=== design 1 ===
$ cat config.mk
export PLATFORM = sky130hd
export DESIGN_NAME = latch_bank_flat
export DESIGN_NICKNAME = d
export VERILOG_FILES = /design/src/rtl/latch_bank_if.sv /design/src/rtl/latch_bank.sv /design/src/flat_wrapper.sv
export SDC_FILE = /design/constraint.sdc
export NUM_CORES = 1
export LEC_CHECK = 0
export CORE_AREA = 5 5 42 44
export DETAILED_ROUTE_END_ITERATION = 10
export DIE_AREA = 0 0 47 49
export PLACE_DENSITY = 0.77
export RECOVER_POWER = 25
export SYNTH_ARGS = -nofsm -noshare
export SYNTH_HDL_FRONTEND = slang
export SYNTH_SLANG_ARGS = --single-unit
$ cat constraint.sdc
create_clock -name clock -period 1.95 [get_ports clock]
set_clock_uncertainty 0.05 [all_clocks]
set_input_delay 0.195 -clock clock [delete_from_list [all_inputs] [get_ports clock]]
set_output_delay 0.195 -clock clock [all_outputs]
set_load 0.01 [all_outputs]
$ cat src/rtl/latch_bank_if.sv
// rtl/latch_bank_if.sv - per-channel set/reset/gate/data bundle and outputs for latch_bank
//
// Ports (signals):
//   s, r, g   CHANNELS bits, per-channel set, reset and gate / derived clock
//   d         CHANNELS*WIDTH bits, data in, channel i at [WIDTH*(i+1)-1:WIDTH*i]
//   q         CHANNELS*WIDTH bits, data out, same packing
//   chg       CHANNELS bits, registered "stored value changed" pulse
// Modports: master drives s/r/g/d, slave (the bank) drives q/chg.
interface latch_bank_if #(
  parameter int WIDTH    = 1,
  parameter int CHANNELS = 4
);
  logic [CHANNELS-1:0]       s;
  logic [CHANNELS-1:0]       r;
  logic [CHANNELS-1:0]       g;
  logic [CHANNELS*WIDTH-1:0] d;
  logic [CHANNELS*WIDTH-1:0] q;
  logic [CHANNELS-1:0]       chg;

  modport master (output s, r, g, d, input q, chg);
  modport slave  (input s, r, g, d, output q, chg);
endinterface

$ cat src/rtl/latch_bank.sv
// rtl/latch_bank.sv - bank of independent latch / edge-flop emulation cells in one clock domain
//
// Ports:
//   clock   system clock, sole clock domain
//   resb    asynchronous active-low reset
//   bus     latch_bank_if.slave: s/r/g/d in, q (combinational) and chg (registered) out
// Parameters:
//   WIDTH    bits per channel
//   CHANNELS number of channels
//   MODE     2 bits per channel: 0 latch, 1 rising g, 2 falling g, 3 both edges
//   SET_VAL  value forced by s
//   INIT     storage value loaded by reset
module latch_bank #(
  parameter int                    WIDTH    = 1,
  parameter int                    CHANNELS = 4,
  parameter logic [2*CHANNELS-1:0] MODE     = '0,
  parameter logic [WIDTH-1:0]      SET_VAL  = WIDTH'(1),
  parameter logic [WIDTH-1:0]      INIT     = '0
) (
  input  logic         clock,
  input  logic         resb,
  latch_bank_if.slave  bus
);

  logic [WIDTH-1:0]          val_q [CHANNELS];
  logic [WIDTH-1:0]          val_d [CHANNELS];
  logic [CHANNELS-1:0]       gp_q;
  logic [CHANNELS-1:0]       gp_d;
  logic [CHANNELS-1:0]       chg_q;
  logic [CHANNELS-1:0]       chg_d;
  logic [CHANNELS-1:0]       active;
  logic [CHANNELS*WIDTH-1:0] q_all;

  // gp_q holds the gate as sampled at the last clock edge, so comparing it
  // with the live gate yields an edge that is active for exactly the first
  // cycle after the transition. The override (r, then s) wins over an edge,
  // but gp still advances, so the edge is consumed rather than deferred.
  always_comb begin
    active = '0;
    q_all  = '0;
    gp_d   = bus.g;
    chg_d  = '0;
    for (int i = 0; i < CHANNELS; i++) begin
      val_d[i] = val_q[i];
      case (MODE[2*i +: 2])
        2'd0:    active[i] = bus.g[i];
        2'd1:    active[i] = bus.g[i] & ~gp_q[i];
        2'd2:    active[i] = ~bus.g[i] & gp_q[i];
        default: active[i] = bus.g[i] ^ gp_q[i];
      endcase
      if (bus.r[i]) begin
        val_d[i] = '0;
      end else if (bus.s[i]) begin
        val_d[i] = SET_VAL;
      end else if (active[i]) begin
        val_d[i] = bus.d[WIDTH*i +: WIDTH];
      end
      q_all[WIDTH*i +: WIDTH] = val_d[i];
      chg_d[i] = (val_d[i] != val_q[i]);
    end
  end

  always_ff @(posedge clock or negedge resb) begin
    if (!resb) begin
      for (int i = 0; i < CHANNELS; i++) begin
        val_q[i] <= INIT;
      end
      gp_q  <= '0;
      chg_q <= '0;
    end else begin
      for (int i = 0; i < CHANNELS; i++) begin
        val_q[i] <= val_d[i];
      end
      gp_q  <= gp_d;
      chg_q <= chg_d;
    end
  end

  assign bus.q   = q_all;
  assign bus.chg = chg_q;

endmodule

$ cat src/flat_wrapper.sv
// flat-port wrapper written by rule: the top's interface ports become plain ports
module latch_bank_flat 
#(
  parameter int                    WIDTH    = 1,
  parameter int                    CHANNELS = 4,
  parameter logic [2*CHANNELS-1:0] MODE     = '0,
  parameter logic [WIDTH-1:0]      SET_VAL  = WIDTH'(1),
  parameter logic [WIDTH-1:0]      INIT     = '0
)
  (clock, resb, bus_s, bus_r, bus_g, bus_d, bus_q, bus_chg);
  latch_bank_if #(.WIDTH(WIDTH), .CHANNELS(CHANNELS)) bus_i ();
  input  logic clock;
  input  logic resb;
  input wire logic [$bits(bus_i.s)-1:0] bus_s;
  input wire logic [$bits(bus_i.r)-1:0] bus_r;
  input wire logic [$bits(bus_i.g)-1:0] bus_g;
  input wire logic [$bits(bus_i.d)-1:0] bus_d;
  output wire logic [$bits(bus_i.q)-1:0] bus_q;
  output wire logic [$bits(bus_i.chg)-1:0] bus_chg;
  assign bus_i.s = bus_s;
  assign bus_i.r = bus_r;
  assign bus_i.g = bus_g;
  assign bus_i.d = bus_d;
  assign bus_q = bus_i.q;
  assign bus_chg = bus_i.chg;
  latch_bank #(.WIDTH(WIDTH), .CHANNELS(CHANNELS), .MODE(MODE), .SET_VAL(SET_VAL), .INIT(INIT)) u_core (.clock(clock), .resb(resb), .bus(bus_i));
endmodule
=== design 2 ===
## src/rtl/lsu_pkg.sv

```systemverilog
// Shared encodings for the multi-cycle load/store unit: funct3 codes, FSM states,
// response error codes and the access-size decode.
package lsu_pkg;

  // RISC-V load/store funct3 width/sign codes
  localparam logic [2:0] F3_B  = 3'b000;
  localparam logic [2:0] F3_H  = 3'b001;
  localparam logic [2:0] F3_W  = 3'b010;
  localparam logic [2:0] F3_D  = 3'b011;
  localparam logic [2:0] F3_BU = 3'b100;
  localparam logic [2:0] F3_HU = 3'b101;
  localparam logic [2:0] F3_WU = 3'b110;

  typedef enum logic [2:0] {
    IDLE,
    REQ,
    RESP,
    DONE,
    ERR,
    TOUT
  } lsu_state_e;

  localparam logic [1:0] ERR_OK    = 2'b00;
  localparam logic [1:0] ERR_ALIGN = 2'b01;
  localparam logic [1:0] ERR_TOUT  = 2'b10;

  typedef enum logic [1:0] {
    SZ_B,
    SZ_H,
    SZ_W,
    SZ_D
  } lsu_size_e;

  // funct3[1:0] encodes log2 of the access width; funct3[2] marks zero-extension
  function automatic lsu_size_e f3_size(input logic [2:0] f3);
    return lsu_size_e'(f3[1:0]);
  endfunction

endpackage

```

## src/rtl/lsu_align.sv

```systemverilog
// Combinational lane logic for the load/store unit: legality and alignment decode,
// store byte enables and lane replication, load field extraction and extension.
module lsu_align #(
  parameter int unsigned XLEN = 32
) (
  input  logic              store,
  input  logic [2:0]        funct3,
  input  logic [2:0]        addr_lo,
  input  logic [XLEN-1:0]   wdata,
  input  logic [XLEN-1:0]   rdata,
  output logic              legal,
  output logic              misaligned,
  output logic [XLEN/8-1:0] be,
  output logic [XLEN-1:0]   wdata_rep,
  output logic [XLEN-1:0]   rdata_ext
);
  import lsu_pkg::*;

  localparam int unsigned NBYTES = XLEN / 8;
  localparam int unsigned OFFW   = $clog2(NBYTES);

  logic [OFFW-1:0]   off;
  lsu_size_e         size;
  int unsigned       nb;
  logic [NBYTES-1:0] mask;
  logic [XLEN-1:0]   shifted;
  logic              sign;

  assign off  = addr_lo[OFFW-1:0];
  assign size = f3_size(funct3);

  // Which funct3 codes exist for this direction and XLEN
  always_comb begin
    legal = 1'b0;
    if (store) begin
      case (funct3)
        F3_B, F3_H, F3_W: legal = 1'b1;
        F3_D:             legal = (XLEN == 64);
        default:          legal = 1'b0;
      endcase
    end else begin
      case (funct3)
        F3_B, F3_H, F3_W, F3_BU, F3_HU: legal = 1'b1;
        F3_D, F3_WU:                    legal = (XLEN == 64);
        default:                        legal = 1'b0;
      endcase
    end
  end

  // Natural alignment check plus access width in bytes and the unshifted lane mask
  always_comb begin
    misaligned = 1'b0;
    nb         = 1;
    mask       = NBYTES'(1);
    unique case (size)
      SZ_B: begin
        misaligned = 1'b0;
        nb         = 1;
        mask       = NBYTES'(1);
      end
      SZ_H: begin
        misaligned = addr_lo[0];
        nb         = 2;
        mask       = NBYTES'(3);
      end
      SZ_W: begin
        misaligned = |addr_lo[1:0];
        nb         = 4;
        mask       = NBYTES'(15);
      end
      SZ_D: begin
        misaligned = |addr_lo[2:0];
        nb         = 8;
        mask       = '1;
      end
    endcase
  end

  // Stores enable only the addressed lanes; loads always fetch the whole word
  always_comb begin
    be = store ? (mask << off) : '1;
  end

  // Replicate the low access-width field of the store data across every lane
  always_comb begin
    wdata_rep = '0;
    for (int unsigned i = 0; i < NBYTES; i++) begin
      wdata_rep[8*i +: 8] = wdata[8*(i % nb) +: 8];
    end
  end

  // Right-align the addressed field, then sign- or zero-extend above its width
  always_comb begin
    shifted = rdata >> {off, 3'b000};
    sign    = 1'b0;
    unique case (size)
      SZ_B: sign = shifted[7];
      SZ_H: sign = shifted[15];
      SZ_W: sign = shifted[31];
      SZ_D: sign = shifted[XLEN-1];
    endcase
    sign      = sign & ~funct3[2];
    rdata_ext = '0;
    for (int unsigned i = 0; i < XLEN; i++) begin
      rdata_ext[i] = (i < 8 * nb) ? shifted[i] : sign;
    end
  end

endmodule

```

## src/rtl/load_store_unit.sv

```systemverilog
// Multi-cycle load/store unit: accepts one op from the core, runs a granted
// request/response exchange with data memory, and returns a registered response
// pulse carrying extended load data or an alignment/timeout error.
module load_store_unit #(
  parameter int unsigned XLEN    = 32,
  parameter int unsigned TIMEOUT = 16
) (
  input  logic              clk,
  input  logic              reset,
  input  logic              req_valid,
  output logic              req_ready,
  input  logic              req_store,
  input  logic [2:0]        req_funct3,
  input  logic [XLEN-1:0]   req_addr,
  input  logic [XLEN-1:0]   req_wdata,
  output logic              rsp_valid,
  output logic [XLEN-1:0]   rsp_rdata,
  output logic [1:0]        rsp_err,
  output logic              mem_req,
  output logic              mem_we,
  output logic [XLEN-1:0]   mem_addr,
  output logic [XLEN/8-1:0] mem_be,
  output logic [XLEN-1:0]   mem_wdata,
  input  logic              mem_gnt,
  input  logic              mem_rvalid,
  input  logic [XLEN-1:0]   mem_rdata
);
  import lsu_pkg::*;

  localparam int unsigned NBYTES = XLEN / 8;
  localparam int unsigned OFFW   = $clog2(NBYTES);
  localparam int unsigned CNTW   = $clog2(TIMEOUT);
  localparam logic [CNTW-1:0] TERM = CNTW'(TIMEOUT - 1);

  lsu_state_e        state_q;
  logic [CNTW-1:0]   cnt_q;
  logic              cap_store_q;
  logic [2:0]        cap_funct3_q;
  logic [2:0]        cap_addr_lo_q;

  logic              idle;
  logic [2:0]        al_funct3;
  logic [2:0]        al_addr_lo;
  logic              al_legal;
  logic              al_misaligned;
  logic [NBYTES-1:0] al_be;
  logic [XLEN-1:0]   al_wdata_rep;
  logic [XLEN-1:0]   al_rdata_ext;

  assign idle      = (state_q == IDLE);
  assign req_ready = idle;

  // The lane logic decodes the incoming request while idle and the captured one afterwards
  always_comb begin
    al_funct3  = idle ? req_funct3    : cap_funct3_q;
    al_addr_lo = idle ? req_addr[2:0] : cap_addr_lo_q;
  end

  lsu_align #(
    .XLEN(XLEN)
  ) u_align (
    .store     (req_store),
    .funct3    (al_funct3),
    .addr_lo   (al_addr_lo),
    .wdata     (req_wdata),
    .rdata     (mem_rdata),
    .legal     (al_legal),
    .misaligned(al_misaligned),
    .be        (al_be),
    .wdata_rep (al_wdata_rep),
    .rdata_ext (al_rdata_ext)
  );

  // FSM, timeout counter, request capture and all registered outputs
  always_ff @(posedge clk or negedge reset) begin
    if (!reset) begin
      state_q       <= IDLE;
      cnt_q         <= '0;
      cap_store_q   <= 1'b0;
      cap_funct3_q  <= '0;
      cap_addr_lo_q <= '0;
      rsp_valid     <= 1'b0;
      rsp_rdata     <= '0;
      rsp_err       <= ERR_OK;
      mem_req       <= 1'b0;
      mem_we        <= 1'b0;
      mem_addr      <= '0;
      mem_be        <= '0;
      mem_wdata     <= '0;
    end else begin
      // Response fields are a single-cycle pulse unless a terminal transition sets them
      rsp_valid <= 1'b0;
      rsp_rdata <= '0;
      rsp_err   <= ERR_OK;
      unique case (state_q)
        IDLE: begin
          if (req_valid) begin
            cap_store_q   <= req_store;
            cap_funct3_q  <= req_funct3;
            cap_addr_lo_q <= req_addr[2:0];
            if (!al_legal || al_misaligned) begin
              state_q   <= ERR;
              rsp_valid <= 1'b1;
              rsp_err   <= ERR_ALIGN;
            end else begin
              state_q   <= REQ;
              cnt_q     <= '0;
              mem_req   <= 1'b1;
              mem_we    <= req_store;
              mem_addr  <= {req_addr[XLEN-1:OFFW], {OFFW{1'b0}}};
              mem_be    <= al_be;
              mem_wdata <= al_wdata_rep;
            end
          end
        end
        REQ: begin
          // Terminal count beats a same-cycle grant; rvalid is meaningless before a grant
          if (cnt_q == TERM) begin
            state_q   <= TOUT;
            mem_req   <= 1'b0;
            rsp_valid <= 1'b1;
            rsp_err   <= ERR_TOUT;
          end else begin
            cnt_q <= cnt_q + 1'b1;
            if (mem_gnt) begin
              state_q <= RESP;
              mem_req <= 1'b0;
            end
          end
        end
        RESP: begin
          // A response arriving on the terminal count still completes the op
          if (mem_rvalid) begin
            state_q   <= DONE;
            rsp_valid <= 1'b1;
            rsp_rdata <= cap_store_q ? '0 : al_rdata_ext;
          end else if (cnt_q == TERM) begin
            state_q   <= TOUT;
            rsp_valid <= 1'b1;
            rsp_err   <= ERR_TOUT;
          end else begin
            cnt_q <= cnt_q + 1'b1;
          end
        end
        DONE, ERR, TOUT: begin
          state_q <= IDLE;
        end
        default: begin
          state_q <= IDLE;
        end
      endcase
    end
  end

endmodule

```

## config.mk

```make
export PLATFORM = sky130hd
export DESIGN_NAME = load_store_unit
export DESIGN_NICKNAME = d
export VERILOG_FILES = /design/src/rtl/lsu_pkg.sv /design/src/rtl/lsu_align.sv /design/src/rtl/load_store_unit.sv
export SDC_FILE = /design/constraint.sdc
export NUM_CORES = 1
export LEC_CHECK = 0
export CORE_ASPECT_RATIO = 2
export CORE_MARGIN = 10
export CORE_UTILIZATION = 48
export CTS_BUF_LIST = sky130_fd_sc_hd__clkbuf_4 sky130_fd_sc_hd__clkbuf_8
export CTS_CLUSTER_DIAMETER = 30
export CTS_CLUSTER_SIZE = 16
export DETAILED_ROUTE_END_ITERATION = 16
export PLACE_DENSITY = 0.82
export SYNTH_ARGS = -nofsm -noshare
export SYNTH_HDL_FRONTEND = slang
export SYNTH_HIERARCHICAL = 1
export SYNTH_SLANG_ARGS = --single-unit
```

## constraint.sdc

```tcl
create_clock -name clk -period 4.75 [get_ports clk]
set_clock_uncertainty 0.2 [all_clocks]
set_input_delay 0.475 -clock clk [delete_from_list [all_inputs] [get_ports clk]]
set_output_delay 0.475 -clock clk [all_outputs]
set_load 0.05 [all_outputs]
```

Figure 1. Cell classes on the final placement (design 2).
Drawn at 2 px/µm.
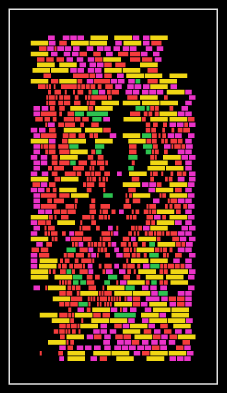
Key: magenta = remaining buffers and delay cells [cells 226, share of their area 25%]; red = remaining logic cells [cells 447, share of their area 39%]; green = clock drivers and dummy loads [cells 32, share of their area 4.4%]; yellow = registers [cells 117, share of their area 32%]

Figure 2. Placed standard cells (design 2).
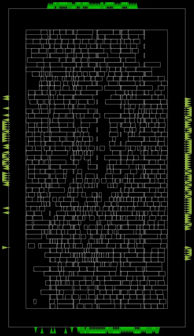
Final Instance Count excl. Fillers: 980
core footprint: 13510 µm²
number of fill cells: 1048
fin util: 68.58%
register fraction of the total cell area: 31.59%

==> impl_metrics.py, design 2 <==
# Synthesis and PnR figures
metrics = {
    "global_route": {
        "grt_pass1_wl_um": 32690,
        "maximum_number_of_pins_on_one_net_before_global_route_repair": 79,
        "first_global_vias": 6143,
    },
    "worst_setup_path": {
        "worstPathMaxFanout": 11,
        "cp-start-kind": "flop",
    },
    "sta": {
        "final-setup-viol-count": 0,
        "fin_hold_ws_ns": 0.0008527,
        "timing_hold_violations_final": 0,
        "fin_setup_tns_ns": 0,
    },
    "clock_tree": {
        "clock_insertion_delay_at_the_later_pin_of_the_skew_report_ns": 0.43,
        "cts_resized": 0,
        "clkSinkCount": 117,
        "clk_pin_slew_worst_paths_ns": 0.08,
        "cts.hold.buffers_added": 0,
        "numCtsBuffers": 17,
    },
    "synth": {
        "synth_largest_type_area_fraction_pct": 43.97,
        "post_synth_most_frequent_cells": "sky130_fd_sc_hd__dfrtp_1 (117), sky130_fd_sc_hd__mux2_2 (57), sky130_fd_sc_hd__nand2_1 (46)",
    },
    "power": {
        "power.density_nw_per_um2": 832.7,
        "seq_power_share_pct": 20.5,
        "reported_sequential_group_power_mw": 1.58,
        "clock_power_share_pct": 12.2,
    },
    "placed_design": {
        "dpl.cell_count": 941,
    },
    "status": {
        "run_status": "complete, no violations",
    },
    "detailed_routing": {
        "detailedRoute.firstIterationViolations": 265,
        "routed_via_density": 5.715,
    },
    "layout": {
        "mostFrequentLayoutCells": "sky130_fd_sc_hd__clkdlybuf4s50_1 (207), sky130_fd_sc_hd__dfrtp_1 (117), sky130_fd_sc_hd__mux2_2 (57)",
    },
}
[design 2: path summary, 6_finish.rpt]
kind / start / to / slack (ns) / depth (start not counted)
worst max-delay path: state_q[1] / mem_wdata[7] / 0.20 / 15
worst min-delay path: reset / rsp_valid / 0.0009 / 1
worst max register to register: state_q[1] / mem_wdata[7] / 0.20 / 15
worst min register to register: cap_funct3_q[0] / cap_funct3_q[0] / 0.29 / 2
max in group asynchronous: reset / mem_be[0] / 3.22 / 2
min in group clk: cap_funct3_q[0] / cap_funct3_q[0] / 0.29 / 2
[design 2: per-layer routing]
metal / up-vias / GRT usage (%) / routed length (µm)
met5: - / 0 / 0
met4: 0 / 10.28 / 586
met3: 36 / 4.177 / 1072
met2: 205 / 41.69 / 12430
met1: 2793 / 20.50 / 7125
li1: 2567 / - / -
[design 2: state kept, by name (all words and copies together), names as in the netlist]
register       count
cap_funct3_q       3
cap_addr_lo_q      3
state_q            3
mem_be             4
mem_wdata         32
cap_store_q        1
cnt_q              4
mem_addr          30
rsp_valid          1
mem_req            1
rsp_err            2
rsp_rdata         32
mem_we             1
Figure 3. Wiring by layer (design 1).
Drawn at 8 px/µm. Only two layers are drawn.
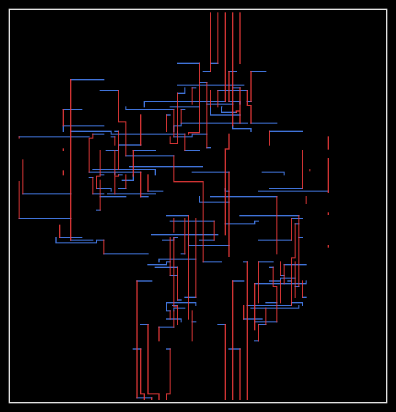
Key: blue = M1 [wire length 371 µm]; red = M2 [wire length 457 µm]

Figure 4. Local utilization (design 1).
Drawn at 8 px/µm. 9 x 10 tiles, from black (low) to pale yellow (high), 0 to 100% covered.
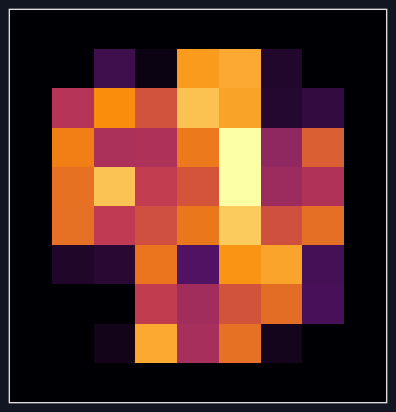
The densest ninth of the die: centre. The emptiest ninth of the die: lower left. 13% of the tiles are over 75% full. The fullest tile reaches 100%.
core footprint: 1401 µm²
fin util: 49.46%

==> impl_metrics.py, design 1 <==
# Synthesis and PnR figures
metrics = {
    "status": {
        "run_status": "complete, no violations",
    },
    "layout": {
        "mostFrequentLayoutCells": "sky130_fd_sc_hd__clkdlybuf4s50_1 (24), sky130_fd_sc_hd__a21oi_1 (8), sky130_fd_sc_hd__dfrtp_1 (8)",
        "layout.non_clock_buffers": 25,
        "layout_top_cell_excl_fill_tap": "sky130_fd_sc_hd__clkdlybuf4s50_1",
        "layout.non_clock_inverters": 0,
        "area_delta_synth_final_pct": 73.13,
    },
    "clock_tree": {
        "cts_resized": 0,
        "clkSinkCount": 8,
    },
    "die": {
        "nWellTaps": 16,
    },
    "synth": {
        "async_reset_ff_share_pct": 100.0,
        "synth.mux.area_fraction_pct": 0,
        "synthesis_warning_total": 0,
        "post_synth_num_cell_types": 7,
    },
    "sta": {
        "max_clock_freq_ghz": 0.5532,
        "period_needed_ns": 1.808,
    },
    "global_route": {
        "grt_usage_pct": 9.758,
    },
    "detailed_routing": {
        "detailedRoute.firstIterationViolations": 4,
    },
    "placed_design": {
        "buffer_ports.inserted": 25,
    },
    "worst_setup_path": {
        "critical_path_arrival_ns": 1.56,
    },
}
[design 1: worst max-delay path by stage]
stage               slack [ns]        to       startpoint
finish                    0.14  bus_q[1]         bus_g[1]
global route              0.06  bus_q[3]         bus_g[3]
CTS                       0.13  bus_q[1]         bus_g[1]
detailed placement        0.13  bus_q[1]         bus_g[1]
global placement          0.15  bus_q[1]         bus_g[1]
floorplan                 1.06  bus_q[0]  u_core.val_q[3]
[design 1: power groups by stage]
stage	registers, mW	logic, mW	clock network, mW
2_1_floorplan	0.195	0.0335	0
4_1_cts	0.189	0.113	0.134
3_5_place_dp	0.192	0.113	0
5_1_grt	0.191	0.121	0.138
3_3_place_gp	0.191	0.112	0
6_report	0.189	0.111	0.126
[design 1: critical path: stages]
cell                              delay [ns]
sky130_fd_sc_hd__clkdlybuf4s50_1        0.49
sky130_fd_sc_hd__a21oi_1                0.11
sky130_fd_sc_hd__a21oi_1                0.20
sky130_fd_sc_hd__clkdlybuf4s50_1        0.56
[design 1: routing by layer]
layer  part of all wire (%)  up-vias
li1                       -      189
met1                     41      176
met2                     50       13
met3                    9.0        0
met4                      0        0
met5                      0        -

==> gallery <==
M3 wires.
panel A
Drawn at 8 px/µm.
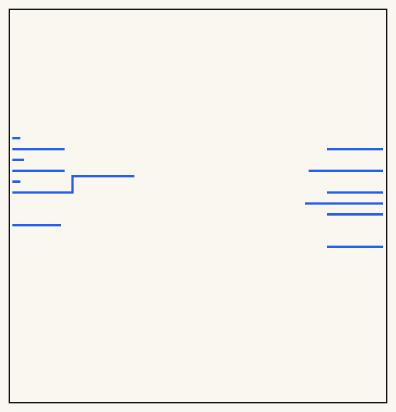
panel B
Drawn at 3 px/µm.
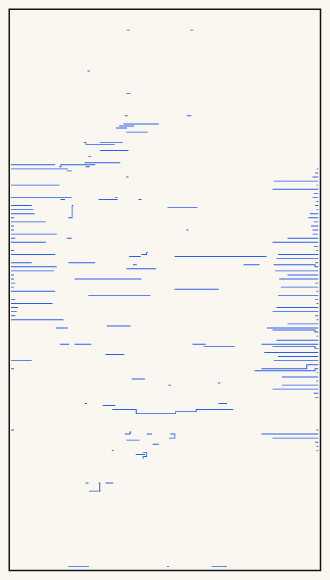
| from | picture |
|---|---|
| design 2 | panel B |
| design 1 | panel A |
The one with the largest die is panel B.

Key to panel B:
The wires run mostly horizontal. 134 nets have wire on it. The layer carries 1070 µm of wire. The layer holds 5.1% of the routed length. The longest straight run is 30.4 µm.


=== design 3 ===
Figure 5. Wiring by layer (design 3).
Drawn at 6 px/µm. Only two layers are drawn.
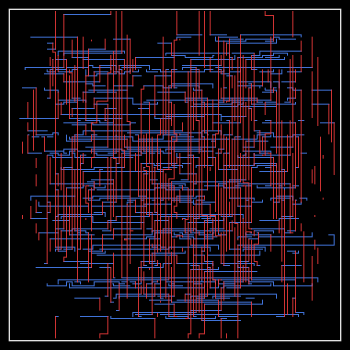

File: src/rtl/alu_seq_if.sv
// Handshake and datapath-control bundle between the sequencer
// and the datapath/instruction source it drives.
interface alu_seq_if #(
  parameter int N    = 10,
  parameter int NREG = 4
);
  logic [N-1:0]    INSTR;
  logic            PEXEC;
  logic            BUSY;
  logic            DONE;
  logic            ERR;
  logic [3:0]      FN;
  logic            Ain;
  logic            Gin;
  logic            Gout;
  logic            IRout;
  logic            IMMout;
  logic [N-1:0]    IMM;
  logic [NREG-1:0] Rin;
  logic [NREG-1:0] Rout;

  modport master (
    output INSTR, PEXEC,
    input  BUSY, DONE, ERR, FN, Ain, Gin, Gout,
    input  IRout, IMMout, IMM, Rin, Rout
  );

  modport slave (
    input  INSTR, PEXEC,
    output BUSY, DONE, ERR, FN, Ain, Gin, Gout,
    output IRout, IMMout, IMM, Rin, Rout
  );
endinterface

File: src/rtl/alu_sequencer.sv
// Multi-cycle control FSM stepping the shared bus/ALU datapath
// through DEC/T1/T2/T3 for one latched instruction at a time.
module alu_sequencer #(
  parameter int N    = 10,
  parameter int NREG = 4
) (
  input  logic      CLKb,
  input  logic      RSTb,
  alu_seq_if.slave  bus
);

  typedef enum logic [2:0] {
    S_IDLE, S_DEC, S_T1, S_T2, S_T3
  } state_t;

  state_t         r_state;
  logic [N-1:0]   r_ir;

  logic [1:0]     w_cls;
  logic [3:0]     w_fnc;
  logic [1:0]     w_sub;
  logic           w_rtype;
  logic           w_move;
  logic           w_legal;
  logic           w_mv;
  logic           w_mvi;
  logic [1:0]     w_rx;
  logic [1:0]     w_ry;

  logic            w_busy;
  logic            w_done;
  logic            w_err;
  logic [3:0]      w_fn;
  logic            w_ain;
  logic            w_gin;
  logic            w_gout;
  logic            w_irout;
  logic            w_immout;
  logic [NREG-1:0] w_rin;
  logic [NREG-1:0] w_rout;

  function automatic logic [NREG-1:0] oh(
    input logic [1:0] idx
  );
    oh = NREG'(1) << idx;
  endfunction

  assign w_cls   = r_ir[9:8];
  assign w_fnc   = r_ir[7:4];
  assign w_sub   = r_ir[7:6];
  assign w_rtype = (w_cls == 2'b00);
  assign w_move  = (w_cls == 2'b01);
  assign w_mv    = w_move && (w_sub == 2'b00);
  assign w_mvi   = w_move && (w_sub == 2'b01);

  // R-type FNc outside 0010..1011 and move sub 1x are rejected
  assign w_legal = w_rtype ? (w_fnc >= 4'd2 && w_fnc <= 4'd11)
                 : w_move  ? !w_sub[1]
                 : 1'b1;

  assign w_rx = w_rtype ? r_ir[3:2]
              : w_move  ? r_ir[5:4]
              : r_ir[7:6];
  assign w_ry = w_rtype ? r_ir[1:0] : r_ir[3:2];

  always_ff @(negedge CLKb or negedge RSTb) begin
    if (!RSTb) begin
      r_state <= S_IDLE;
      r_ir    <= '0;
    end else begin
      unique case (r_state)
        S_IDLE: begin
          if (bus.PEXEC) begin
            r_ir    <= bus.INSTR;
            r_state <= S_DEC;
          end
        end
        S_DEC: begin
          if (!w_legal || w_move) r_state <= S_IDLE;
          else                    r_state <= S_T1;
        end
        S_T1:    r_state <= S_T2;
        S_T2:    r_state <= S_T3;
        S_T3:    r_state <= S_IDLE;
        default: r_state <= S_IDLE;
      endcase
    end
  end

  always_comb begin
    w_busy   = 1'b0;
    w_done   = 1'b0;
    w_err    = 1'b0;
    w_fn     = 4'b0000;
    w_ain    = 1'b0;
    w_gin    = 1'b0;
    w_gout   = 1'b0;
    w_irout  = 1'b0;
    w_immout = 1'b0;
    w_rin    = '0;
    w_rout   = '0;
    unique case (r_state)
      S_DEC: begin
        w_busy = 1'b1;
        unique case (1'b1)
          !w_legal: w_err = 1'b1;
          w_mv: begin
            w_rout = oh(w_ry);
            w_rin  = oh(w_rx);
            w_done = 1'b1;
          end
          w_mvi: begin
            w_immout = 1'b1;
            w_rin    = oh(w_rx);
            w_done   = 1'b1;
          end
          default: ;
        endcase
      end
      S_T1: begin
        w_busy = 1'b1;
        w_rout = oh(w_rx);
        w_ain  = 1'b1;
      end
      S_T2: begin
        w_busy = 1'b1;
        w_gin  = 1'b1;
        if (w_rtype) begin
          w_rout = oh(w_ry);
          w_fn   = w_fnc;
        end else begin
          w_irout = 1'b1;
          w_fn    = w_cls[0] ? 4'b0011 : 4'b0010;
        end
      end
      S_T3: begin
        w_busy = 1'b1;
        w_gout = 1'b1;
        w_rin  = oh(w_rx);
        w_done = 1'b1;
      end
      default: ;
    endcase
  end

  assign bus.BUSY   = w_busy;
  assign bus.DONE   = w_done;
  assign bus.ERR    = w_err;
  assign bus.FN     = w_fn;
  assign bus.Ain    = w_ain;
  assign bus.Gin    = w_gin;
  assign bus.Gout   = w_gout;
  assign bus.IRout  = w_irout;
  assign bus.IMMout = w_immout;
  assign bus.IMM    = {{(N-6){1'b0}}, r_ir[5:0]};
  assign bus.Rin    = w_rin;
  assign bus.Rout   = w_rout;

endmodule

File: src/flat_wrapper.sv
// flat-port wrapper written by rule: the top's interface ports become plain ports
module alu_sequencer_flat 
#(
  parameter int N    = 10,
  parameter int NREG = 4
)
  (CLKb, RSTb, bus_INSTR, bus_PEXEC, bus_BUSY, bus_DONE, bus_ERR, bus_FN, bus_Ain, bus_Gin, bus_Gout, bus_IRout, bus_IMMout, bus_IMM, bus_Rin, bus_Rout);
  alu_seq_if #(.N(N), .NREG(NREG)) bus_i ();
  input  logic CLKb;
  input  logic RSTb;
  input wire logic [$bits(bus_i.INSTR)-1:0] bus_INSTR;
  input wire logic [$bits(bus_i.PEXEC)-1:0] bus_PEXEC;
  output wire logic [$bits(bus_i.BUSY)-1:0] bus_BUSY;
  output wire logic [$bits(bus_i.DONE)-1:0] bus_DONE;
  output wire logic [$bits(bus_i.ERR)-1:0] bus_ERR;
  output wire logic [$bits(bus_i.FN)-1:0] bus_FN;
  output wire logic [$bits(bus_i.Ain)-1:0] bus_Ain;
  output wire logic [$bits(bus_i.Gin)-1:0] bus_Gin;
  output wire logic [$bits(bus_i.Gout)-1:0] bus_Gout;
  output wire logic [$bits(bus_i.IRout)-1:0] bus_IRout;
  output wire logic [$bits(bus_i.IMMout)-1:0] bus_IMMout;
  output wire logic [$bits(bus_i.IMM)-1:0] bus_IMM;
  output wire logic [$bits(bus_i.Rin)-1:0] bus_Rin;
  output wire logic [$bits(bus_i.Rout)-1:0] bus_Rout;
  assign bus_i.INSTR = bus_INSTR;
  assign bus_i.PEXEC = bus_PEXEC;
  assign bus_BUSY = bus_i.BUSY;
  assign bus_DONE = bus_i.DONE;
  assign bus_ERR = bus_i.ERR;
  assign bus_FN = bus_i.FN;
  assign bus_Ain = bus_i.Ain;
  assign bus_Gin = bus_i.Gin;
  assign bus_Gout = bus_i.Gout;
  assign bus_IRout = bus_i.IRout;
  assign bus_IMMout = bus_i.IMMout;
  assign bus_IMM = bus_i.IMM;
  assign bus_Rin = bus_i.Rin;
  assign bus_Rout = bus_i.Rout;
  alu_sequencer #(.N(N), .NREG(NREG)) u_core (.CLKb(CLKb), .RSTb(RSTb), .bus(bus_i));
endmodule
File: config.mk
export PLATFORM = sky130hd
export DESIGN_NAME = alu_sequencer_flat
export DESIGN_NICKNAME = d
export VERILOG_FILES = /design/src/rtl/alu_seq_if.sv /design/src/rtl/alu_sequencer.sv /design/src/flat_wrapper.sv
export SDC_FILE = /design/constraint.sdc
export NUM_CORES = 1
export LEC_CHECK = 0
export ABC_AREA = 1
export CORE_UTILIZATION = 34
export DETAILED_ROUTE_END_ITERATION = 10
export GPL_ROUTABILITY_DRIVEN = 0
export PLACE_DENSITY = 0.66
export SYNTH_ARGS = -nofsm -noshare
export SYNTH_HDL_FRONTEND = slang
export SYNTH_SLANG_ARGS = --single-unit
File: constraint.sdc
create_clock -name CLKb -period 1.4 [get_ports CLKb]
set_input_delay 0.21 -clock CLKb [delete_from_list [all_inputs] [get_ports CLKb]]
set_output_delay 0.21 -clock CLKb [all_outputs]
set_load 0.02 [all_outputs]
=== design 4 ===
===== src/rtl/dcache_assoc_ctrl_if.sv =====
// dcache_assoc_ctrl_if: bundles the load/store request side and the memory port of the associative data cache
// master drives rd/wr requests and memory responses (data_mem, mem_ack); slave is the cache controller
interface dcache_assoc_ctrl_if #(
  parameter int BLOCK_SIZE = 10,
  parameter int DATA_SIZE  = 32,
  parameter int WAYS       = 4
);
  localparam int WAY_BITS = $clog2(WAYS);
  logic [BLOCK_SIZE-1:0] rd_addr;
  logic                  rd_en;
  logic [BLOCK_SIZE-1:0] wr_addr;
  logic [DATA_SIZE-1:0]  wr_data;
  logic                  wr_en;
  logic [DATA_SIZE-1:0]  data;
  logic                  valid;
  logic                  busy;
  logic [WAY_BITS-1:0]   set_offset_out;
  logic [BLOCK_SIZE-1:0] rd_addr_mem;
  logic                  rd_en_mem;
  logic [BLOCK_SIZE-1:0] wr_addr_mem;
  logic [DATA_SIZE-1:0]  wr_data_mem;
  logic                  wr_en_mem;
  logic [DATA_SIZE-1:0]  data_mem;
  logic                  mem_ack;
  modport master (
    output rd_addr, rd_en, wr_addr, wr_data, wr_en, data_mem, mem_ack,
    input  data, valid, busy, set_offset_out, rd_addr_mem, rd_en_mem, wr_addr_mem, wr_data_mem, wr_en_mem
  );
  modport slave (
    input  rd_addr, rd_en, wr_addr, wr_data, wr_en, data_mem, mem_ack,
    output data, valid, busy, set_offset_out, rd_addr_mem, rd_en_mem, wr_addr_mem, wr_data_mem, wr_en_mem
  );
endinterface


===== src/rtl/dcache_assoc_ctrl.sv =====
// dcache_assoc_ctrl: N-way set-associative write-through, no-write-allocate data cache controller with per-set round-robin replacement
// ports: clk, rst (async, active-high), bus (slave side of dcache_assoc_ctrl_if: request/response to LSU, req/ack to memory)
module dcache_assoc_ctrl #(
  parameter int BLOCK_SIZE = 10,
  parameter int DATA_SIZE  = 32,
  parameter int INDEX_SIZE = 3,
  parameter int WAYS       = 4
) (
  input logic clk,
  input logic rst,
  dcache_assoc_ctrl_if.slave bus
);
  localparam int SETS     = 2 ** INDEX_SIZE;
  localparam int TAG_SIZE = BLOCK_SIZE - INDEX_SIZE;
  localparam int WAY_BITS = $clog2(WAYS);
  typedef enum logic [1:0] {IDLE, RD_MISS, WR_THRU} stateT;
  stateT state, nextState;
  logic [DATA_SIZE-1:0] dataArr [SETS][WAYS];
  logic [TAG_SIZE-1:0]  tagArr  [SETS][WAYS];
  logic [WAYS-1:0]      validArr [SETS];
  logic [WAY_BITS-1:0]  rrPtr [SETS];
  logic [INDEX_SIZE-1:0] rdIdx, wrIdx, missIdx;
  logic [TAG_SIZE-1:0]   rdTag, wrTag, missTag;
  logic rdHit, wrHit, allValid, accRd, accWr, fill;
  logic [WAY_BITS-1:0] rdWay, wrWay, victim;
  logic [DATA_SIZE-1:0] nData, nWrDataMem;
  logic [BLOCK_SIZE-1:0] nRdAddrMem, nWrAddrMem;
  logic [WAY_BITS-1:0] nWay;
  logic nValid;
  assign rdIdx   = bus.rd_addr[INDEX_SIZE-1:0];
  assign rdTag   = bus.rd_addr[BLOCK_SIZE-1:INDEX_SIZE];
  assign wrIdx   = bus.wr_addr[INDEX_SIZE-1:0];
  assign wrTag   = bus.wr_addr[BLOCK_SIZE-1:INDEX_SIZE];
  // the pending miss address is held on rd_addr_mem, so the fill set/tag come from there
  assign missIdx = bus.rd_addr_mem[INDEX_SIZE-1:0];
  assign missTag = bus.rd_addr_mem[BLOCK_SIZE-1:INDEX_SIZE];
  assign accWr   = state == IDLE && bus.wr_en;
  assign accRd   = state == IDLE && bus.rd_en && !bus.wr_en;
  assign fill    = state == RD_MISS && bus.mem_ack;
  // descending scan so the lowest-numbered matching/invalid way wins
  always_comb begin
    rdHit = 1'b0;
    rdWay = '0;
    wrHit = 1'b0;
    wrWay = '0;
    allValid = 1'b1;
    victim = rrPtr[missIdx];
    for (int w = WAYS - 1; w >= 0; w--) begin
      if (validArr[rdIdx][w] && tagArr[rdIdx][w] == rdTag) begin
        rdHit = 1'b1;
        rdWay = WAY_BITS'(w);
      end
      if (validArr[wrIdx][w] && tagArr[wrIdx][w] == wrTag) begin
        wrHit = 1'b1;
        wrWay = WAY_BITS'(w);
      end
      if (!validArr[missIdx][w]) begin
        allValid = 1'b0;
        victim = WAY_BITS'(w);
      end
    end
  end
  always_comb begin
    nextState = state;
    if (state == IDLE)
      nextState = accWr ? WR_THRU : (accRd && !rdHit) ? RD_MISS : IDLE;
    else if (bus.mem_ack)
      nextState = IDLE;
  end
  always_comb begin
    nValid     = (accRd && rdHit) || fill;
    nData      = (accRd && rdHit) ? dataArr[rdIdx][rdWay] : fill ? bus.data_mem : bus.data;
    nWay       = (accRd && rdHit) ? rdWay : fill ? victim : bus.set_offset_out;
    nRdAddrMem = (accRd && !rdHit) ? bus.rd_addr : bus.rd_addr_mem;
    nWrAddrMem = accWr ? bus.wr_addr : bus.wr_addr_mem;
    nWrDataMem = accWr ? bus.wr_data : bus.wr_data_mem;
  end
  always_ff @(posedge clk or posedge rst) begin
    if (rst) begin
      state              <= IDLE;
      bus.data           <= '0;
      bus.valid          <= 1'b0;
      bus.busy           <= 1'b0;
      bus.set_offset_out <= '0;
      bus.rd_addr_mem    <= '0;
      bus.rd_en_mem      <= 1'b0;
      bus.wr_addr_mem    <= '0;
      bus.wr_data_mem    <= '0;
      bus.wr_en_mem      <= 1'b0;
      for (int s = 0; s < SETS; s++) begin
        validArr[s] <= '0;
        rrPtr[s]    <= '0;
      end
    end else begin
      state              <= nextState;
      bus.data           <= nData;
      bus.valid          <= nValid;
      bus.busy           <= nextState != IDLE;
      bus.set_offset_out <= nWay;
      bus.rd_addr_mem    <= nRdAddrMem;
      bus.rd_en_mem      <= nextState == RD_MISS;
      bus.wr_addr_mem    <= nWrAddrMem;
      bus.wr_data_mem    <= nWrDataMem;
      bus.wr_en_mem      <= nextState == WR_THRU;
      if (fill) begin
        validArr[missIdx][victim] <= 1'b1;
        if (allValid) rrPtr[missIdx] <= rrPtr[missIdx] + WAY_BITS'(1);
      end
    end
  end
  // payload arrays carry no reset; validArr alone decides whether their contents count
  always_ff @(posedge clk) begin
    if (fill) begin
      dataArr[missIdx][victim] <= bus.data_mem;
      tagArr[missIdx][victim]  <= missTag;
    end
    if (accWr && wrHit) dataArr[wrIdx][wrWay] <= bus.wr_data;
  end
endmodule


===== src/flat_wrapper.sv =====
// flat-port wrapper written by rule: the top's interface ports become plain ports
module dcache_assoc_ctrl_flat 
#(
  parameter int BLOCK_SIZE = 10,
  parameter int DATA_SIZE  = 32,
  parameter int INDEX_SIZE = 3,
  parameter int WAYS       = 4
)
  (clk, rst, bus_rd_addr, bus_rd_en, bus_wr_addr, bus_wr_data, bus_wr_en, bus_data_mem, bus_mem_ack, bus_data, bus_valid, bus_busy, bus_set_offset_out, bus_rd_addr_mem, bus_rd_en_mem, bus_wr_addr_mem, bus_wr_data_mem, bus_wr_en_mem);
  dcache_assoc_ctrl_if #(.BLOCK_SIZE(BLOCK_SIZE), .DATA_SIZE(DATA_SIZE), .WAYS(WAYS)) bus_i ();
  input logic clk;
  input logic rst;
  input wire logic [$bits(bus_i.rd_addr)-1:0] bus_rd_addr;
  input wire logic [$bits(bus_i.rd_en)-1:0] bus_rd_en;
  input wire logic [$bits(bus_i.wr_addr)-1:0] bus_wr_addr;
  input wire logic [$bits(bus_i.wr_data)-1:0] bus_wr_data;
  input wire logic [$bits(bus_i.wr_en)-1:0] bus_wr_en;
  input wire logic [$bits(bus_i.data_mem)-1:0] bus_data_mem;
  input wire logic [$bits(bus_i.mem_ack)-1:0] bus_mem_ack;
  output wire logic [$bits(bus_i.data)-1:0] bus_data;
  output wire logic [$bits(bus_i.valid)-1:0] bus_valid;
  output wire logic [$bits(bus_i.busy)-1:0] bus_busy;
  output wire logic [$bits(bus_i.set_offset_out)-1:0] bus_set_offset_out;
  output wire logic [$bits(bus_i.rd_addr_mem)-1:0] bus_rd_addr_mem;
  output wire logic [$bits(bus_i.rd_en_mem)-1:0] bus_rd_en_mem;
  output wire logic [$bits(bus_i.wr_addr_mem)-1:0] bus_wr_addr_mem;
  output wire logic [$bits(bus_i.wr_data_mem)-1:0] bus_wr_data_mem;
  output wire logic [$bits(bus_i.wr_en_mem)-1:0] bus_wr_en_mem;
  assign bus_i.rd_addr = bus_rd_addr;
  assign bus_i.rd_en = bus_rd_en;
  assign bus_i.wr_addr = bus_wr_addr;
  assign bus_i.wr_data = bus_wr_data;
  assign bus_i.wr_en = bus_wr_en;
  assign bus_i.data_mem = bus_data_mem;
  assign bus_i.mem_ack = bus_mem_ack;
  assign bus_data = bus_i.data;
  assign bus_valid = bus_i.valid;
  assign bus_busy = bus_i.busy;
  assign bus_set_offset_out = bus_i.set_offset_out;
  assign bus_rd_addr_mem = bus_i.rd_addr_mem;
  assign bus_rd_en_mem = bus_i.rd_en_mem;
  assign bus_wr_addr_mem = bus_i.wr_addr_mem;
  assign bus_wr_data_mem = bus_i.wr_data_mem;
  assign bus_wr_en_mem = bus_i.wr_en_mem;
  dcache_assoc_ctrl #(.BLOCK_SIZE(BLOCK_SIZE), .DATA_SIZE(DATA_SIZE), .INDEX_SIZE(INDEX_SIZE), .WAYS(WAYS)) u_core (.clk(clk), .rst(rst), .bus(bus_i));
endmodule

===== config.mk =====
export PLATFORM = sky130hd
export DESIGN_NAME = dcache_assoc_ctrl_flat
export DESIGN_NICKNAME = d
export VERILOG_FILES = /design/src/rtl/dcache_assoc_ctrl_if.sv /design/src/rtl/dcache_assoc_ctrl.sv /design/src/flat_wrapper.sv
export SDC_FILE = /design/constraint.sdc
export NUM_CORES = 1
export LEC_CHECK = 0
export CORE_MARGIN = 3
export CORE_UTILIZATION = 42
export CTS_BUF_LIST = sky130_fd_sc_hd__clkbuf_4 sky130_fd_sc_hd__clkbuf_8
export DETAILED_ROUTE_END_ITERATION = 16
export GPL_TIMING_DRIVEN = 0
export PLACE_DENSITY = 0.6
export SYNTH_ARGS = -nofsm -noshare
export SYNTH_HDL_FRONTEND = slang
export SYNTH_SLANG_ARGS = --single-unit

===== constraint.sdc =====
create_clock -name clk -period 7.87 [get_ports clk]
set_input_delay 1.1805 -clock clk [delete_from_list [all_inputs] [get_ports clk]]
set_output_delay 1.1805 -clock clk [all_outputs]
set_load 0.1 [all_outputs]

=== design 5 ===
--- src/rtl/step_ctrl.sv ---
`default_nettype none
// ============================================================================
// Module   : step_ctrl
// Brief    : Run/pause/single-step controller producing MU0 step enables.
// Revision : 1.0
// ============================================================================
module step_ctrl #(
    parameter int STEP_DIV = 13500000,
    parameter int CNT_W    = 24
) (
    input  logic       clk,
    input  logic       rst_n,
    input  logic       btn_run,
    input  logic       btn_step,
    input  logic       halt,
    output logic       step_en,
    output logic       running,
    output logic       halted,
    output logic [7:0] step_count
);

    typedef enum logic [1:0] {
        S_PAUSED  = 2'd0,
        S_RUNNING = 2'd1,
        S_HALTED  = 2'd2
    } state_t;

    localparam logic [CNT_W-1:0] c_term = CNT_W'(STEP_DIV - 1);

    state_t           r_state;
    state_t           w_state_nxt;
    logic [CNT_W-1:0] r_div;
    logic [CNT_W-1:0] w_div_nxt;
    logic             r_prev_run;
    logic             r_prev_step;
    logic             r_step_en;
    logic             r_running;
    logic             r_halted;
    logic [7:0]       r_step_count;
    logic             w_step_nxt;
    logic             w_run_rise;
    logic             w_step_rise;

    assign w_run_rise  = btn_run  & ~r_prev_run;
    assign w_step_rise = btn_step & ~r_prev_step;

    always_ff @(posedge clk or negedge rst_n) begin
        if (!rst_n) begin
            r_state      <= S_PAUSED;
            r_div        <= '0;
            r_prev_run   <= 1'b0;
            r_prev_step  <= 1'b0;
            r_step_en    <= 1'b0;
            r_running    <= 1'b0;
            r_halted     <= 1'b0;
            r_step_count <= 8'd0;
        end else begin
            r_state     <= w_state_nxt;
            r_div       <= w_div_nxt;
            r_prev_run  <= btn_run;
            r_prev_step <= btn_step;
            r_step_en   <= w_step_nxt;
            r_running   <= (w_state_nxt == S_RUNNING);
            r_halted    <= (w_state_nxt == S_HALTED);
            if (w_step_nxt) begin
                r_step_count <= r_step_count + 8'd1;
            end
        end
    end

    // Priority within each state: halt, then run edge, then step/terminal count.
    always_comb begin
        w_state_nxt = r_state;
        w_div_nxt   = '0;
        w_step_nxt  = 1'b0;
        case (r_state)
            S_PAUSED: begin
                if (halt) begin
                    w_state_nxt = S_HALTED;
                end else if (w_run_rise) begin
                    w_state_nxt = S_RUNNING;
                end else if (w_step_rise) begin
                    w_step_nxt = 1'b1;
                end
            end
            S_RUNNING: begin
                if (halt) begin
                    w_state_nxt = S_HALTED;
                end else if (w_run_rise) begin
                    w_state_nxt = S_PAUSED;
                end else if (r_div == c_term) begin
                    w_step_nxt = 1'b1;
                end else begin
                    w_div_nxt = r_div + CNT_W'(1);
                end
            end
            S_HALTED: begin
                if (w_run_rise && !halt) begin
                    w_state_nxt = S_PAUSED;
                end
            end
            default: begin
                w_state_nxt = S_PAUSED;
            end
        endcase
    end

    assign step_en    = r_step_en;
    assign running    = r_running;
    assign halted     = r_halted;
    assign step_count = r_step_count;

endmodule
`default_nettype wire
--- config.mk ---
export PLATFORM = sky130hd
export DESIGN_NAME = step_ctrl
export DESIGN_NICKNAME = d
export VERILOG_FILES = /design/src/rtl/step_ctrl.sv
export SDC_FILE = /design/constraint.sdc
export NUM_CORES = 1
export LEC_CHECK = 0
export CAP_MARGIN = 20
export CORE_MARGIN = 5
export CORE_UTILIZATION = 45
export DETAILED_ROUTE_END_ITERATION = 8
export GPL_ROUTABILITY_DRIVEN = 1
export PLACE_DENSITY = 0.7
export SYNTH_ARGS = -nofsm -noshare
export SYNTH_HDL_FRONTEND = slang
export SYNTH_SLANG_ARGS = --single-unit
--- constraint.sdc ---
create_clock -name clk -period 3.9 [get_ports clk]
set_clock_uncertainty 0.2 [all_clocks]
set_input_delay 0.78 -clock clk [delete_from_list [all_inputs] [get_ports clk]]
set_output_delay 0.78 -clock clk [all_outputs]
set_load 0.02 [all_outputs]
Figure 6. Placed standard cells (design 4).
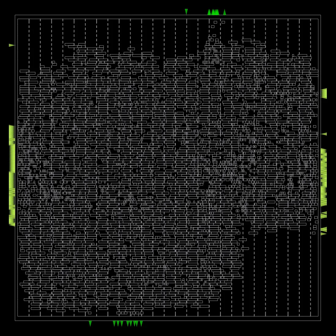
fin util: 49.49%
std cell rows: 134
FF+latch count: 1388
number of fill cells: 11030
register fraction of the total cell area: 61.66%

==> impl_metrics.py, design 4 <==
# Synthesis and PnR figures
metrics = {
    "status": {
        "run_status": "complete, no violations",
    },
    "die": {
        "ioPinCount": 179,
        "die.size.x_um": 374.7,
    },
    "detailed_routing": {
        "routed-wl-met2_um": 81440,
        "totalWireLength_um": 173900,
        "detailedRoute.firstIterationViolations": 3353,
        "final_routed_drc_violation_total": 0,
    },
    "synth": {
        "async_reset_ff_share_pct": 10.09,
        "yosys.stat.chipArea_um2": 57100,
        "postSynth.topFlopCell": "sky130_fd_sc_hd__edfxtp_1",
        "top_area_cell": "sky130_fd_sc_hd__edfxtp_1",
    },
    "clock_tree": {
        "cts_tree": "yes",
    },
    "layout": {
        "clk_share_pct": 6.913,
        "antenna-diode-count": 7,
        "largest_registers": "u_core.dataArr: 1024 flops, u_core.tagArr: 224 flops",
        "layout.non_clock_buffers": 379,
        "seqCellArea_um2": 40980,
        "nonClkBufAreaFrac_pct": 4.765,
    },
    "sta": {
        "final_cycle_utilization_of_the_critical_path_pct": 82.32,
        "finalMaxSlewViolations": 0,
    },
    "worst_setup_path": {
        "critical_path_required_ns": 8.51,
    },
    "run": {
        "maxCapViolCount": 0,
    },
    "power": {
        "swShare_pct": 32.29,
        "clock_power_share_pct": 33.6,
        "p_int_mw": 12.89,
    },
    "worst_hold_path": {
        "worst_hold_path_type": "reg -> reg",
    },
    "global_route": {
        "gr-total-overflow": 0,
    },
    "placed_design": {
        "gp_congestion": 0.9363,
    },
}
-- design 4: how the worst max path moves through the flow --
stage	slack [ns]	startpoint	end	cells past startpoint
floorplan	2.28	bus_wr_addr[0]	u_core.dataArr[7][0]	11
global placement	-1.51	bus_wr_addr[1]	u_core.dataArr[5][79]	10
detailed placement	0.50	bus_wr_addr[1]	u_core.dataArr[2][14]	11
CTS	1.51	bus_wr_addr[1]	u_core.dataArr[2][28]	11
global route	1.41	bus_wr_addr[1]	u_core.dataArr[4][122]	11
finish	1.39	bus_wr_addr[1]	u_core.dataArr[4][106]	11
-- design 4: through the flow --
| stage | utilization [%] | power, mW | cells | area [µm²] | hold slack [ns] |
|---|---|---|---|---|---|
| 2_1_floorplan | - | 11.39 | 2985 | 57100 | 0.4691 |
| 3_3_place_gp | 45.36 | 12.68 | 4913 | 60910 | 0.4611 |
| 3_5_place_dp | 46.05 | 12.76 | 4946 | 61850 | 0.4648 |
| 4_1_cts | 49.47 | 19.09 | 5353 | 66440 | 0.4791 |
| 5_1_grt | 49.48 | 19.61 | 5357 | 66460 | 0.5011 |
| 6_report | 49.49 | 19.03 | 5360 | 66460 | 0.4765 |
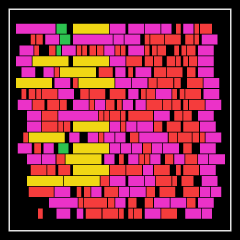
Figure 7: design 3, cell classes on the final placement.
Drawn at 4 px/µm.
Key: red = remaining logic cells [cells 128, share of their area 40%]; green = clock drivers and dummy loads [cells 4, share of their area 1.2%]; magenta = remaining buffers and delay cells [cells 91, share of their area 44%]; yellow = registers [cells 13, share of their area 15%]

Notes on Figure 5 above:
Key: blue = M1 [wire length 1870 µm]; red = M2 [wire length 2140 µm]
DR WL/cell: 16.79 µm
overall fraction of global-route tracks in use: 27.79%
DR vias: 1375

==> impl_metrics.py, design 3 <==
# Synthesis and PnR figures
metrics = {
    "sta": {
        "finalWorstSetupSlack_ns": -1.203,
        "fin_hold_ws_ns": 0.6121,
        "final-setup-viol-count": 27,
        "finalMaxSlewViolations": 0,
    },
    "layout": {
        "final_nets": 250,
        "drive_above_1_share_pct": 66.10,
        "largest_register_ffs": 10,
    },
    "global_route": {
        "first_global_vias": 1303,
    },
    "status": {
        "violations": "setup timing",
        "run_status": "complete, but fails checks",
    },
    "die": {
        "fp_util_pct": 37.18,
        "row_count": 18,
    },
    "worst_hold_path": {
        "timing.hold.worst_endpoint": "u_core.r_ir[4]",
        "worstHoldPathCells": 3,
    },
    "worst_setup_path": {
        "reg2reg_setup_slack_ns": -0.50,
    },
    "run": {
        "maxCapViolCount": 0,
        "warnings": 29,
    },
    "power": {
        "clock_power_share_pct": 4.4,
    },
}
-- design 3: power groups by stage --
stage	Sequential, mW	Combinational [mW]	Clock [mW]
floorplan	0.730	1.58	0
global placement	0.719	2.62	0
detailed placement	0.724	2.68	0
CTS	0.732	3.76	0.230
global route	0.781	4.50	0.254
finish	0.770	4.30	0.232
-- design 3: logic make-up (layout without fill, tap and decap cells) --
kind of cell,count (synthesis),in the layout,share of synthesized area [%]
and+or+nand+nor,89,89,39.06
buffers and inverters,32,114,17.82
AOI/OAI and AO/OA,16,16,8.650
DFF,13,13,34.08
other,1,4,0.3928
-- design 3: area by class of cell --
cell class | count | area, µm²
clock buffers | 4 | 26.28
fillers | 132 | 366.6
inverters | 19 | 81.33
multi-input cells | 109 | 787.0
flip-flops and latches | 13 | 325.3
well taps | 30 | 37.54
repair buffers | 91 | 943.4
-- design 3: synth_stat cells (all sizes together) --
cell	count
nand2	42
nor2	34
inv	19
buf	13
dfrtn	13
a21oi	10
nand3	10
o21ai	5
nand4	2
conb	1
nor3	1
o211ai	1
-- design 3: layer usage --
metal	wire (µm)	global-route usage (%)	vias up
met5	0	0	-
met4	234	15.00	0
met3	220	2.459	22
met2	2142	48.19	69
met1	1868	33.67	658
li1	-	-	626
Figure 8. Cell classes on the final placement (design 5).
Drawn at 4 px/µm.
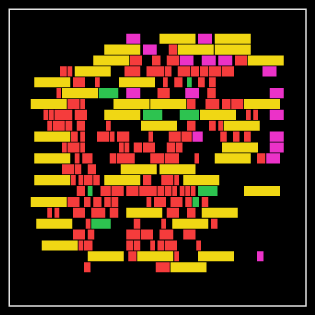
Key: red = remaining logic cells [cells 132, share of their area 41%]; green = clock drivers and dummy loads [cells 8, share of their area 4.0%]; yellow = registers [cells 39, share of their area 48%]; magenta = remaining buffers and delay cells [cells 16, share of their area 7.5%]

Figure 9. Wiring by layer (design 5).
Drawn at 4 px/µm. Only two layers are drawn.
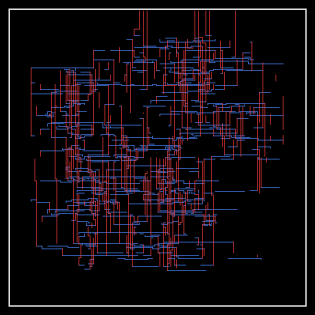
Key: blue = M1 [wire length 1570 µm]; red = M2 [wire length 1700 µm]
DR vias: 1346
Detailed Route WL: 3475 µm
DR WL/cell: 14.18 µm
overall fraction of global-route tracks in use: 14.49%

==> impl_metrics.py, design 5 <==
# Synthesis and PnR figures
metrics = {
    "synth": {
        "postSynth.topFlopCell": "sky130_fd_sc_hd__dfrtp_1",
        "synth.mux.area_fraction_pct": 0.6143,
        "enable_flop_cells": 0,
        "async_reset_ff_share_pct": 100.0,
        "synth.cellmix.xorXnorShare_pct": 12.42,
    },
    "clock_tree": {
        "cts-htree-levels": 2,
        "cts-root-to-sink-buffers": 2,
        "cts.hold.buffers_added": 0,
    },
    "status": {
        "run_status": "complete, no violations",
    },
    "worst_setup_path": {
        "cp_top_family": "buffers and inverters",
        "cp-start-kind": "flop",
    },
    "die": {
        "coreArea_um2": 3971,
        "fp_util_pct": 46.16,
    },
    "worst_hold_path": {
        "worst_hold_path_type": "reg -> reg",
        "timing.hold.worst_endpoint": "step_count[7]",
    },
    "power": {
        "cellLeakagePower_nw": 0.8157,
    },
    "layout": {
        "flop-count": 39,
        "antenna-diode-count": 0,
        "nonClkBufAreaFrac_pct": 7.249,
        "final.fill_count": 346,
        "area.combinational_um2": 822.0,
    },
    "global_route": {
        "maximum_number_of_pins_on_one_net_before_global_route_repair": 40,
    },
}
-- design 5: per-stage QoR --
| step | worst slack (ns) | util, % | std cells | cell area (µm²) |
|---|---|---|---|---|
| finish | 1.577 | 53.02 | 245 | 2106 |
| global route | 1.448 | 53.02 | 245 | 2106 |
| CTS | 1.565 | 53.02 | 245 | 2106 |
| detailed placement | 1.306 | 50.98 | 237 | 2024 |
| global placement | 1.369 | 50.98 | 237 | 2024 |
| floorplan | 1.838 | - | 176 | 1833 |
-- design 5: power by group through the flow --
stage          Combinational, mW  Sequential, mW  Clock [mW]
5_1_grt                    0.101           0.440       0.285
4_1_cts                   0.0946           0.437       0.267
6_report                  0.0931           0.437       0.258
3_3_place_gp              0.0922           0.444           0
2_1_floorplan             0.0281           0.461           0
3_5_place_dp              0.0938           0.445           0
-- design 5: sequential cells by signal (all words and copies together), names as in the netlist --
| register | flops |
|---|---|
| step_count | 8 |
| running | 1 |
| step_en | 1 |
| r_div | 24 |
| halted | 1 |
| r_prev_run | 1 |
| r_state | 2 |
| r_prev_step | 1 |

=== design 6 ===
Figure 10. Cell classes on the final placement (design 6).
Drawn at 3 px/µm.
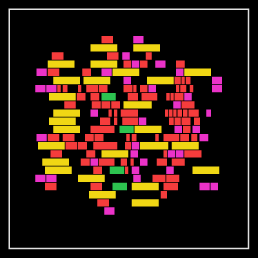

[config.mk]
export PLATFORM = sky130hd
export DESIGN_NAME = uart_tx
export DESIGN_NICKNAME = d
export VERILOG_FILES = /design/src/rtl/uart_pkg.sv /design/src/rtl/uart_tx.sv
export SDC_FILE = /design/constraint.sdc
export NUM_CORES = 1
export LEC_CHECK = 0
export CAP_MARGIN = 15
export CORE_MARGIN = 8
export CORE_UTILIZATION = 35
export DETAILED_ROUTE_END_ITERATION = 8
export HOLD_SLACK_MARGIN = 0.03
export PLACE_DENSITY = 0.58
export SLEW_MARGIN = 0
export SYNTH_ARGS = -nofsm -noshare
export SYNTH_HDL_FRONTEND = slang
export SYNTH_SLANG_ARGS = --single-unit
[constraint.sdc]
create_clock -name clk -period 1.92 [get_ports clk]
set_clock_uncertainty 0.05 [all_clocks]
set_input_delay 0.384 -clock clk [delete_from_list [all_inputs] [get_ports clk]]
set_output_delay 0.384 -clock clk [all_outputs]
set_load 0.02 [all_outputs]
[src/rtl/uart_pkg.sv]
// Shared definitions for the UART transmitter: FSM state encoding,
// parity-mode selectors and the widest supported payload.
package uart_pkg;

  localparam int MAX_DATA_BITS = 8;

  localparam int PAR_NONE = 0;
  localparam int PAR_EVEN = 1;
  localparam int PAR_ODD  = 2;

  typedef logic [2:0] state_t;

  localparam state_t ST_IDLE   = 3'd0;
  localparam state_t ST_SYNC   = 3'd1;
  localparam state_t ST_START  = 3'd2;
  localparam state_t ST_DATA   = 3'd3;
  localparam state_t ST_PARITY = 3'd4;
  localparam state_t ST_STOP   = 3'd5;

endpackage

[src/rtl/uart_tx.sv]
// UART transmitter with a one-entry holding register, driven by bit ticks
// derived from the rising edges of an external baud clock.
//
// state  | meaning
// -------+------------------------------------------------------------
// IDLE   | line high, baud generator off, waiting for a held byte
// SYNC   | baud generator running, waiting for first tick to align
// START  | start bit (0) for one bit period
// DATA   | payload bits, LSB first, one per tick
// PARITY | optional parity bit (even or odd over the payload)
// STOP   | STOP_BITS stop bits (1); back-to-back reload on final tick
module uart_tx
  import uart_pkg::*;
#(
  parameter int DATA_BITS   = 8,
  parameter int PARITY_MODE = PAR_NONE,
  parameter int STOP_BITS   = 1
) (
  input  logic                 clk,
  input  logic                 rst_n,
  input  logic                 baud_clk,
  output logic                 baud_en,
  input  logic [DATA_BITS-1:0] tx_data,
  input  logic                 tx_valid,
  output logic                 tx_ready,
  output logic                 tx,
  output logic                 busy
);

  localparam int IDX_W = $clog2(MAX_DATA_BITS);
  localparam logic [IDX_W-1:0] IDX_LAST = IDX_W'(DATA_BITS - 1);
  // The stop counter only needs to tell the first of two stop bits apart.
  localparam logic STOP_LAST = (STOP_BITS == 2);

  state_t               state_q, state_d;
  logic [DATA_BITS-1:0] hold_q, hold_d;
  logic [DATA_BITS-1:0] shift_q, shift_d;
  logic                 hold_full_q, hold_full_d;
  logic [IDX_W-1:0]     idx_q, idx_d;
  logic                 stop_cnt_q, stop_cnt_d;
  logic                 baud_en_q, baud_en_d;
  logic                 baud_prev_q;
  logic                 tx_q, tx_d;
  logic                 tick;
  logic                 accept;
  logic                 load;

  assign tick     = baud_clk & ~baud_prev_q;
  assign accept   = tx_valid & ~hold_full_q;
  assign tx_ready = ~hold_full_q;
  assign baud_en  = baud_en_q;
  assign tx       = tx_q;
  assign busy     = (state_q != ST_IDLE) | hold_full_q;

  // Frame sequencing: next state, bit index, stop count and generator enable.
  always_comb begin
    state_d    = state_q;
    idx_d      = idx_q;
    stop_cnt_d = stop_cnt_q;
    baud_en_d  = baud_en_q;
    load       = 1'b0;
    case (state_q)
      ST_IDLE: begin
        if (hold_full_q) begin
          load      = 1'b1;
          baud_en_d = 1'b1;
          state_d   = ST_SYNC;
        end
      end
      ST_SYNC: begin
        if (tick) state_d = ST_START;
      end
      ST_START: begin
        if (tick) begin
          idx_d   = '0;
          state_d = ST_DATA;
        end
      end
      ST_DATA: begin
        if (tick) begin
          if (idx_q == IDX_LAST) begin
            idx_d      = '0;
            stop_cnt_d = 1'b0;
            state_d    = (PARITY_MODE != PAR_NONE) ? ST_PARITY : ST_STOP;
          end else begin
            idx_d = idx_q + 1'b1;
          end
        end
      end
      ST_PARITY: begin
        if (tick) begin
          stop_cnt_d = 1'b0;
          state_d    = ST_STOP;
        end
      end
      ST_STOP: begin
        if (tick) begin
          if (stop_cnt_q == STOP_LAST) begin
            stop_cnt_d = 1'b0;
            if (hold_full_q) begin
              // Reload straight into START: the generator is already phased.
              load    = 1'b1;
              state_d = ST_START;
            end else begin
              baud_en_d = 1'b0;
              state_d   = ST_IDLE;
            end
          end else begin
            stop_cnt_d = 1'b1;
          end
        end
      end
      default: begin
        baud_en_d = 1'b0;
        state_d   = ST_IDLE;
      end
    endcase
  end

  // Holding register and shift register: accept and load may coincide.
  always_comb begin
    hold_d      = hold_q;
    shift_d     = shift_q;
    if (accept) hold_d = tx_data;
    if (load) shift_d = hold_q;
    hold_full_d = (hold_full_q & ~load) | accept;
  end

  // Serial line value for the next cycle, registered so the pin never glitches.
  always_comb begin
    case (state_d)
      ST_START:  tx_d = 1'b0;
      ST_DATA:   tx_d = shift_d[idx_d];
      ST_PARITY: tx_d = (^shift_d) ^ (PARITY_MODE == PAR_ODD);
      default:   tx_d = 1'b1;
    endcase
  end

  // State and datapath registers with asynchronous abort on reset.
  always_ff @(posedge clk or negedge rst_n) begin
    if (!rst_n) begin
      state_q     <= ST_IDLE;
      hold_q      <= '0;
      shift_q     <= '0;
      hold_full_q <= 1'b0;
      idx_q       <= '0;
      stop_cnt_q  <= 1'b0;
      baud_en_q   <= 1'b0;
      baud_prev_q <= 1'b0;
      tx_q        <= 1'b1;
    end else begin
      state_q     <= state_d;
      hold_q      <= hold_d;
      shift_q     <= shift_d;
      hold_full_q <= hold_full_d;
      idx_q       <= idx_d;
      stop_cnt_q  <= stop_cnt_d;
      baud_en_q   <= baud_en_d;
      baud_prev_q <= baud_clk;
      tx_q        <= tx_d;
    end
  end

endmodule

=== design 7 ===
<file path="config.mk">
export PLATFORM = sky130hd
export DESIGN_NAME = temp_alarm_ctrl_flat
export DESIGN_NICKNAME = d
export VERILOG_FILES = /design/src/rtl/temp_alarm_pkg.sv /design/src/rtl/temp_alarm_ctrl_if.sv /design/src/rtl/temp_alarm_ctrl_watchdog.sv /design/src/rtl/temp_alarm_ctrl.sv /design/src/flat_wrapper.sv
export SDC_FILE = /design/constraint.sdc
export NUM_CORES = 1
export LEC_CHECK = 0
export ABC_CLOCK_PERIOD_IN_PS = 3200
export CAP_MARGIN = 20
export CORE_UTILIZATION = 40
export CTS_CLUSTER_SIZE = 20
export DETAILED_ROUTE_END_ITERATION = 12
export PLACE_DENSITY_LB_ADDON = 0.15
export SYNTH_ARGS = -nofsm -noshare
export SYNTH_HDL_FRONTEND = slang
export SYNTH_HIERARCHICAL = 1
export SYNTH_SLANG_ARGS = --single-unit
</file>
<file path="constraint.sdc">
create_clock -name clk -period 3.2 [get_ports clk]
set_clock_uncertainty 0.05 [all_clocks]
set_input_delay 0.48 -clock clk [delete_from_list [all_inputs] [get_ports clk]]
set_output_delay 0.48 -clock clk [all_outputs]
set_load 0.1 [all_outputs]
</file>
<file path="src/rtl/temp_alarm_pkg.sv">
// -----------------------------------------------------------------------------
// temp_alarm_pkg
// Shared definitions for the temperature alarm controller and the buzzer stage.
//   - SEL_* : 2-bit code consumed by the buzzer (11 = buzzer active)
//   - ST_*  : controller state encoding
//   - alarm_out_t / state_to_out : Moore decode of a state into sel/fault
// -----------------------------------------------------------------------------
package temp_alarm_pkg;

  localparam logic [1:0] SEL_NORMAL = 2'b00;
  localparam logic [1:0] SEL_WARN   = 2'b01;
  localparam logic [1:0] SEL_MUTED  = 2'b10;
  localparam logic [1:0] SEL_ALARM  = 2'b11;

  typedef logic [2:0] state_t;

  localparam state_t ST_NORMAL = 3'd0;
  localparam state_t ST_WARN   = 3'd1;
  localparam state_t ST_MUTED  = 3'd2;
  localparam state_t ST_ALARM  = 3'd3;
  localparam state_t ST_FAULT  = 3'd4;

  typedef struct packed {
    logic [1:0] sel;
    logic       fault;
  } alarm_out_t;

  // FAULT shares the alarm code so the buzzer sounds on a dead sensor.
  function automatic alarm_out_t state_to_out(input state_t s);
    alarm_out_t o;
    o.fault = 1'b0;
    case (s)
      ST_NORMAL: o.sel = SEL_NORMAL;
      ST_WARN:   o.sel = SEL_WARN;
      ST_MUTED:  o.sel = SEL_MUTED;
      ST_ALARM:  o.sel = SEL_ALARM;
      default: begin
        o.sel   = SEL_ALARM;
        o.fault = 1'b1;
      end
    endcase
    return o;
  endfunction

endpackage

</file>
<file path="src/rtl/temp_alarm_ctrl_if.sv">
// -----------------------------------------------------------------------------
// temp_alarm_if
// Bundles the sample stream, the user acknowledge and the buzzer-facing outputs.
//   data[7:0]   sample: data[6:0] whole degC, data[7] adds 0.5 degC
//   data_valid  one-cycle strobe qualifying data
//   ack         one-cycle debounced button pulse
//   sel[1:0]    buzzer code (00 normal, 01 warn, 10 muted, 11 alarm/fault)
//   fault       high while the sensor is considered dead
// master: sample source / button side.  slave: the controller.
// -----------------------------------------------------------------------------
interface temp_alarm_if;
  import temp_alarm_pkg::*;

  logic [7:0] data;
  logic       data_valid;
  logic       ack;
  logic [1:0] sel;
  logic       fault;

  modport master (
    output data,
    output data_valid,
    output ack,
    input  sel,
    input  fault
  );

  modport slave (
    input  data,
    input  data_valid,
    input  ack,
    output sel,
    output fault
  );

endinterface

</file>
<file path="src/rtl/temp_alarm_ctrl_watchdog.sv">
// -----------------------------------------------------------------------------
// sensor_watchdog
// Counts clock cycles since the last kick; expired is a level that stays high
// while the count is saturated at TIMEOUT.
//   clk      system clock
//   rst_n    asynchronous active-low reset (count returns to 0)
//   kick     clears the count (driven by data_valid)
//   expired  high while count == TIMEOUT
// -----------------------------------------------------------------------------
module sensor_watchdog #(
  parameter int unsigned TIMEOUT = 100000000
) (
  input  logic clk,
  input  logic rst_n,
  input  logic kick,
  output logic expired
);

  localparam logic [26:0] LIMIT = 27'(TIMEOUT);

  logic [26:0] cnt_q;
  logic [26:0] cnt_d;

  // Saturate at LIMIT so expired holds until the next kick.
  always_comb begin
    cnt_d = cnt_q;
    if (kick) begin
      cnt_d = '0;
    end else if (cnt_q < LIMIT) begin
      cnt_d = cnt_q + 27'd1;
    end
  end

  always_ff @(posedge clk or negedge rst_n) begin
    if (!rst_n) begin
      cnt_q <= '0;
    end else begin
      cnt_q <= cnt_d;
    end
  end

  assign expired = (cnt_q == LIMIT);

endmodule

</file>
<file path="src/rtl/temp_alarm_ctrl.sv">
// -----------------------------------------------------------------------------
// temp_alarm_ctrl
// Classifies temperature samples into NORMAL / WARN / ALARM with hysteresis and
// CONFIRM-sample confirmation, supports muting via ack, and enters FAULT when
// the sensor goes silent for TIMEOUT cycles.
//   clk    system clock
//   rst_n  asynchronous active-low reset
//   bus    temp_alarm_if.slave: data, data_valid, ack in; sel, fault out
// sel/fault are registered from the next state, so they change on the same
// edge as the state register (one cycle after the deciding sample).
// -----------------------------------------------------------------------------
module temp_alarm_ctrl
  import temp_alarm_pkg::*;
#(
  parameter int unsigned WARN_T  = 40,
  parameter int unsigned ALARM_T = 50,
  parameter int unsigned HYST    = 4,
  parameter int unsigned CONFIRM = 3,
  parameter int unsigned TIMEOUT = 100000000
) (
  input  logic          clk,
  input  logic          rst_n,
  temp_alarm_if.slave   bus
);

  // Thresholds in half-degree units, widened to 9 bits so 2*127 fits.
  localparam logic [8:0] W2_V       = 9'(2 * WARN_T);
  localparam logic [8:0] A2_V       = 9'(2 * ALARM_T);
  localparam logic [8:0] WARN_LO_V  = 9'(2 * WARN_T - HYST);
  localparam logic [8:0] ALARM_LO_V = 9'(2 * ALARM_T - HYST);
  localparam logic [3:0] CONF_V     = 4'(CONFIRM);

  state_t     state_q, state_d;
  logic [3:0] up_q, up_d;
  logic [3:0] dn_q, dn_d;
  alarm_out_t out_q;
  alarm_out_t out_d;

  logic [8:0] t;
  logic       up_qual;
  logic       dn_qual;
  logic       wd_expired;

  sensor_watchdog #(
    .TIMEOUT (TIMEOUT)
  ) u_watchdog (
    .clk     (clk),
    .rst_n   (rst_n),
    .kick    (bus.data_valid),
    .expired (wd_expired)
  );

  // Half-degree bit moves to the LSB so t is a plain unsigned value.
  assign t = {1'b0, bus.data[6:0], bus.data[7]};

  // Which direction each counter tracks depends on the current level.
  always_comb begin
    up_qual = 1'b0;
    dn_qual = 1'b0;
    case (state_q)
      ST_NORMAL: up_qual = (t >= W2_V);
      ST_WARN: begin
        up_qual = (t >= A2_V);
        dn_qual = (t < WARN_LO_V);
      end
      ST_ALARM, ST_MUTED: dn_qual = (t < ALARM_LO_V);
      default: ;
    endcase
  end

  always_comb begin
    state_d = state_q;
    up_d    = up_q;
    dn_d    = dn_q;

    if (bus.data_valid) begin
      // A sample always beats a simultaneous watchdog expiry.
      up_d = up_qual ? (up_q + 4'd1) : 4'd0;
      dn_d = dn_qual ? (dn_q + 4'd1) : 4'd0;
      if (state_q == ST_FAULT) begin
        state_d = ST_NORMAL;
      end else if ((state_q == ST_ALARM) && bus.ack) begin
        // Mute takes priority over a confirmed de-escalation.
        state_d = ST_MUTED;
      end else if (up_d == CONF_V) begin
        state_d = (state_q == ST_NORMAL) ? ST_WARN : ST_ALARM;
      end else if (dn_d == CONF_V) begin
        state_d = (state_q == ST_WARN) ? ST_NORMAL : ST_WARN;
      end
    end else if (wd_expired) begin
      state_d = ST_FAULT;
    end else if ((state_q == ST_ALARM) && bus.ack) begin
      state_d = ST_MUTED;
    end

    // Counts never carry across a level change or into/through FAULT.
    if ((state_d != state_q) || (!bus.data_valid && wd_expired)) begin
      up_d = 4'd0;
      dn_d = 4'd0;
    end
  end

  assign out_d = state_to_out(state_d);

  always_ff @(posedge clk or negedge rst_n) begin
    if (!rst_n) begin
      state_q <= ST_NORMAL;
      up_q    <= 4'd0;
      dn_q    <= 4'd0;
      out_q   <= state_to_out(ST_NORMAL);
    end else begin
      state_q <= state_d;
      up_q    <= up_d;
      dn_q    <= dn_d;
      out_q   <= out_d;
    end
  end

  assign bus.sel   = out_q.sel;
  assign bus.fault = out_q.fault;

endmodule
</file>
<file path="src/flat_wrapper.sv">
// flat-port wrapper written by rule: the top's interface ports become plain ports
module temp_alarm_ctrl_flat import temp_alarm_pkg::*;
#(
  parameter int unsigned WARN_T  = 40,
  parameter int unsigned ALARM_T = 50,
  parameter int unsigned HYST    = 4,
  parameter int unsigned CONFIRM = 3,
  parameter int unsigned TIMEOUT = 100000000
)
  (clk, rst_n, bus_data, bus_data_valid, bus_ack, bus_sel, bus_fault);
  temp_alarm_if bus_i ();
  input  logic clk;
  input  logic rst_n;
  input wire logic [$bits(bus_i.data)-1:0] bus_data;
  input wire logic [$bits(bus_i.data_valid)-1:0] bus_data_valid;
  input wire logic [$bits(bus_i.ack)-1:0] bus_ack;
  output wire logic [$bits(bus_i.sel)-1:0] bus_sel;
  output wire logic [$bits(bus_i.fault)-1:0] bus_fault;
  assign bus_i.data = bus_data;
  assign bus_i.data_valid = bus_data_valid;
  assign bus_i.ack = bus_ack;
  assign bus_sel = bus_i.sel;
  assign bus_fault = bus_i.fault;
  temp_alarm_ctrl #(.WARN_T(WARN_T), .ALARM_T(ALARM_T), .HYST(HYST), .CONFIRM(CONFIRM), .TIMEOUT(TIMEOUT)) u_core (.clk(clk), .rst_n(rst_n), .bus(bus_i));
endmodule
</file>
=== design 8 ===
$ cat config.mk
export PLATFORM = sky130hd
export DESIGN_NAME = spi_ss_arbiter
export DESIGN_NICKNAME = d
export VERILOG_FILES = /design/src/rtl/spi_arb_pkg.sv /design/src/rtl/spi_ss_arbiter_rr_picker.sv /design/src/rtl/spi_ss_arbiter.sv
export SDC_FILE = /design/constraint.sdc
export NUM_CORES = 1
export LEC_CHECK = 0
export CAP_MARGIN = 20
export CORE_MARGIN = 3
export CORE_UTILIZATION = 45
export DETAILED_ROUTE_END_ITERATION = 16
export GPL_ROUTABILITY_DRIVEN = 1
export MAX_ROUTING_LAYER = met4
export PLACE_DENSITY = 0.93
export SLEW_MARGIN = 5
export SYNTH_ARGS = -nofsm -noshare
export SYNTH_HDL_FRONTEND = slang
export SYNTH_HIERARCHICAL = 1
export SYNTH_SLANG_ARGS = --single-unit
$ cat constraint.sdc
create_clock -name clk -period 5.1 [get_ports clk]
set_input_delay 1.02 -clock clk [delete_from_list [all_inputs] [get_ports clk]]
set_output_delay 1.02 -clock clk [all_outputs]
set_load 0.005 [all_outputs]
$ cat src/rtl/spi_arb_pkg.sv
// Shared types for the SPI slave-select arbiter: slave codes, arbiter states
// and the slave-code validity check.
package spi_arb_pkg;

    typedef enum logic [2:0] {
        SS_NONE = 3'd0,
        SS_CH1  = 3'd1,
        SS_CH2  = 3'd2,
        SS_CH3  = 3'd3,
        SS_TRIG = 3'd4,
        SS_EEP  = 3'd5
    } ss_code_t;

    typedef enum logic [2:0] {
        ST_IDLE     = 3'd0,
        ST_LAUNCH   = 3'd1,
        ST_BUSY     = 3'd2,
        ST_RESP_ERR = 3'd3,
        ST_GAP      = 3'd4
    } arb_state_t;

    // Codes 0, 6 and 7 address no board-level slave.
    function automatic logic is_valid_ss(input logic [2:0] code);
        return (code >= 3'd1) && (code <= 3'd5);
    endfunction

endpackage

$ cat src/rtl/spi_ss_arbiter_rr_picker.sv
// Combinational round-robin picker: first asserted request at or after ptr_i,
// wrapping. Generic so other shared-peripheral arbiters can reuse it.
module rr_picker #(
    parameter int NUM_REQ = 3,
    parameter int IDX_W   = (NUM_REQ > 1) ? $clog2(NUM_REQ) : 1
) (
    input  logic [NUM_REQ-1:0] req_i,
    input  logic [IDX_W-1:0]   ptr_i,
    output logic [IDX_W-1:0]   idx_o,
    output logic               valid_o
);

    logic [IDX_W-1:0] cand_s;
    logic             hit_s;

    // Scan from the farthest offset back to ptr_i so the nearest hit wins last.
    always_comb begin
        idx_o   = '0;
        valid_o = 1'b0;
        cand_s  = '0;
        hit_s   = 1'b0;
        for (int off = NUM_REQ - 1; off >= 0; off--) begin
            cand_s  = IDX_W'((int'(ptr_i) + off) % NUM_REQ);
            hit_s   = req_i[cand_s];
            idx_o   = hit_s ? cand_s : idx_o;
            valid_o = valid_o | hit_s;
        end
    end

endmodule

$ cat src/rtl/spi_ss_arbiter.sv
// Round-robin arbiter sharing one SPI master among NUM_REQ requesters, with
// slave-select fan-out. Define SPI_ARB_TIMEOUT_EN to build the BUSY watchdog.
module spi_ss_arbiter
    import spi_arb_pkg::*;
#(
    parameter int NUM_REQ     = 3,
    parameter int DATA_W      = 16,
    parameter int GAP_CYC     = 4,
    parameter int TIMEOUT_CYC = 1024
) (
    input  logic                  clk,
    input  logic                  rst_n,
    input  logic [NUM_REQ-1:0]    req,
    input  logic [3*NUM_REQ-1:0]  req_ss,
    input  logic [DATA_W*NUM_REQ-1:0] req_data,
    output logic [NUM_REQ-1:0]    gnt,
    output logic [NUM_REQ-1:0]    done,
    output logic                  err,
    output logic [DATA_W-1:0]     rd_data,
    output logic [DATA_W-1:0]     spi_cmd,
    output logic                  spi_wrt,
    input  logic                  spi_ss_n,
    input  logic [DATA_W-1:0]     spi_rdata,
    input  logic                  spi_done,
    output logic                  ch1_ss_n,
    output logic                  ch2_ss_n,
    output logic                  ch3_ss_n,
    output logic                  trig_ss_n,
    output logic                  EEP_ss_n
);

    localparam int               IDX_W    = (NUM_REQ > 1) ? $clog2(NUM_REQ) : 1;
    localparam logic [IDX_W-1:0] LAST_IDX = IDX_W'(NUM_REQ - 1);

    arb_state_t          state_q,   state_d;
    logic [IDX_W-1:0]    rr_ptr_q,  rr_ptr_d;
    logic [IDX_W-1:0]    idx_q,     idx_d;
    logic [2:0]          cur_ss_q,  cur_ss_d;
    logic [DATA_W-1:0]   spi_cmd_q, spi_cmd_d;
    logic [DATA_W-1:0]   rd_data_q, rd_data_d;
    logic                err_q,     err_d;
    logic [NUM_REQ-1:0]  gnt_q,     gnt_d;
    logic [NUM_REQ-1:0]  done_q,    done_d;
    logic                spi_wrt_q, spi_wrt_d;
    logic [3:0]          gap_cnt_q, gap_cnt_d;

    logic [IDX_W-1:0]    pick_idx_s;
    logic                pick_valid_s;
    logic [2:0]          sel_ss_s;
    logic [DATA_W-1:0]   sel_data_s;

`ifdef SPI_ARB_TIMEOUT_EN
    localparam int              WDOG_W    = $clog2(TIMEOUT_CYC + 1);
    localparam logic [WDOG_W-1:0] WDOG_LAST = WDOG_W'(TIMEOUT_CYC - 1);
    logic [WDOG_W-1:0] wdog_q, wdog_d;
`else
    logic [31:0] unused_timeout_s;
    assign unused_timeout_s = 32'(TIMEOUT_CYC);
`endif

    rr_picker #(
        .NUM_REQ (NUM_REQ),
        .IDX_W   (IDX_W)
    ) u_picker (
        .req_i   (req),
        .ptr_i   (rr_ptr_q),
        .idx_o   (pick_idx_s),
        .valid_o (pick_valid_s)
    );

    assign sel_ss_s   = req_ss[int'(pick_idx_s) * 3 +: 3];
    assign sel_data_s = req_data[int'(pick_idx_s) * DATA_W +: DATA_W];

    // Next-state and registered-output computation for the arbiter FSM.
    always_comb begin
        state_d   = state_q;
        rr_ptr_d  = rr_ptr_q;
        idx_d     = idx_q;
        cur_ss_d  = cur_ss_q;
        spi_cmd_d = spi_cmd_q;
        rd_data_d = rd_data_q;
        err_d     = err_q;
        gnt_d     = '0;
        done_d    = '0;
        spi_wrt_d = 1'b0;
        gap_cnt_d = gap_cnt_q;
`ifdef SPI_ARB_TIMEOUT_EN
        wdog_d    = wdog_q;
`endif
        case (state_q)
            ST_IDLE: begin
                if (pick_valid_s) begin
                    gnt_d[pick_idx_s] = 1'b1;
                    idx_d     = pick_idx_s;
                    cur_ss_d  = sel_ss_s;
                    spi_cmd_d = sel_data_s;
                    rr_ptr_d  = (pick_idx_s == LAST_IDX) ? '0 : pick_idx_s + IDX_W'(1);
                    state_d   = is_valid_ss(sel_ss_s) ? ST_LAUNCH : ST_RESP_ERR;
                end else begin
                    state_d = ST_IDLE;
                end
            end
            ST_LAUNCH: begin
                spi_wrt_d = 1'b1;
`ifdef SPI_ARB_TIMEOUT_EN
                wdog_d    = '0;
`endif
                state_d   = ST_BUSY;
            end
            ST_BUSY: begin
                if (spi_done) begin
                    rd_data_d      = spi_rdata;
                    done_d[idx_q]  = 1'b1;
                    err_d          = 1'b0;
                    gap_cnt_d      = 4'd0;
                    state_d        = ST_GAP;
                end
`ifdef SPI_ARB_TIMEOUT_EN
                // Watchdog expiry: abort with error and drop the select at once.
                else if (wdog_q == WDOG_LAST) begin
                    done_d[idx_q]  = 1'b1;
                    err_d          = 1'b1;
                    cur_ss_d       = SS_NONE;
                    gap_cnt_d      = 4'd0;
                    state_d        = ST_GAP;
                end else begin
                    wdog_d = wdog_q + WDOG_W'(1);
                end
`else
                else begin
                    state_d = ST_BUSY;
                end
`endif
            end
            ST_RESP_ERR: begin
                done_d[idx_q] = 1'b1;
                err_d         = 1'b1;
                gap_cnt_d     = 4'd0;
                state_d       = ST_GAP;
            end
            ST_GAP: begin
                if (gap_cnt_q == 4'(GAP_CYC - 1)) begin
                    cur_ss_d = SS_NONE;
                    state_d  = ST_IDLE;
                end else begin
                    gap_cnt_d = gap_cnt_q + 4'd1;
                end
            end
            default: begin
                cur_ss_d = SS_NONE;
                state_d  = ST_IDLE;
            end
        endcase
    end

    // State and output registers.
    always_ff @(posedge clk or negedge rst_n) begin
        if (!rst_n) begin
            state_q   <= ST_IDLE;
            rr_ptr_q  <= '0;
            idx_q     <= '0;
            cur_ss_q  <= SS_NONE;
            spi_cmd_q <= '0;
            rd_data_q <= '0;
            err_q     <= 1'b0;
            gnt_q     <= '0;
            done_q    <= '0;
            spi_wrt_q <= 1'b0;
            gap_cnt_q <= 4'd0;
`ifdef SPI_ARB_TIMEOUT_EN
            wdog_q    <= '0;
`endif
        end else begin
            state_q   <= state_d;
            rr_ptr_q  <= rr_ptr_d;
            idx_q     <= idx_d;
            cur_ss_q  <= cur_ss_d;
            spi_cmd_q <= spi_cmd_d;
            rd_data_q <= rd_data_d;
            err_q     <= err_d;
            gnt_q     <= gnt_d;
            done_q    <= done_d;
            spi_wrt_q <= spi_wrt_d;
            gap_cnt_q <= gap_cnt_d;
`ifdef SPI_ARB_TIMEOUT_EN
            wdog_q    <= wdog_d;
`endif
        end
    end

    assign gnt     = gnt_q;
    assign done    = done_q;
    assign err     = err_q;
    assign rd_data = rd_data_q;
    assign spi_cmd = spi_cmd_q;
    assign spi_wrt = spi_wrt_q;

    // Decode is combinational off cur_ss_q so an async reset releases selects immediately.
    assign ch1_ss_n  = (cur_ss_q == SS_CH1)  ? spi_ss_n : 1'b1;
    assign ch2_ss_n  = (cur_ss_q == SS_CH2)  ? spi_ss_n : 1'b1;
    assign ch3_ss_n  = (cur_ss_q == SS_CH3)  ? spi_ss_n : 1'b1;
    assign trig_ss_n = (cur_ss_q == SS_TRIG) ? spi_ss_n : 1'b1;
    assign EEP_ss_n  = (cur_ss_q == SS_EEP)  ? spi_ss_n : 1'b1;

endmodule

Figure 11. M3 wires (design 6).
Drawn at 4 px/µm.
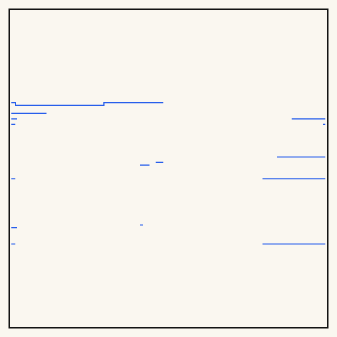
The layer carries 107 µm of wire. The layer holds 3.8% of the routed length. The wires run mostly horizontal. The longest straight run is 22.1 µm.
DR vias: 980
Detailed Route WL: 2777 µm
met3 GRT Util: 2.483%

## Picture notes: Figure 10
Key: green = clock drivers and dummy loads [cells 4, share of their area 3.2%]; yellow = registers [cells 26, share of their area 37%]; red = remaining logic cells [cells 86, share of their area 42%]; magenta = remaining buffers and delay cells [cells 36, share of their area 17%]
std cell rows: 23
register fraction of the total cell area: 36.17%
core footprint: 3914 µm²

==> impl_metrics.py, design 6 <==
# Synthesis and PnR figures
metrics = {
    "power": {
        "total_power_mw": 2.881,
        "biggest_consumer": "combinational logic",
        "cellLeakagePower_nw": 0.8025,
        "reported_sequential_group_power_mw": 0.987,
    },
    "clock_tree": {
        "cts_resized": 3,
        "cts_tree": "yes",
    },
    "status": {
        "run_status": "complete, but fails checks",
        "violations": "setup timing",
    },
    "worst_setup_path": {
        "rr_startpoint": "baud_prev_q",
        "worstPathMaxFanout": 3,
    },
    "synth": {
        "synthesis_warning_total": 0,
        "post_synthesis_instance_area_um2": 1400,
        "synth.avg_cell_area_um2": 11.97,
        "post_synth_num_cell_types": 41,
        "synthCells": 117,
    },
    "sta": {
        "worst_pin_slew_ns": 0.3340,
        "final-setup-viol-count": 1,
        "finalWorstSetupSlack_ns": -0.02061,
        "fin_setup_tns_ns": -0.02061,
    },
    "layout": {
        "final_nets": 167,
        "final.fill_count": 406,
        "nClkBuffers": 4,
    },
    "die": {
        "ioPinCount": 16,
        "fp_util_pct": 35.77,
    },
    "placed_design": {
        "hpwl_um": 2195,
        "detailedPlace.worstSlack_ns": -0.4417,
        "buffer_ports.inserted": 15,
    },
    "global_route": {
        "grt_usage_pct": 9.406,
    },
    "detailed_routing": {
        "top_layer": "met4",
    },
}
-- design 6: cells by family after synthesis --
| family | after synthesis | synth area share, % |
|---|---|---|
| mux | 20 | 17.96 |
| buf+inv | 12 | 4.468 |
| xor+xnor | 13 | 8.132 |
| compound gates | 17 | 10.19 |
| simple gates | 27 | 10.90 |
| flops | 26 | 46.56 |
| fa+ha+maj | 2 | 1.787 |
-- design 6: worst min-delay path by stage --
stage / from / end
2_1_floorplan: rst_n / baud_en
3_3_place_gp: hold_q[4] / hold_q[4]
3_5_place_dp: hold_q[4] / hold_q[4]
4_1_cts: baud_clk / baud_prev_q
5_1_grt: baud_clk / baud_prev_q
6_report: baud_clk / baud_prev_q
-- design 6: metal layers --
layer  vias up  track usage (%)
met4         0            3.889
met5         -                0
met1       480            10.75
li1        482                -
met3         4            2.483
met2        14            16.19
-- design 6: worst max-delay path, stage by stage (launching register included) --
cell and delay [ns]:
sky130_fd_sc_hd__dfrtp_1 0.40, sky130_fd_sc_hd__and4bb_4 0.35, sky130_fd_sc_hd__mux2_4 0.33, sky130_fd_sc_hd__mux4_2 0.42
sky130_fd_sc_hd__nand4_1 0.12, sky130_fd_sc_hd__nand2_1 0.06, sky130_fd_sc_hd__o32a_1 0.15
Figure 12. Sequential cells grouped by signal name (design 8).
Drawn at 6 px/µm. Other sequential cells in the stronger grey, the rest of the logic in the fainter grey.
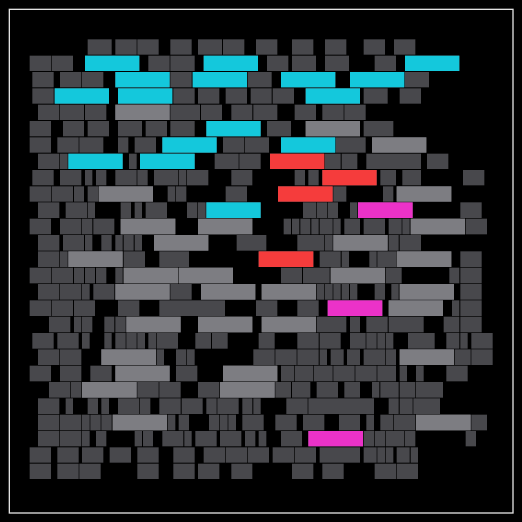
Key: cyan = `rd_data` [flops 16]; red = `gap_cnt_q` [flops 4]; magenta = `state_q` [flops 3]
Another 31 sequential cells are not coloured.
fin util: 73.19%
reported sequential group power: 0.748 mW

==> impl_metrics.py, design 8 <==
# Synthesis and PnR figures
metrics = {
    "status": {
        "run_status": "complete, no violations",
    },
    "worst_setup_path": {
        "worstPathMaxFanout": 3,
        "worst_setup_path_end_kind": "output port",
        "worstReg2RegEnd": "state_q[1]",
        "cell_count_of_the_worst_reg_to_reg_path": 10,
    },
    "detailed_routing": {
        "totalWireLength_um": 6956,
        "number_of_optimization_iterations_in_the_first_detailed_route_pass": 6,
    },
    "synth": {
        "synthCells": 263,
        "most_common_cell": "sky130_fd_sc_hd__dfrtp_1",
        "synth.mux.area_fraction_pct": 15.48,
    },
    "power": {
        "power_frac_comb_pct": 51.0,
        "p_int_mw": 1.446,
    },
    "layout": {
        "antenna-diode-count": 0,
        "layout_top_cell_excl_fill_tap": "sky130_fd_sc_hd__clkdlybuf4s50_1",
    },
    "sta": {
        "worst_clock_skew_ns": 0.006610,
    },
    "clock_tree": {
        "cts.repair_timing.setup_buffer_count": 0,
        "cts-root-to-sink-buffers": 2,
    },
    "worst_hold_path": {
        "worstHoldPathCells": 2,
    },
}
## design 8: final cells by class
type                    count  area (µm²)  area share [%]
flip-flops and latches     54        1351           32.53
repair buffers            129        1277           30.75
multi-input cells         186        1270           30.57
well taps                  72       90.09           2.169
clock buffers               6       82.58           1.988
clock inverters             2       60.06           1.446
inverters                   6       22.52          0.5422
## design 8: sequential cells by signal (all words and copies together), names as in the netlist
register	cells
err	1
gnt	3
done	3
cur_ss_q	3
idx_q	2
rr_ptr_q	2
spi_wrt	1
rd_data	16
gap_cnt_q	4
spi_cmd	16
state_q	3
## design 8: worst max-delay path by stage
| stage | cells past startpoint | endpoint | slack, ns |
|---|---|---|---|
| 2_1_floorplan | 8 | state_q[1] | 2.04 |
| 3_3_place_gp | 9 | state_q[1] | 1.56 |
| 3_5_place_dp | 9 | state_q[1] | 1.43 |
| 4_1_cts | 3 | trig_ss_n | 1.55 |
| 5_1_grt | 9 | state_q[1] | 1.51 |
| 6_report | 3 | trig_ss_n | 1.55 |
## design 8: through the flow
stage	area, µm²	std cells
floorplan	2716	263
global placement	4000	446
detailed placement	4000	446
CTS	4143	454
global route	4154	455
finish	4154	455
Figure 13. Placed standard cells (design 7).
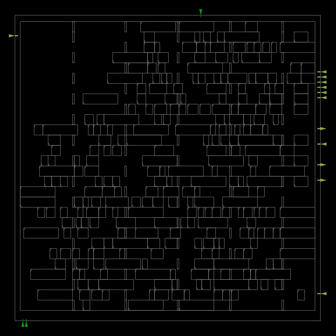
FF+latch count: 41
register fraction of the total cell area: 37.10%

==> impl_metrics.py, design 7 <==
# Synthesis and PnR figures
metrics = {
    "status": {
        "run_status": "complete, no violations",
    },
    "synth": {
        "top_logic_kind": "simple AND/OR/NAND/NOR gates",
        "top_area_cell": "sky130_fd_sc_hd__dfrtp_1",
        "synth.cellmix.xorXnorShare_pct": 3.195,
        "post_synth_most_frequent_cells": "sky130_fd_sc_hd__dfrtp_1 (41), sky130_fd_sc_hd__a21oi_1 (25), sky130_fd_sc_hd__nor2_1 (21)",
        "async_reset_ff_share_pct": 100.0,
    },
    "sta": {
        "worst_slew_margin_rel_pct": 35.88,
        "max_clock_freq_ghz": 0.3883,
        "final-setup-viol-count": 0,
    },
    "layout": {
        "seqCellArea_um2": 1026,
        "antenna-diode-count": 0,
        "area_delta_synth_final_pct": 12.07,
    },
    "die": {
        "row_count": 28,
    },
    "clock_tree": {
        "cts.hold.buffers_added": 0,
        "cts-root-to-sink-buffers": 2,
    },
    "run": {
        "maxCapViolCount": 0,
    },
    "placed_design": {
        "detailedPlace.worstSlack_ns": 0.4840,
    },
    "power": {
        "peakVddDrop_v": 0.0003547,
    },
}
design 7: kinds of logic after synthesis:
group	count (synthesis)
buf+inv	18
xor+xnor	9
mux	4
fa+ha+maj	4
compound gates	73
simple gates	121
flops	41
design 7: per-layer routing:
metal	vias up	global-route usage [%]	wire length, µm
met5	-	0	0
li1	1050	-	-
met3	4	3.750	126
met1	1022	25.44	2800
met2	21	26.69	2342
met4	0	5.357	40
design 7: flip-flops by register name, indices dropped and copies added, names as in the netlist:
name / cells
u_core/state_q: 3
u_core/dn_q: 4
u_core/bus.sel: 2
u_core/bus.fault: 1
u_core/u_watchdog/cnt_q: 27
u_core/up_q: 4
design 7: through the flow:
step / utilization, % / power (mW)
after CTS: 46.70 / 1.387
after global placement: 44.99 / 0.9985
after floorplan: - / 0.8971
after detailed placement: 44.99 / 1.002
after global routing: 46.70 / 1.452
final: 46.70 / 1.365
design 7: report_power, final:
part	total, mW	internal (mW)	leakage, nW	switching, mW
clock network	0.375	0.195	0.0542	0.180
logic	0.373	0.139	0.509	0.234
registers	0.617	0.566	0.560	0.0518

==> gallery <==
Wiring by layer.
Drawn at 4 px/µm. Only two layers are drawn.
Plate I
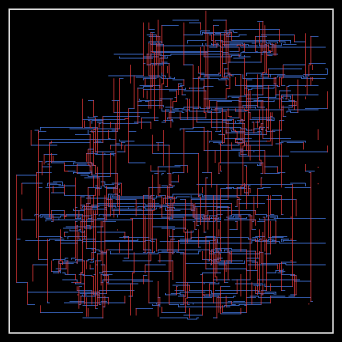
Plate II
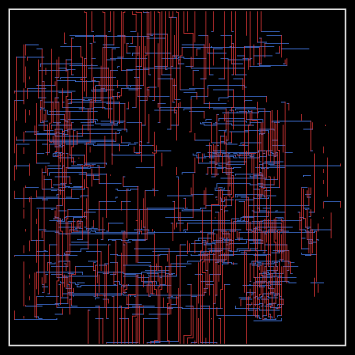
Plate III
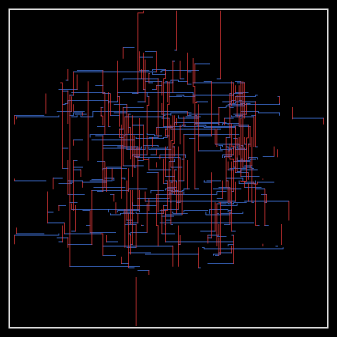
The one with the most wire is Plate II.
The one with the least wire is Plate III.
| from | picture |
|---|---|
| design 7 | Plate I |
| design 8 | Plate II |
| design 6 | Plate III |


=== design 9 ===
[config.mk]
export PLATFORM = sky130hd
export DESIGN_NAME = vram_write_ctrl_flat
export DESIGN_NICKNAME = d
export VERILOG_FILES = /design/src/rtl/vram_ctrl_pkg.sv /design/src/rtl/vram_write_ctrl_if.sv /design/src/rtl/vram_rr_arb.sv /design/src/rtl/vram_write_ctrl.sv /design/src/flat_wrapper.sv
export SDC_FILE = /design/constraint.sdc
export NUM_CORES = 1
export LEC_CHECK = 0
export ABC_AREA = 1
export ABC_CLOCK_PERIOD_IN_PS = 3900
export CORE_UTILIZATION = 55
export DETAILED_ROUTE_END_ITERATION = 8
export PLACE_DENSITY_LB_ADDON = 0.05
export SYNTH_ARGS = -nofsm -noshare
export SYNTH_HDL_FRONTEND = slang
export SYNTH_SLANG_ARGS = --single-unit
export TNS_END_PERCENT = 1
[constraint.sdc]
create_clock -name clk -period 3.9 [get_ports clk]
set_clock_uncertainty 0.1 [all_clocks]
set_input_delay 0.585 -clock clk [delete_from_list [all_inputs] [get_ports clk]]
set_output_delay 0.585 -clock clk [all_outputs]
set_load 0.01 [all_outputs]
[src/rtl/vram_ctrl_pkg.sv]
// vram_ctrl_pkg: shared sizes, FSM states, grant encoding and address helpers for the VRAM write controller
package vram_ctrl_pkg;
  localparam int VRAM_DEPTH = 4800;
  localparam int ADDR_W = 13;
  localparam int DATA_W = 8;
  localparam logic [ADDR_W-1:0] DEPTH_A = ADDR_W'(VRAM_DEPTH);
  localparam logic [ADDR_W-1:0] LAST_ADDR = ADDR_W'(VRAM_DEPTH - 1);
  typedef enum logic {ST_IDLE, ST_FILL} st_e;
  typedef enum logic [1:0] {GNT_NONE, GNT_CPU, GNT_FILL} gnt_sel_e;
  function automatic logic [ADDR_W-1:0] next_addr(input logic [ADDR_W-1:0] a);
    return (a == LAST_ADDR) ? '0 : a + 1'b1;
  endfunction
  function automatic logic [ADDR_W-1:0] clamp_len(input logic [ADDR_W-1:0] l);
    return (l > DEPTH_A) ? DEPTH_A : l;
  endfunction
endpackage

[src/rtl/vram_write_ctrl_if.sv]
// vram_write_ctrl_if: CPU store, fill engine and VRAM write-port signals of the VRAM write controller
interface vram_write_ctrl_if;
  import vram_ctrl_pkg::*;
  logic              cpu_req;
  logic [ADDR_W-1:0] cpu_addr;
  logic [DATA_W-1:0] cpu_wdata;
  logic              cpu_ack;
  logic              fill_start;
  logic [ADDR_W-1:0] fill_base;
  logic [ADDR_W-1:0] fill_len;
  logic [DATA_W-1:0] fill_char;
  logic              fill_busy;
  logic              fill_done;
  logic              wo_wmode;
  logic [ADDR_W-1:0] wo_addr;
  logic [DATA_W-1:0] wo_wdata;
  modport master (
    output cpu_req, cpu_addr, cpu_wdata, fill_start, fill_base, fill_len, fill_char,
    input  cpu_ack, fill_busy, fill_done, wo_wmode, wo_addr, wo_wdata
  );
  modport slave (
    input  cpu_req, cpu_addr, cpu_wdata, fill_start, fill_base, fill_len, fill_char,
    output cpu_ack, fill_busy, fill_done, wo_wmode, wo_addr, wo_wdata
  );
endinterface

[src/rtl/vram_rr_arb.sv]
// vram_rr_arb: two-way arbiter, req[0]=CPU req[1]=fill; round-robin when rr_en, CPU-first otherwise
module vram_rr_arb (
  input  logic       clk,
  input  logic       rst,
  input  logic       rr_en,
  input  logic [1:0] req,
  output logic [1:0] gnt
);
  logic ptr;
  logic fav_fill;
  // grant the favoured side on contention, otherwise whoever asks
  always_comb begin
    fav_fill = rr_en & ptr;
    gnt[0] = req[0] & ~(req[1] & fav_fill);
    gnt[1] = req[1] & ~(req[0] & ~fav_fill);
  end
  // pointer moves to the other requester after each grant; stays on CPU in fixed mode
  always_ff @(posedge clk or posedge rst)
    if (rst) ptr <= 1'b0;
    else if (|gnt) ptr <= rr_en & gnt[0];
endmodule

[src/rtl/vram_write_ctrl.sv]
// vram_write_ctrl: shares the VRAM write port between CPU byte stores and a fill engine (VRAM_WRITE_CTRL_RR_EN selects round-robin)
module vram_write_ctrl
  import vram_ctrl_pkg::*;
(
  input logic clk,
  input logic rst,
  vram_write_ctrl_if.slave bus
);
`ifdef VRAM_WRITE_CTRL_RR_EN
  localparam logic RR_EN = 1'b1;
`else
  localparam logic RR_EN = 1'b0;
`endif
  st_e               st;
  gnt_sel_e          sel;
  logic [1:0]        req;
  logic [1:0]        gnt;
  logic [ADDR_W-1:0] ptr;
  logic [ADDR_W-1:0] rem;
  logic [DATA_W-1:0] chr;
  logic              busy;
  logic              done;
  logic              ack;
  logic              wmode;
  logic [ADDR_W-1:0] waddr;
  logic [DATA_W-1:0] wdata;
  // CPU sits out the cycle its previous write is on the port, so one request never writes twice
  always_comb begin
    req = {st == ST_FILL, bus.cpu_req & ~ack};
    sel = gnt[0] ? GNT_CPU : gnt[1] ? GNT_FILL : GNT_NONE;
  end
  vram_rr_arb u_arb (
    .clk   (clk),
    .rst   (rst),
    .rr_en (RR_EN),
    .req   (req),
    .gnt   (gnt)
  );
  // fill FSM and registered write port: a grant in one cycle is the write of the next
  always_ff @(posedge clk or posedge rst)
    if (rst) begin
      st    <= ST_IDLE;
      ptr   <= '0;
      rem   <= '0;
      chr   <= '0;
      busy  <= 1'b0;
      done  <= 1'b0;
      ack   <= 1'b0;
      wmode <= 1'b0;
      waddr <= '0;
      wdata <= '0;
    end else begin
      ack   <= sel == GNT_CPU;
      done  <= 1'b0;
      wmode <= 1'b0;
      if (done) busy <= 1'b0;
      case (st)
        ST_IDLE:
          if (bus.fill_start && !busy) begin
            if (bus.fill_len == '0) done <= 1'b1;
            else begin
              st   <= ST_FILL;
              busy <= 1'b1;
              ptr  <= bus.fill_base;
              rem  <= clamp_len(bus.fill_len);
              chr  <= bus.fill_char;
            end
          end
        ST_FILL:
          if (sel == GNT_FILL) begin
            ptr <= next_addr(ptr);
            rem <= rem - 1'b1;
            if (rem == ADDR_W'(1)) begin
              st   <= ST_IDLE;
              done <= 1'b1;
            end
          end
        default: st <= ST_IDLE;
      endcase
      if (sel == GNT_CPU && bus.cpu_addr < DEPTH_A) begin
        wmode <= 1'b1;
        waddr <= bus.cpu_addr;
        wdata <= bus.cpu_wdata;
      end
      if (sel == GNT_FILL) begin
        wmode <= 1'b1;
        waddr <= ptr;
        wdata <= chr;
      end
    end
  assign bus.cpu_ack   = ack;
  assign bus.fill_busy = busy;
  assign bus.fill_done = done;
  assign bus.wo_wmode  = wmode;
  assign bus.wo_addr   = waddr;
  assign bus.wo_wdata  = wdata;
endmodule

[src/flat_wrapper.sv]
// flat-port wrapper written by rule: the top's interface ports become plain ports
module vram_write_ctrl_flat import vram_ctrl_pkg::*;
  (clk, rst, bus_cpu_req, bus_cpu_addr, bus_cpu_wdata, bus_fill_start, bus_fill_base, bus_fill_len, bus_fill_char, bus_cpu_ack, bus_fill_busy, bus_fill_done, bus_wo_wmode, bus_wo_addr, bus_wo_wdata);
  vram_write_ctrl_if bus_i ();
  input logic clk;
  input logic rst;
  input wire logic [$bits(bus_i.cpu_req)-1:0] bus_cpu_req;
  input wire logic [$bits(bus_i.cpu_addr)-1:0] bus_cpu_addr;
  input wire logic [$bits(bus_i.cpu_wdata)-1:0] bus_cpu_wdata;
  input wire logic [$bits(bus_i.fill_start)-1:0] bus_fill_start;
  input wire logic [$bits(bus_i.fill_base)-1:0] bus_fill_base;
  input wire logic [$bits(bus_i.fill_len)-1:0] bus_fill_len;
  input wire logic [$bits(bus_i.fill_char)-1:0] bus_fill_char;
  output wire logic [$bits(bus_i.cpu_ack)-1:0] bus_cpu_ack;
  output wire logic [$bits(bus_i.fill_busy)-1:0] bus_fill_busy;
  output wire logic [$bits(bus_i.fill_done)-1:0] bus_fill_done;
  output wire logic [$bits(bus_i.wo_wmode)-1:0] bus_wo_wmode;
  output wire logic [$bits(bus_i.wo_addr)-1:0] bus_wo_addr;
  output wire logic [$bits(bus_i.wo_wdata)-1:0] bus_wo_wdata;
  assign bus_i.cpu_req = bus_cpu_req;
  assign bus_i.cpu_addr = bus_cpu_addr;
  assign bus_i.cpu_wdata = bus_cpu_wdata;
  assign bus_i.fill_start = bus_fill_start;
  assign bus_i.fill_base = bus_fill_base;
  assign bus_i.fill_len = bus_fill_len;
  assign bus_i.fill_char = bus_fill_char;
  assign bus_cpu_ack = bus_i.cpu_ack;
  assign bus_fill_busy = bus_i.fill_busy;
  assign bus_fill_done = bus_i.fill_done;
  assign bus_wo_wmode = bus_i.wo_wmode;
  assign bus_wo_addr = bus_i.wo_addr;
  assign bus_wo_wdata = bus_i.wo_wdata;
  vram_write_ctrl u_core (.clk(clk), .rst(rst), .bus(bus_i));
endmodule
==> impl_metrics.py <==
# Synthesis and PnR figures
metrics = {
    "status": {
        "run_status": "complete, but fails checks",
        "violations": "DRC",
    },
    "global_route": {
        "maximum_number_of_pins_on_one_net_before_global_route_repair": 42,
        "met3_usage_pct": 5.703,
    },
    "worst_setup_path": {
        "critical_path_arrival_ns": 2.36,
        "critical_path_cell_list": "buf_4, inv_4, nor2_8, inv_4, nand3_1, nand2_1, buf_4, nand2_1, nand2_1",
        "critical_path_required_ns": 4.07,
        "cp_top_family": "buffers and inverters",
    },
    "synth": {
        "synth_largest_type_area_fraction_pct": 40.43,
        "top_logic_kind": "simple AND/OR/NAND/NOR gates",
        "post_synth_num_cell_types": 32,
        "post_synth_most_frequent_cells": "sky130_fd_sc_hd__nand2_1 (224), sky130_fd_sc_hd__dfrtp_1 (60), sky130_fd_sc_hd__nor2_1 (54)",
    },
    "placed_design": {
        "hpwl_um": 6479,
    },
    "power": {
        "clock_power_share_pct": 15.0,
        "p_sw_mw": 1.462,
    },
    "clock_tree": {
        "cts-root-to-sink-buffers": 2,
        "clock_insertion_delay_at_the_later_pin_of_the_skew_report_ns": 0.33,
    },
    "sta": {
        "max_clock_freq_ghz": 0.4578,
    },
    "detailed_routing": {
        "final_routed_drc_violation_total": 20,
        "totalWireLength_um": 9001,
    },
    "layout": {
        "drive_above_1_share_pct": 9.018,
        "summed_area_of_non_filler_cells_in_the_final_layout_um2": 4691,
    },
}
[path summary, 6_finish.rpt]
| path | startpoint | to | slack, ns | cells past startpoint |
|---|---|---|---|---|
| max in group asynchronous | rst | u_core.rem[0] | 2.34 | 3 |
| worst max-delay path | u_core.st | u_core.bus.wo_wdata[7] | 1.72 | 9 |
| worst min-delay path | u_core.bus.fill_done | u_core.bus.fill_busy | 0.37 | 1 |
| worst min register to register | u_core.bus.fill_done | u_core.bus.fill_busy | 0.37 | 1 |
| min in group asynchronous | rst | u_core.chr[4] | 0.46 | 2 |
| worst max register to register | u_core.st | u_core.bus.wo_wdata[7] | 1.72 | 9 |
[state kept, by name, indices dropped and copies added (netlist names)]
name	cells
u_core.rem	13
u_core.bus.fill_busy	1
u_core.bus.fill_done	1
u_core.bus.cpu_ack	1
u_core.bus.wo_wmode	1
u_core.chr	8
u_core.bus.wo_addr	13
u_core.bus.wo_wdata	8
u_core.ptr	13
u_core.st	1
[final cells by class]
cell class	count	area (µm²)
fill	559	1732
multi-input combinational	407	1869
tap	77	96.34
clock buffer	12	145.1
inverter	52	200.2
timing repair buffer	86	853.3
sequential	60	1501
clock inverter	4	25.02
Figure 14. Sequential cells grouped by signal name (design 9).
Drawn at 6 px/µm. Other sequential cells in the stronger grey, the rest of the logic in the fainter grey.
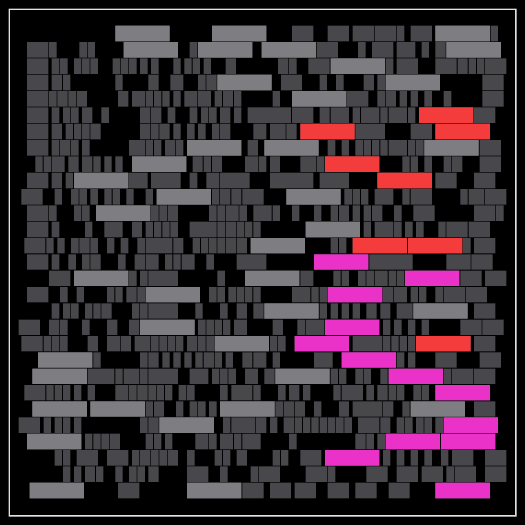
Key: magenta = `u_core.bus.wo_addr` [flops 13]; red = `u_core.bus.wo_wdata` [flops 8]
fin util: 73.04%
reported sequential group power: 1.13 mW
sequential cell area in the final layout: 1501 µm²

Figure 15. Placed standard cells (design 9).
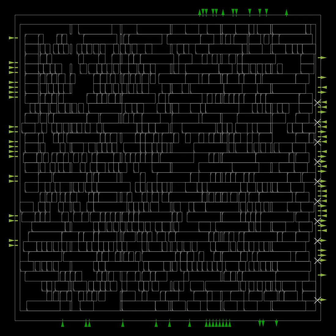
register fraction of the total cell area: 32.01%
Final Instance Count excl. Fillers: 698



## Gallery

Sequential cells grouped by signal name.
image #1
Drawn at 8 px/µm. Other sequential cells in the stronger grey, the rest of the logic in the fainter grey.
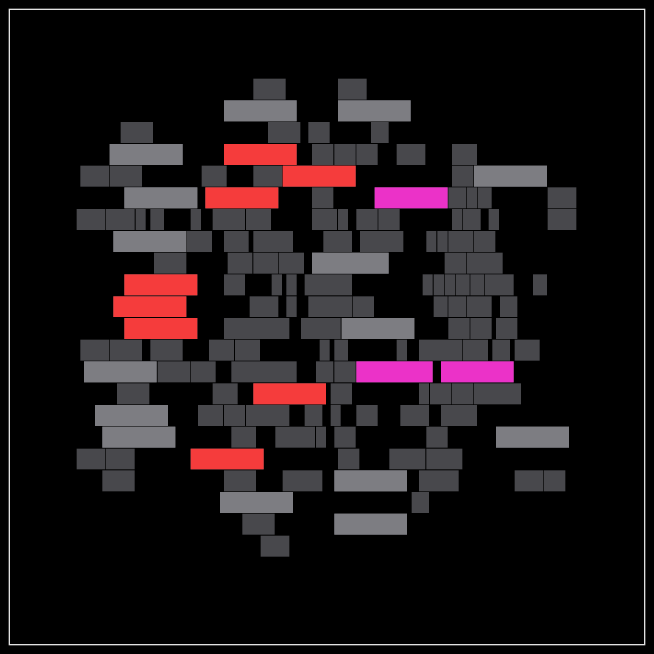
image #2
Drawn at 10 px/µm. Other cells in grey.
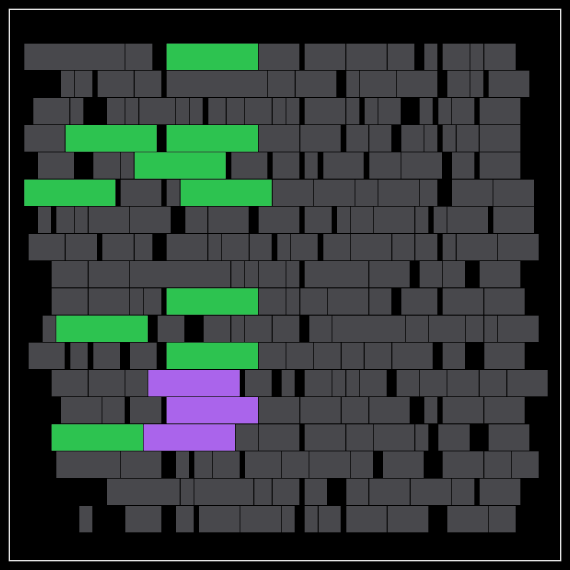
image #3
Drawn at 1.5 px/µm. Other sequential cells in the stronger grey, the rest of the logic in the fainter grey.
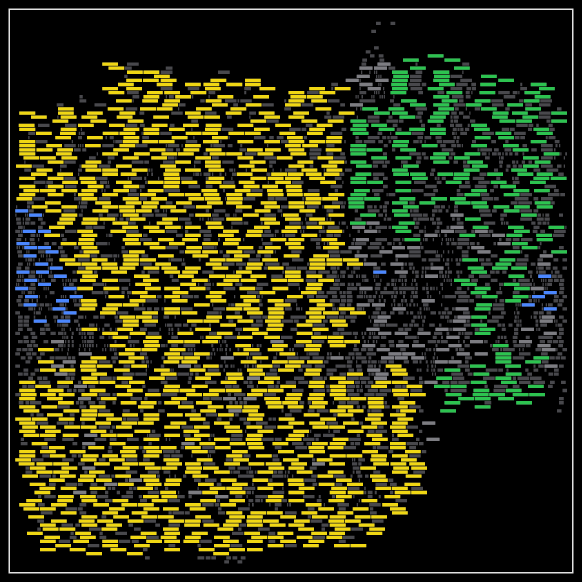
image #4
Drawn at 8 px/µm. Other sequential cells in the stronger grey, the rest of the logic in the fainter grey.
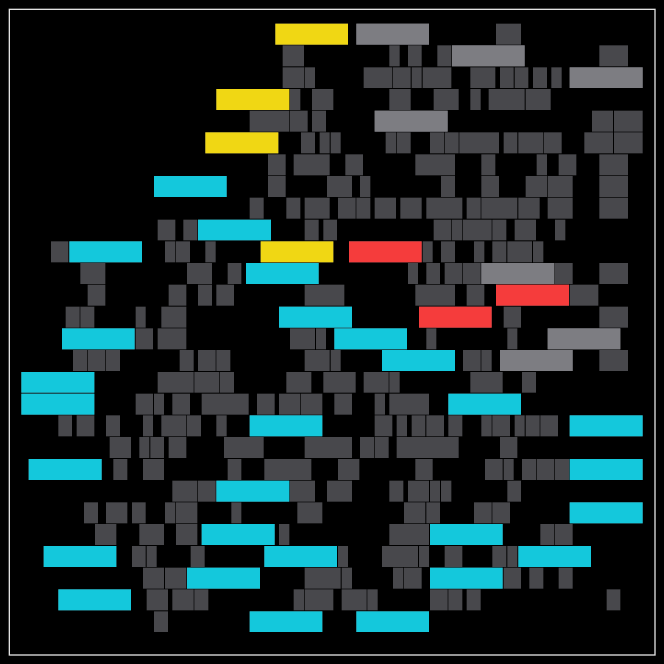
image #5
Drawn at 4 px/µm. Other sequential cells in the stronger grey, the rest of the logic in the fainter grey.
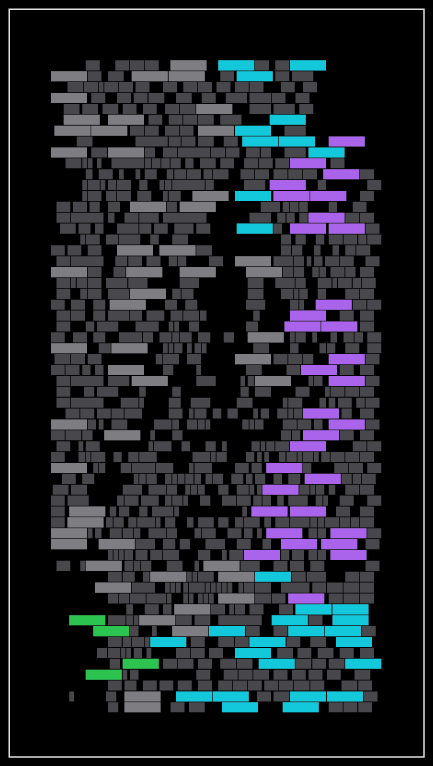
image #6
Drawn at 8 px/µm. Other sequential cells in the stronger grey, the rest of the logic in the fainter grey.
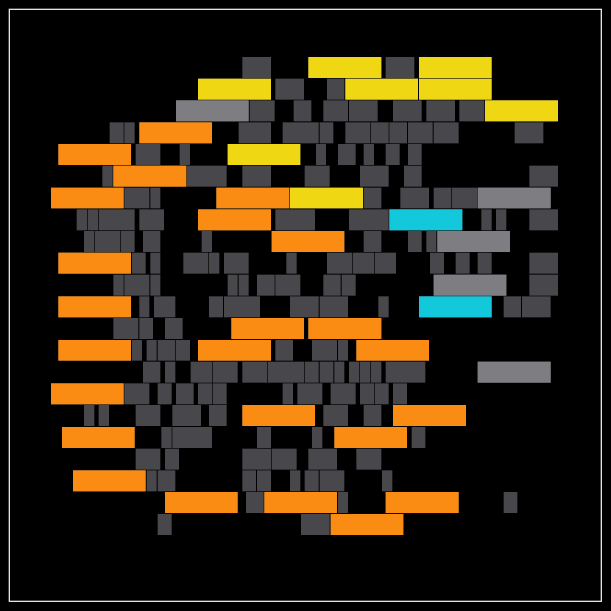
The one with the most cells is image #3.
The one with the fewest sequential cells is image #2.
- image #2 = design 3
- image #3 = design 4
- image #5 = design 2
- image #4 = design 7
- image #1 = design 6
- image #6 = design 5

Key to image #6:
Key: orange = `r_div` [flops 24]; cyan = `r_state` [flops 2]; yellow = `step_count` [flops 8]
Another 5 sequential cells are not coloured.


==> layout pictures side by side <==
Wiring by layer.
picture 1
Drawn at 1 px/µm. Only two layers are drawn.
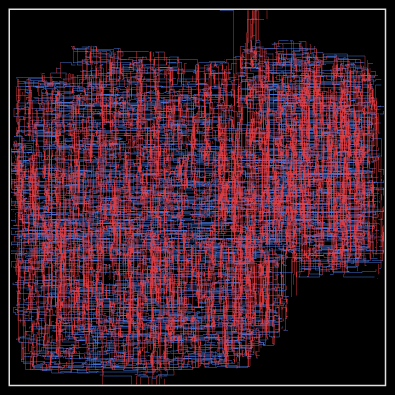
picture 2
Drawn at 3 px/µm. Only two layers are drawn.
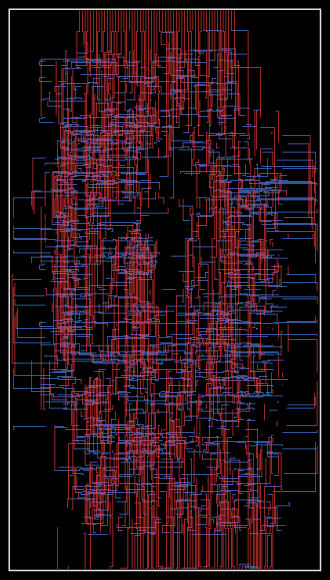
picture 3
Drawn at 4 px/µm. Only two layers are drawn.
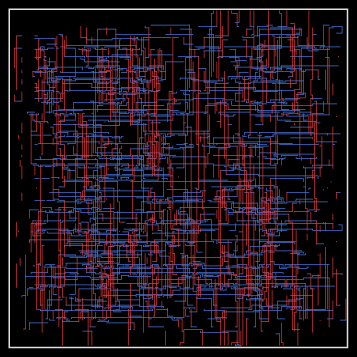
design 4 -> picture 1
design 9 -> picture 3
design 2 -> picture 2

Power is estimated from default activity; no workload was simulated.
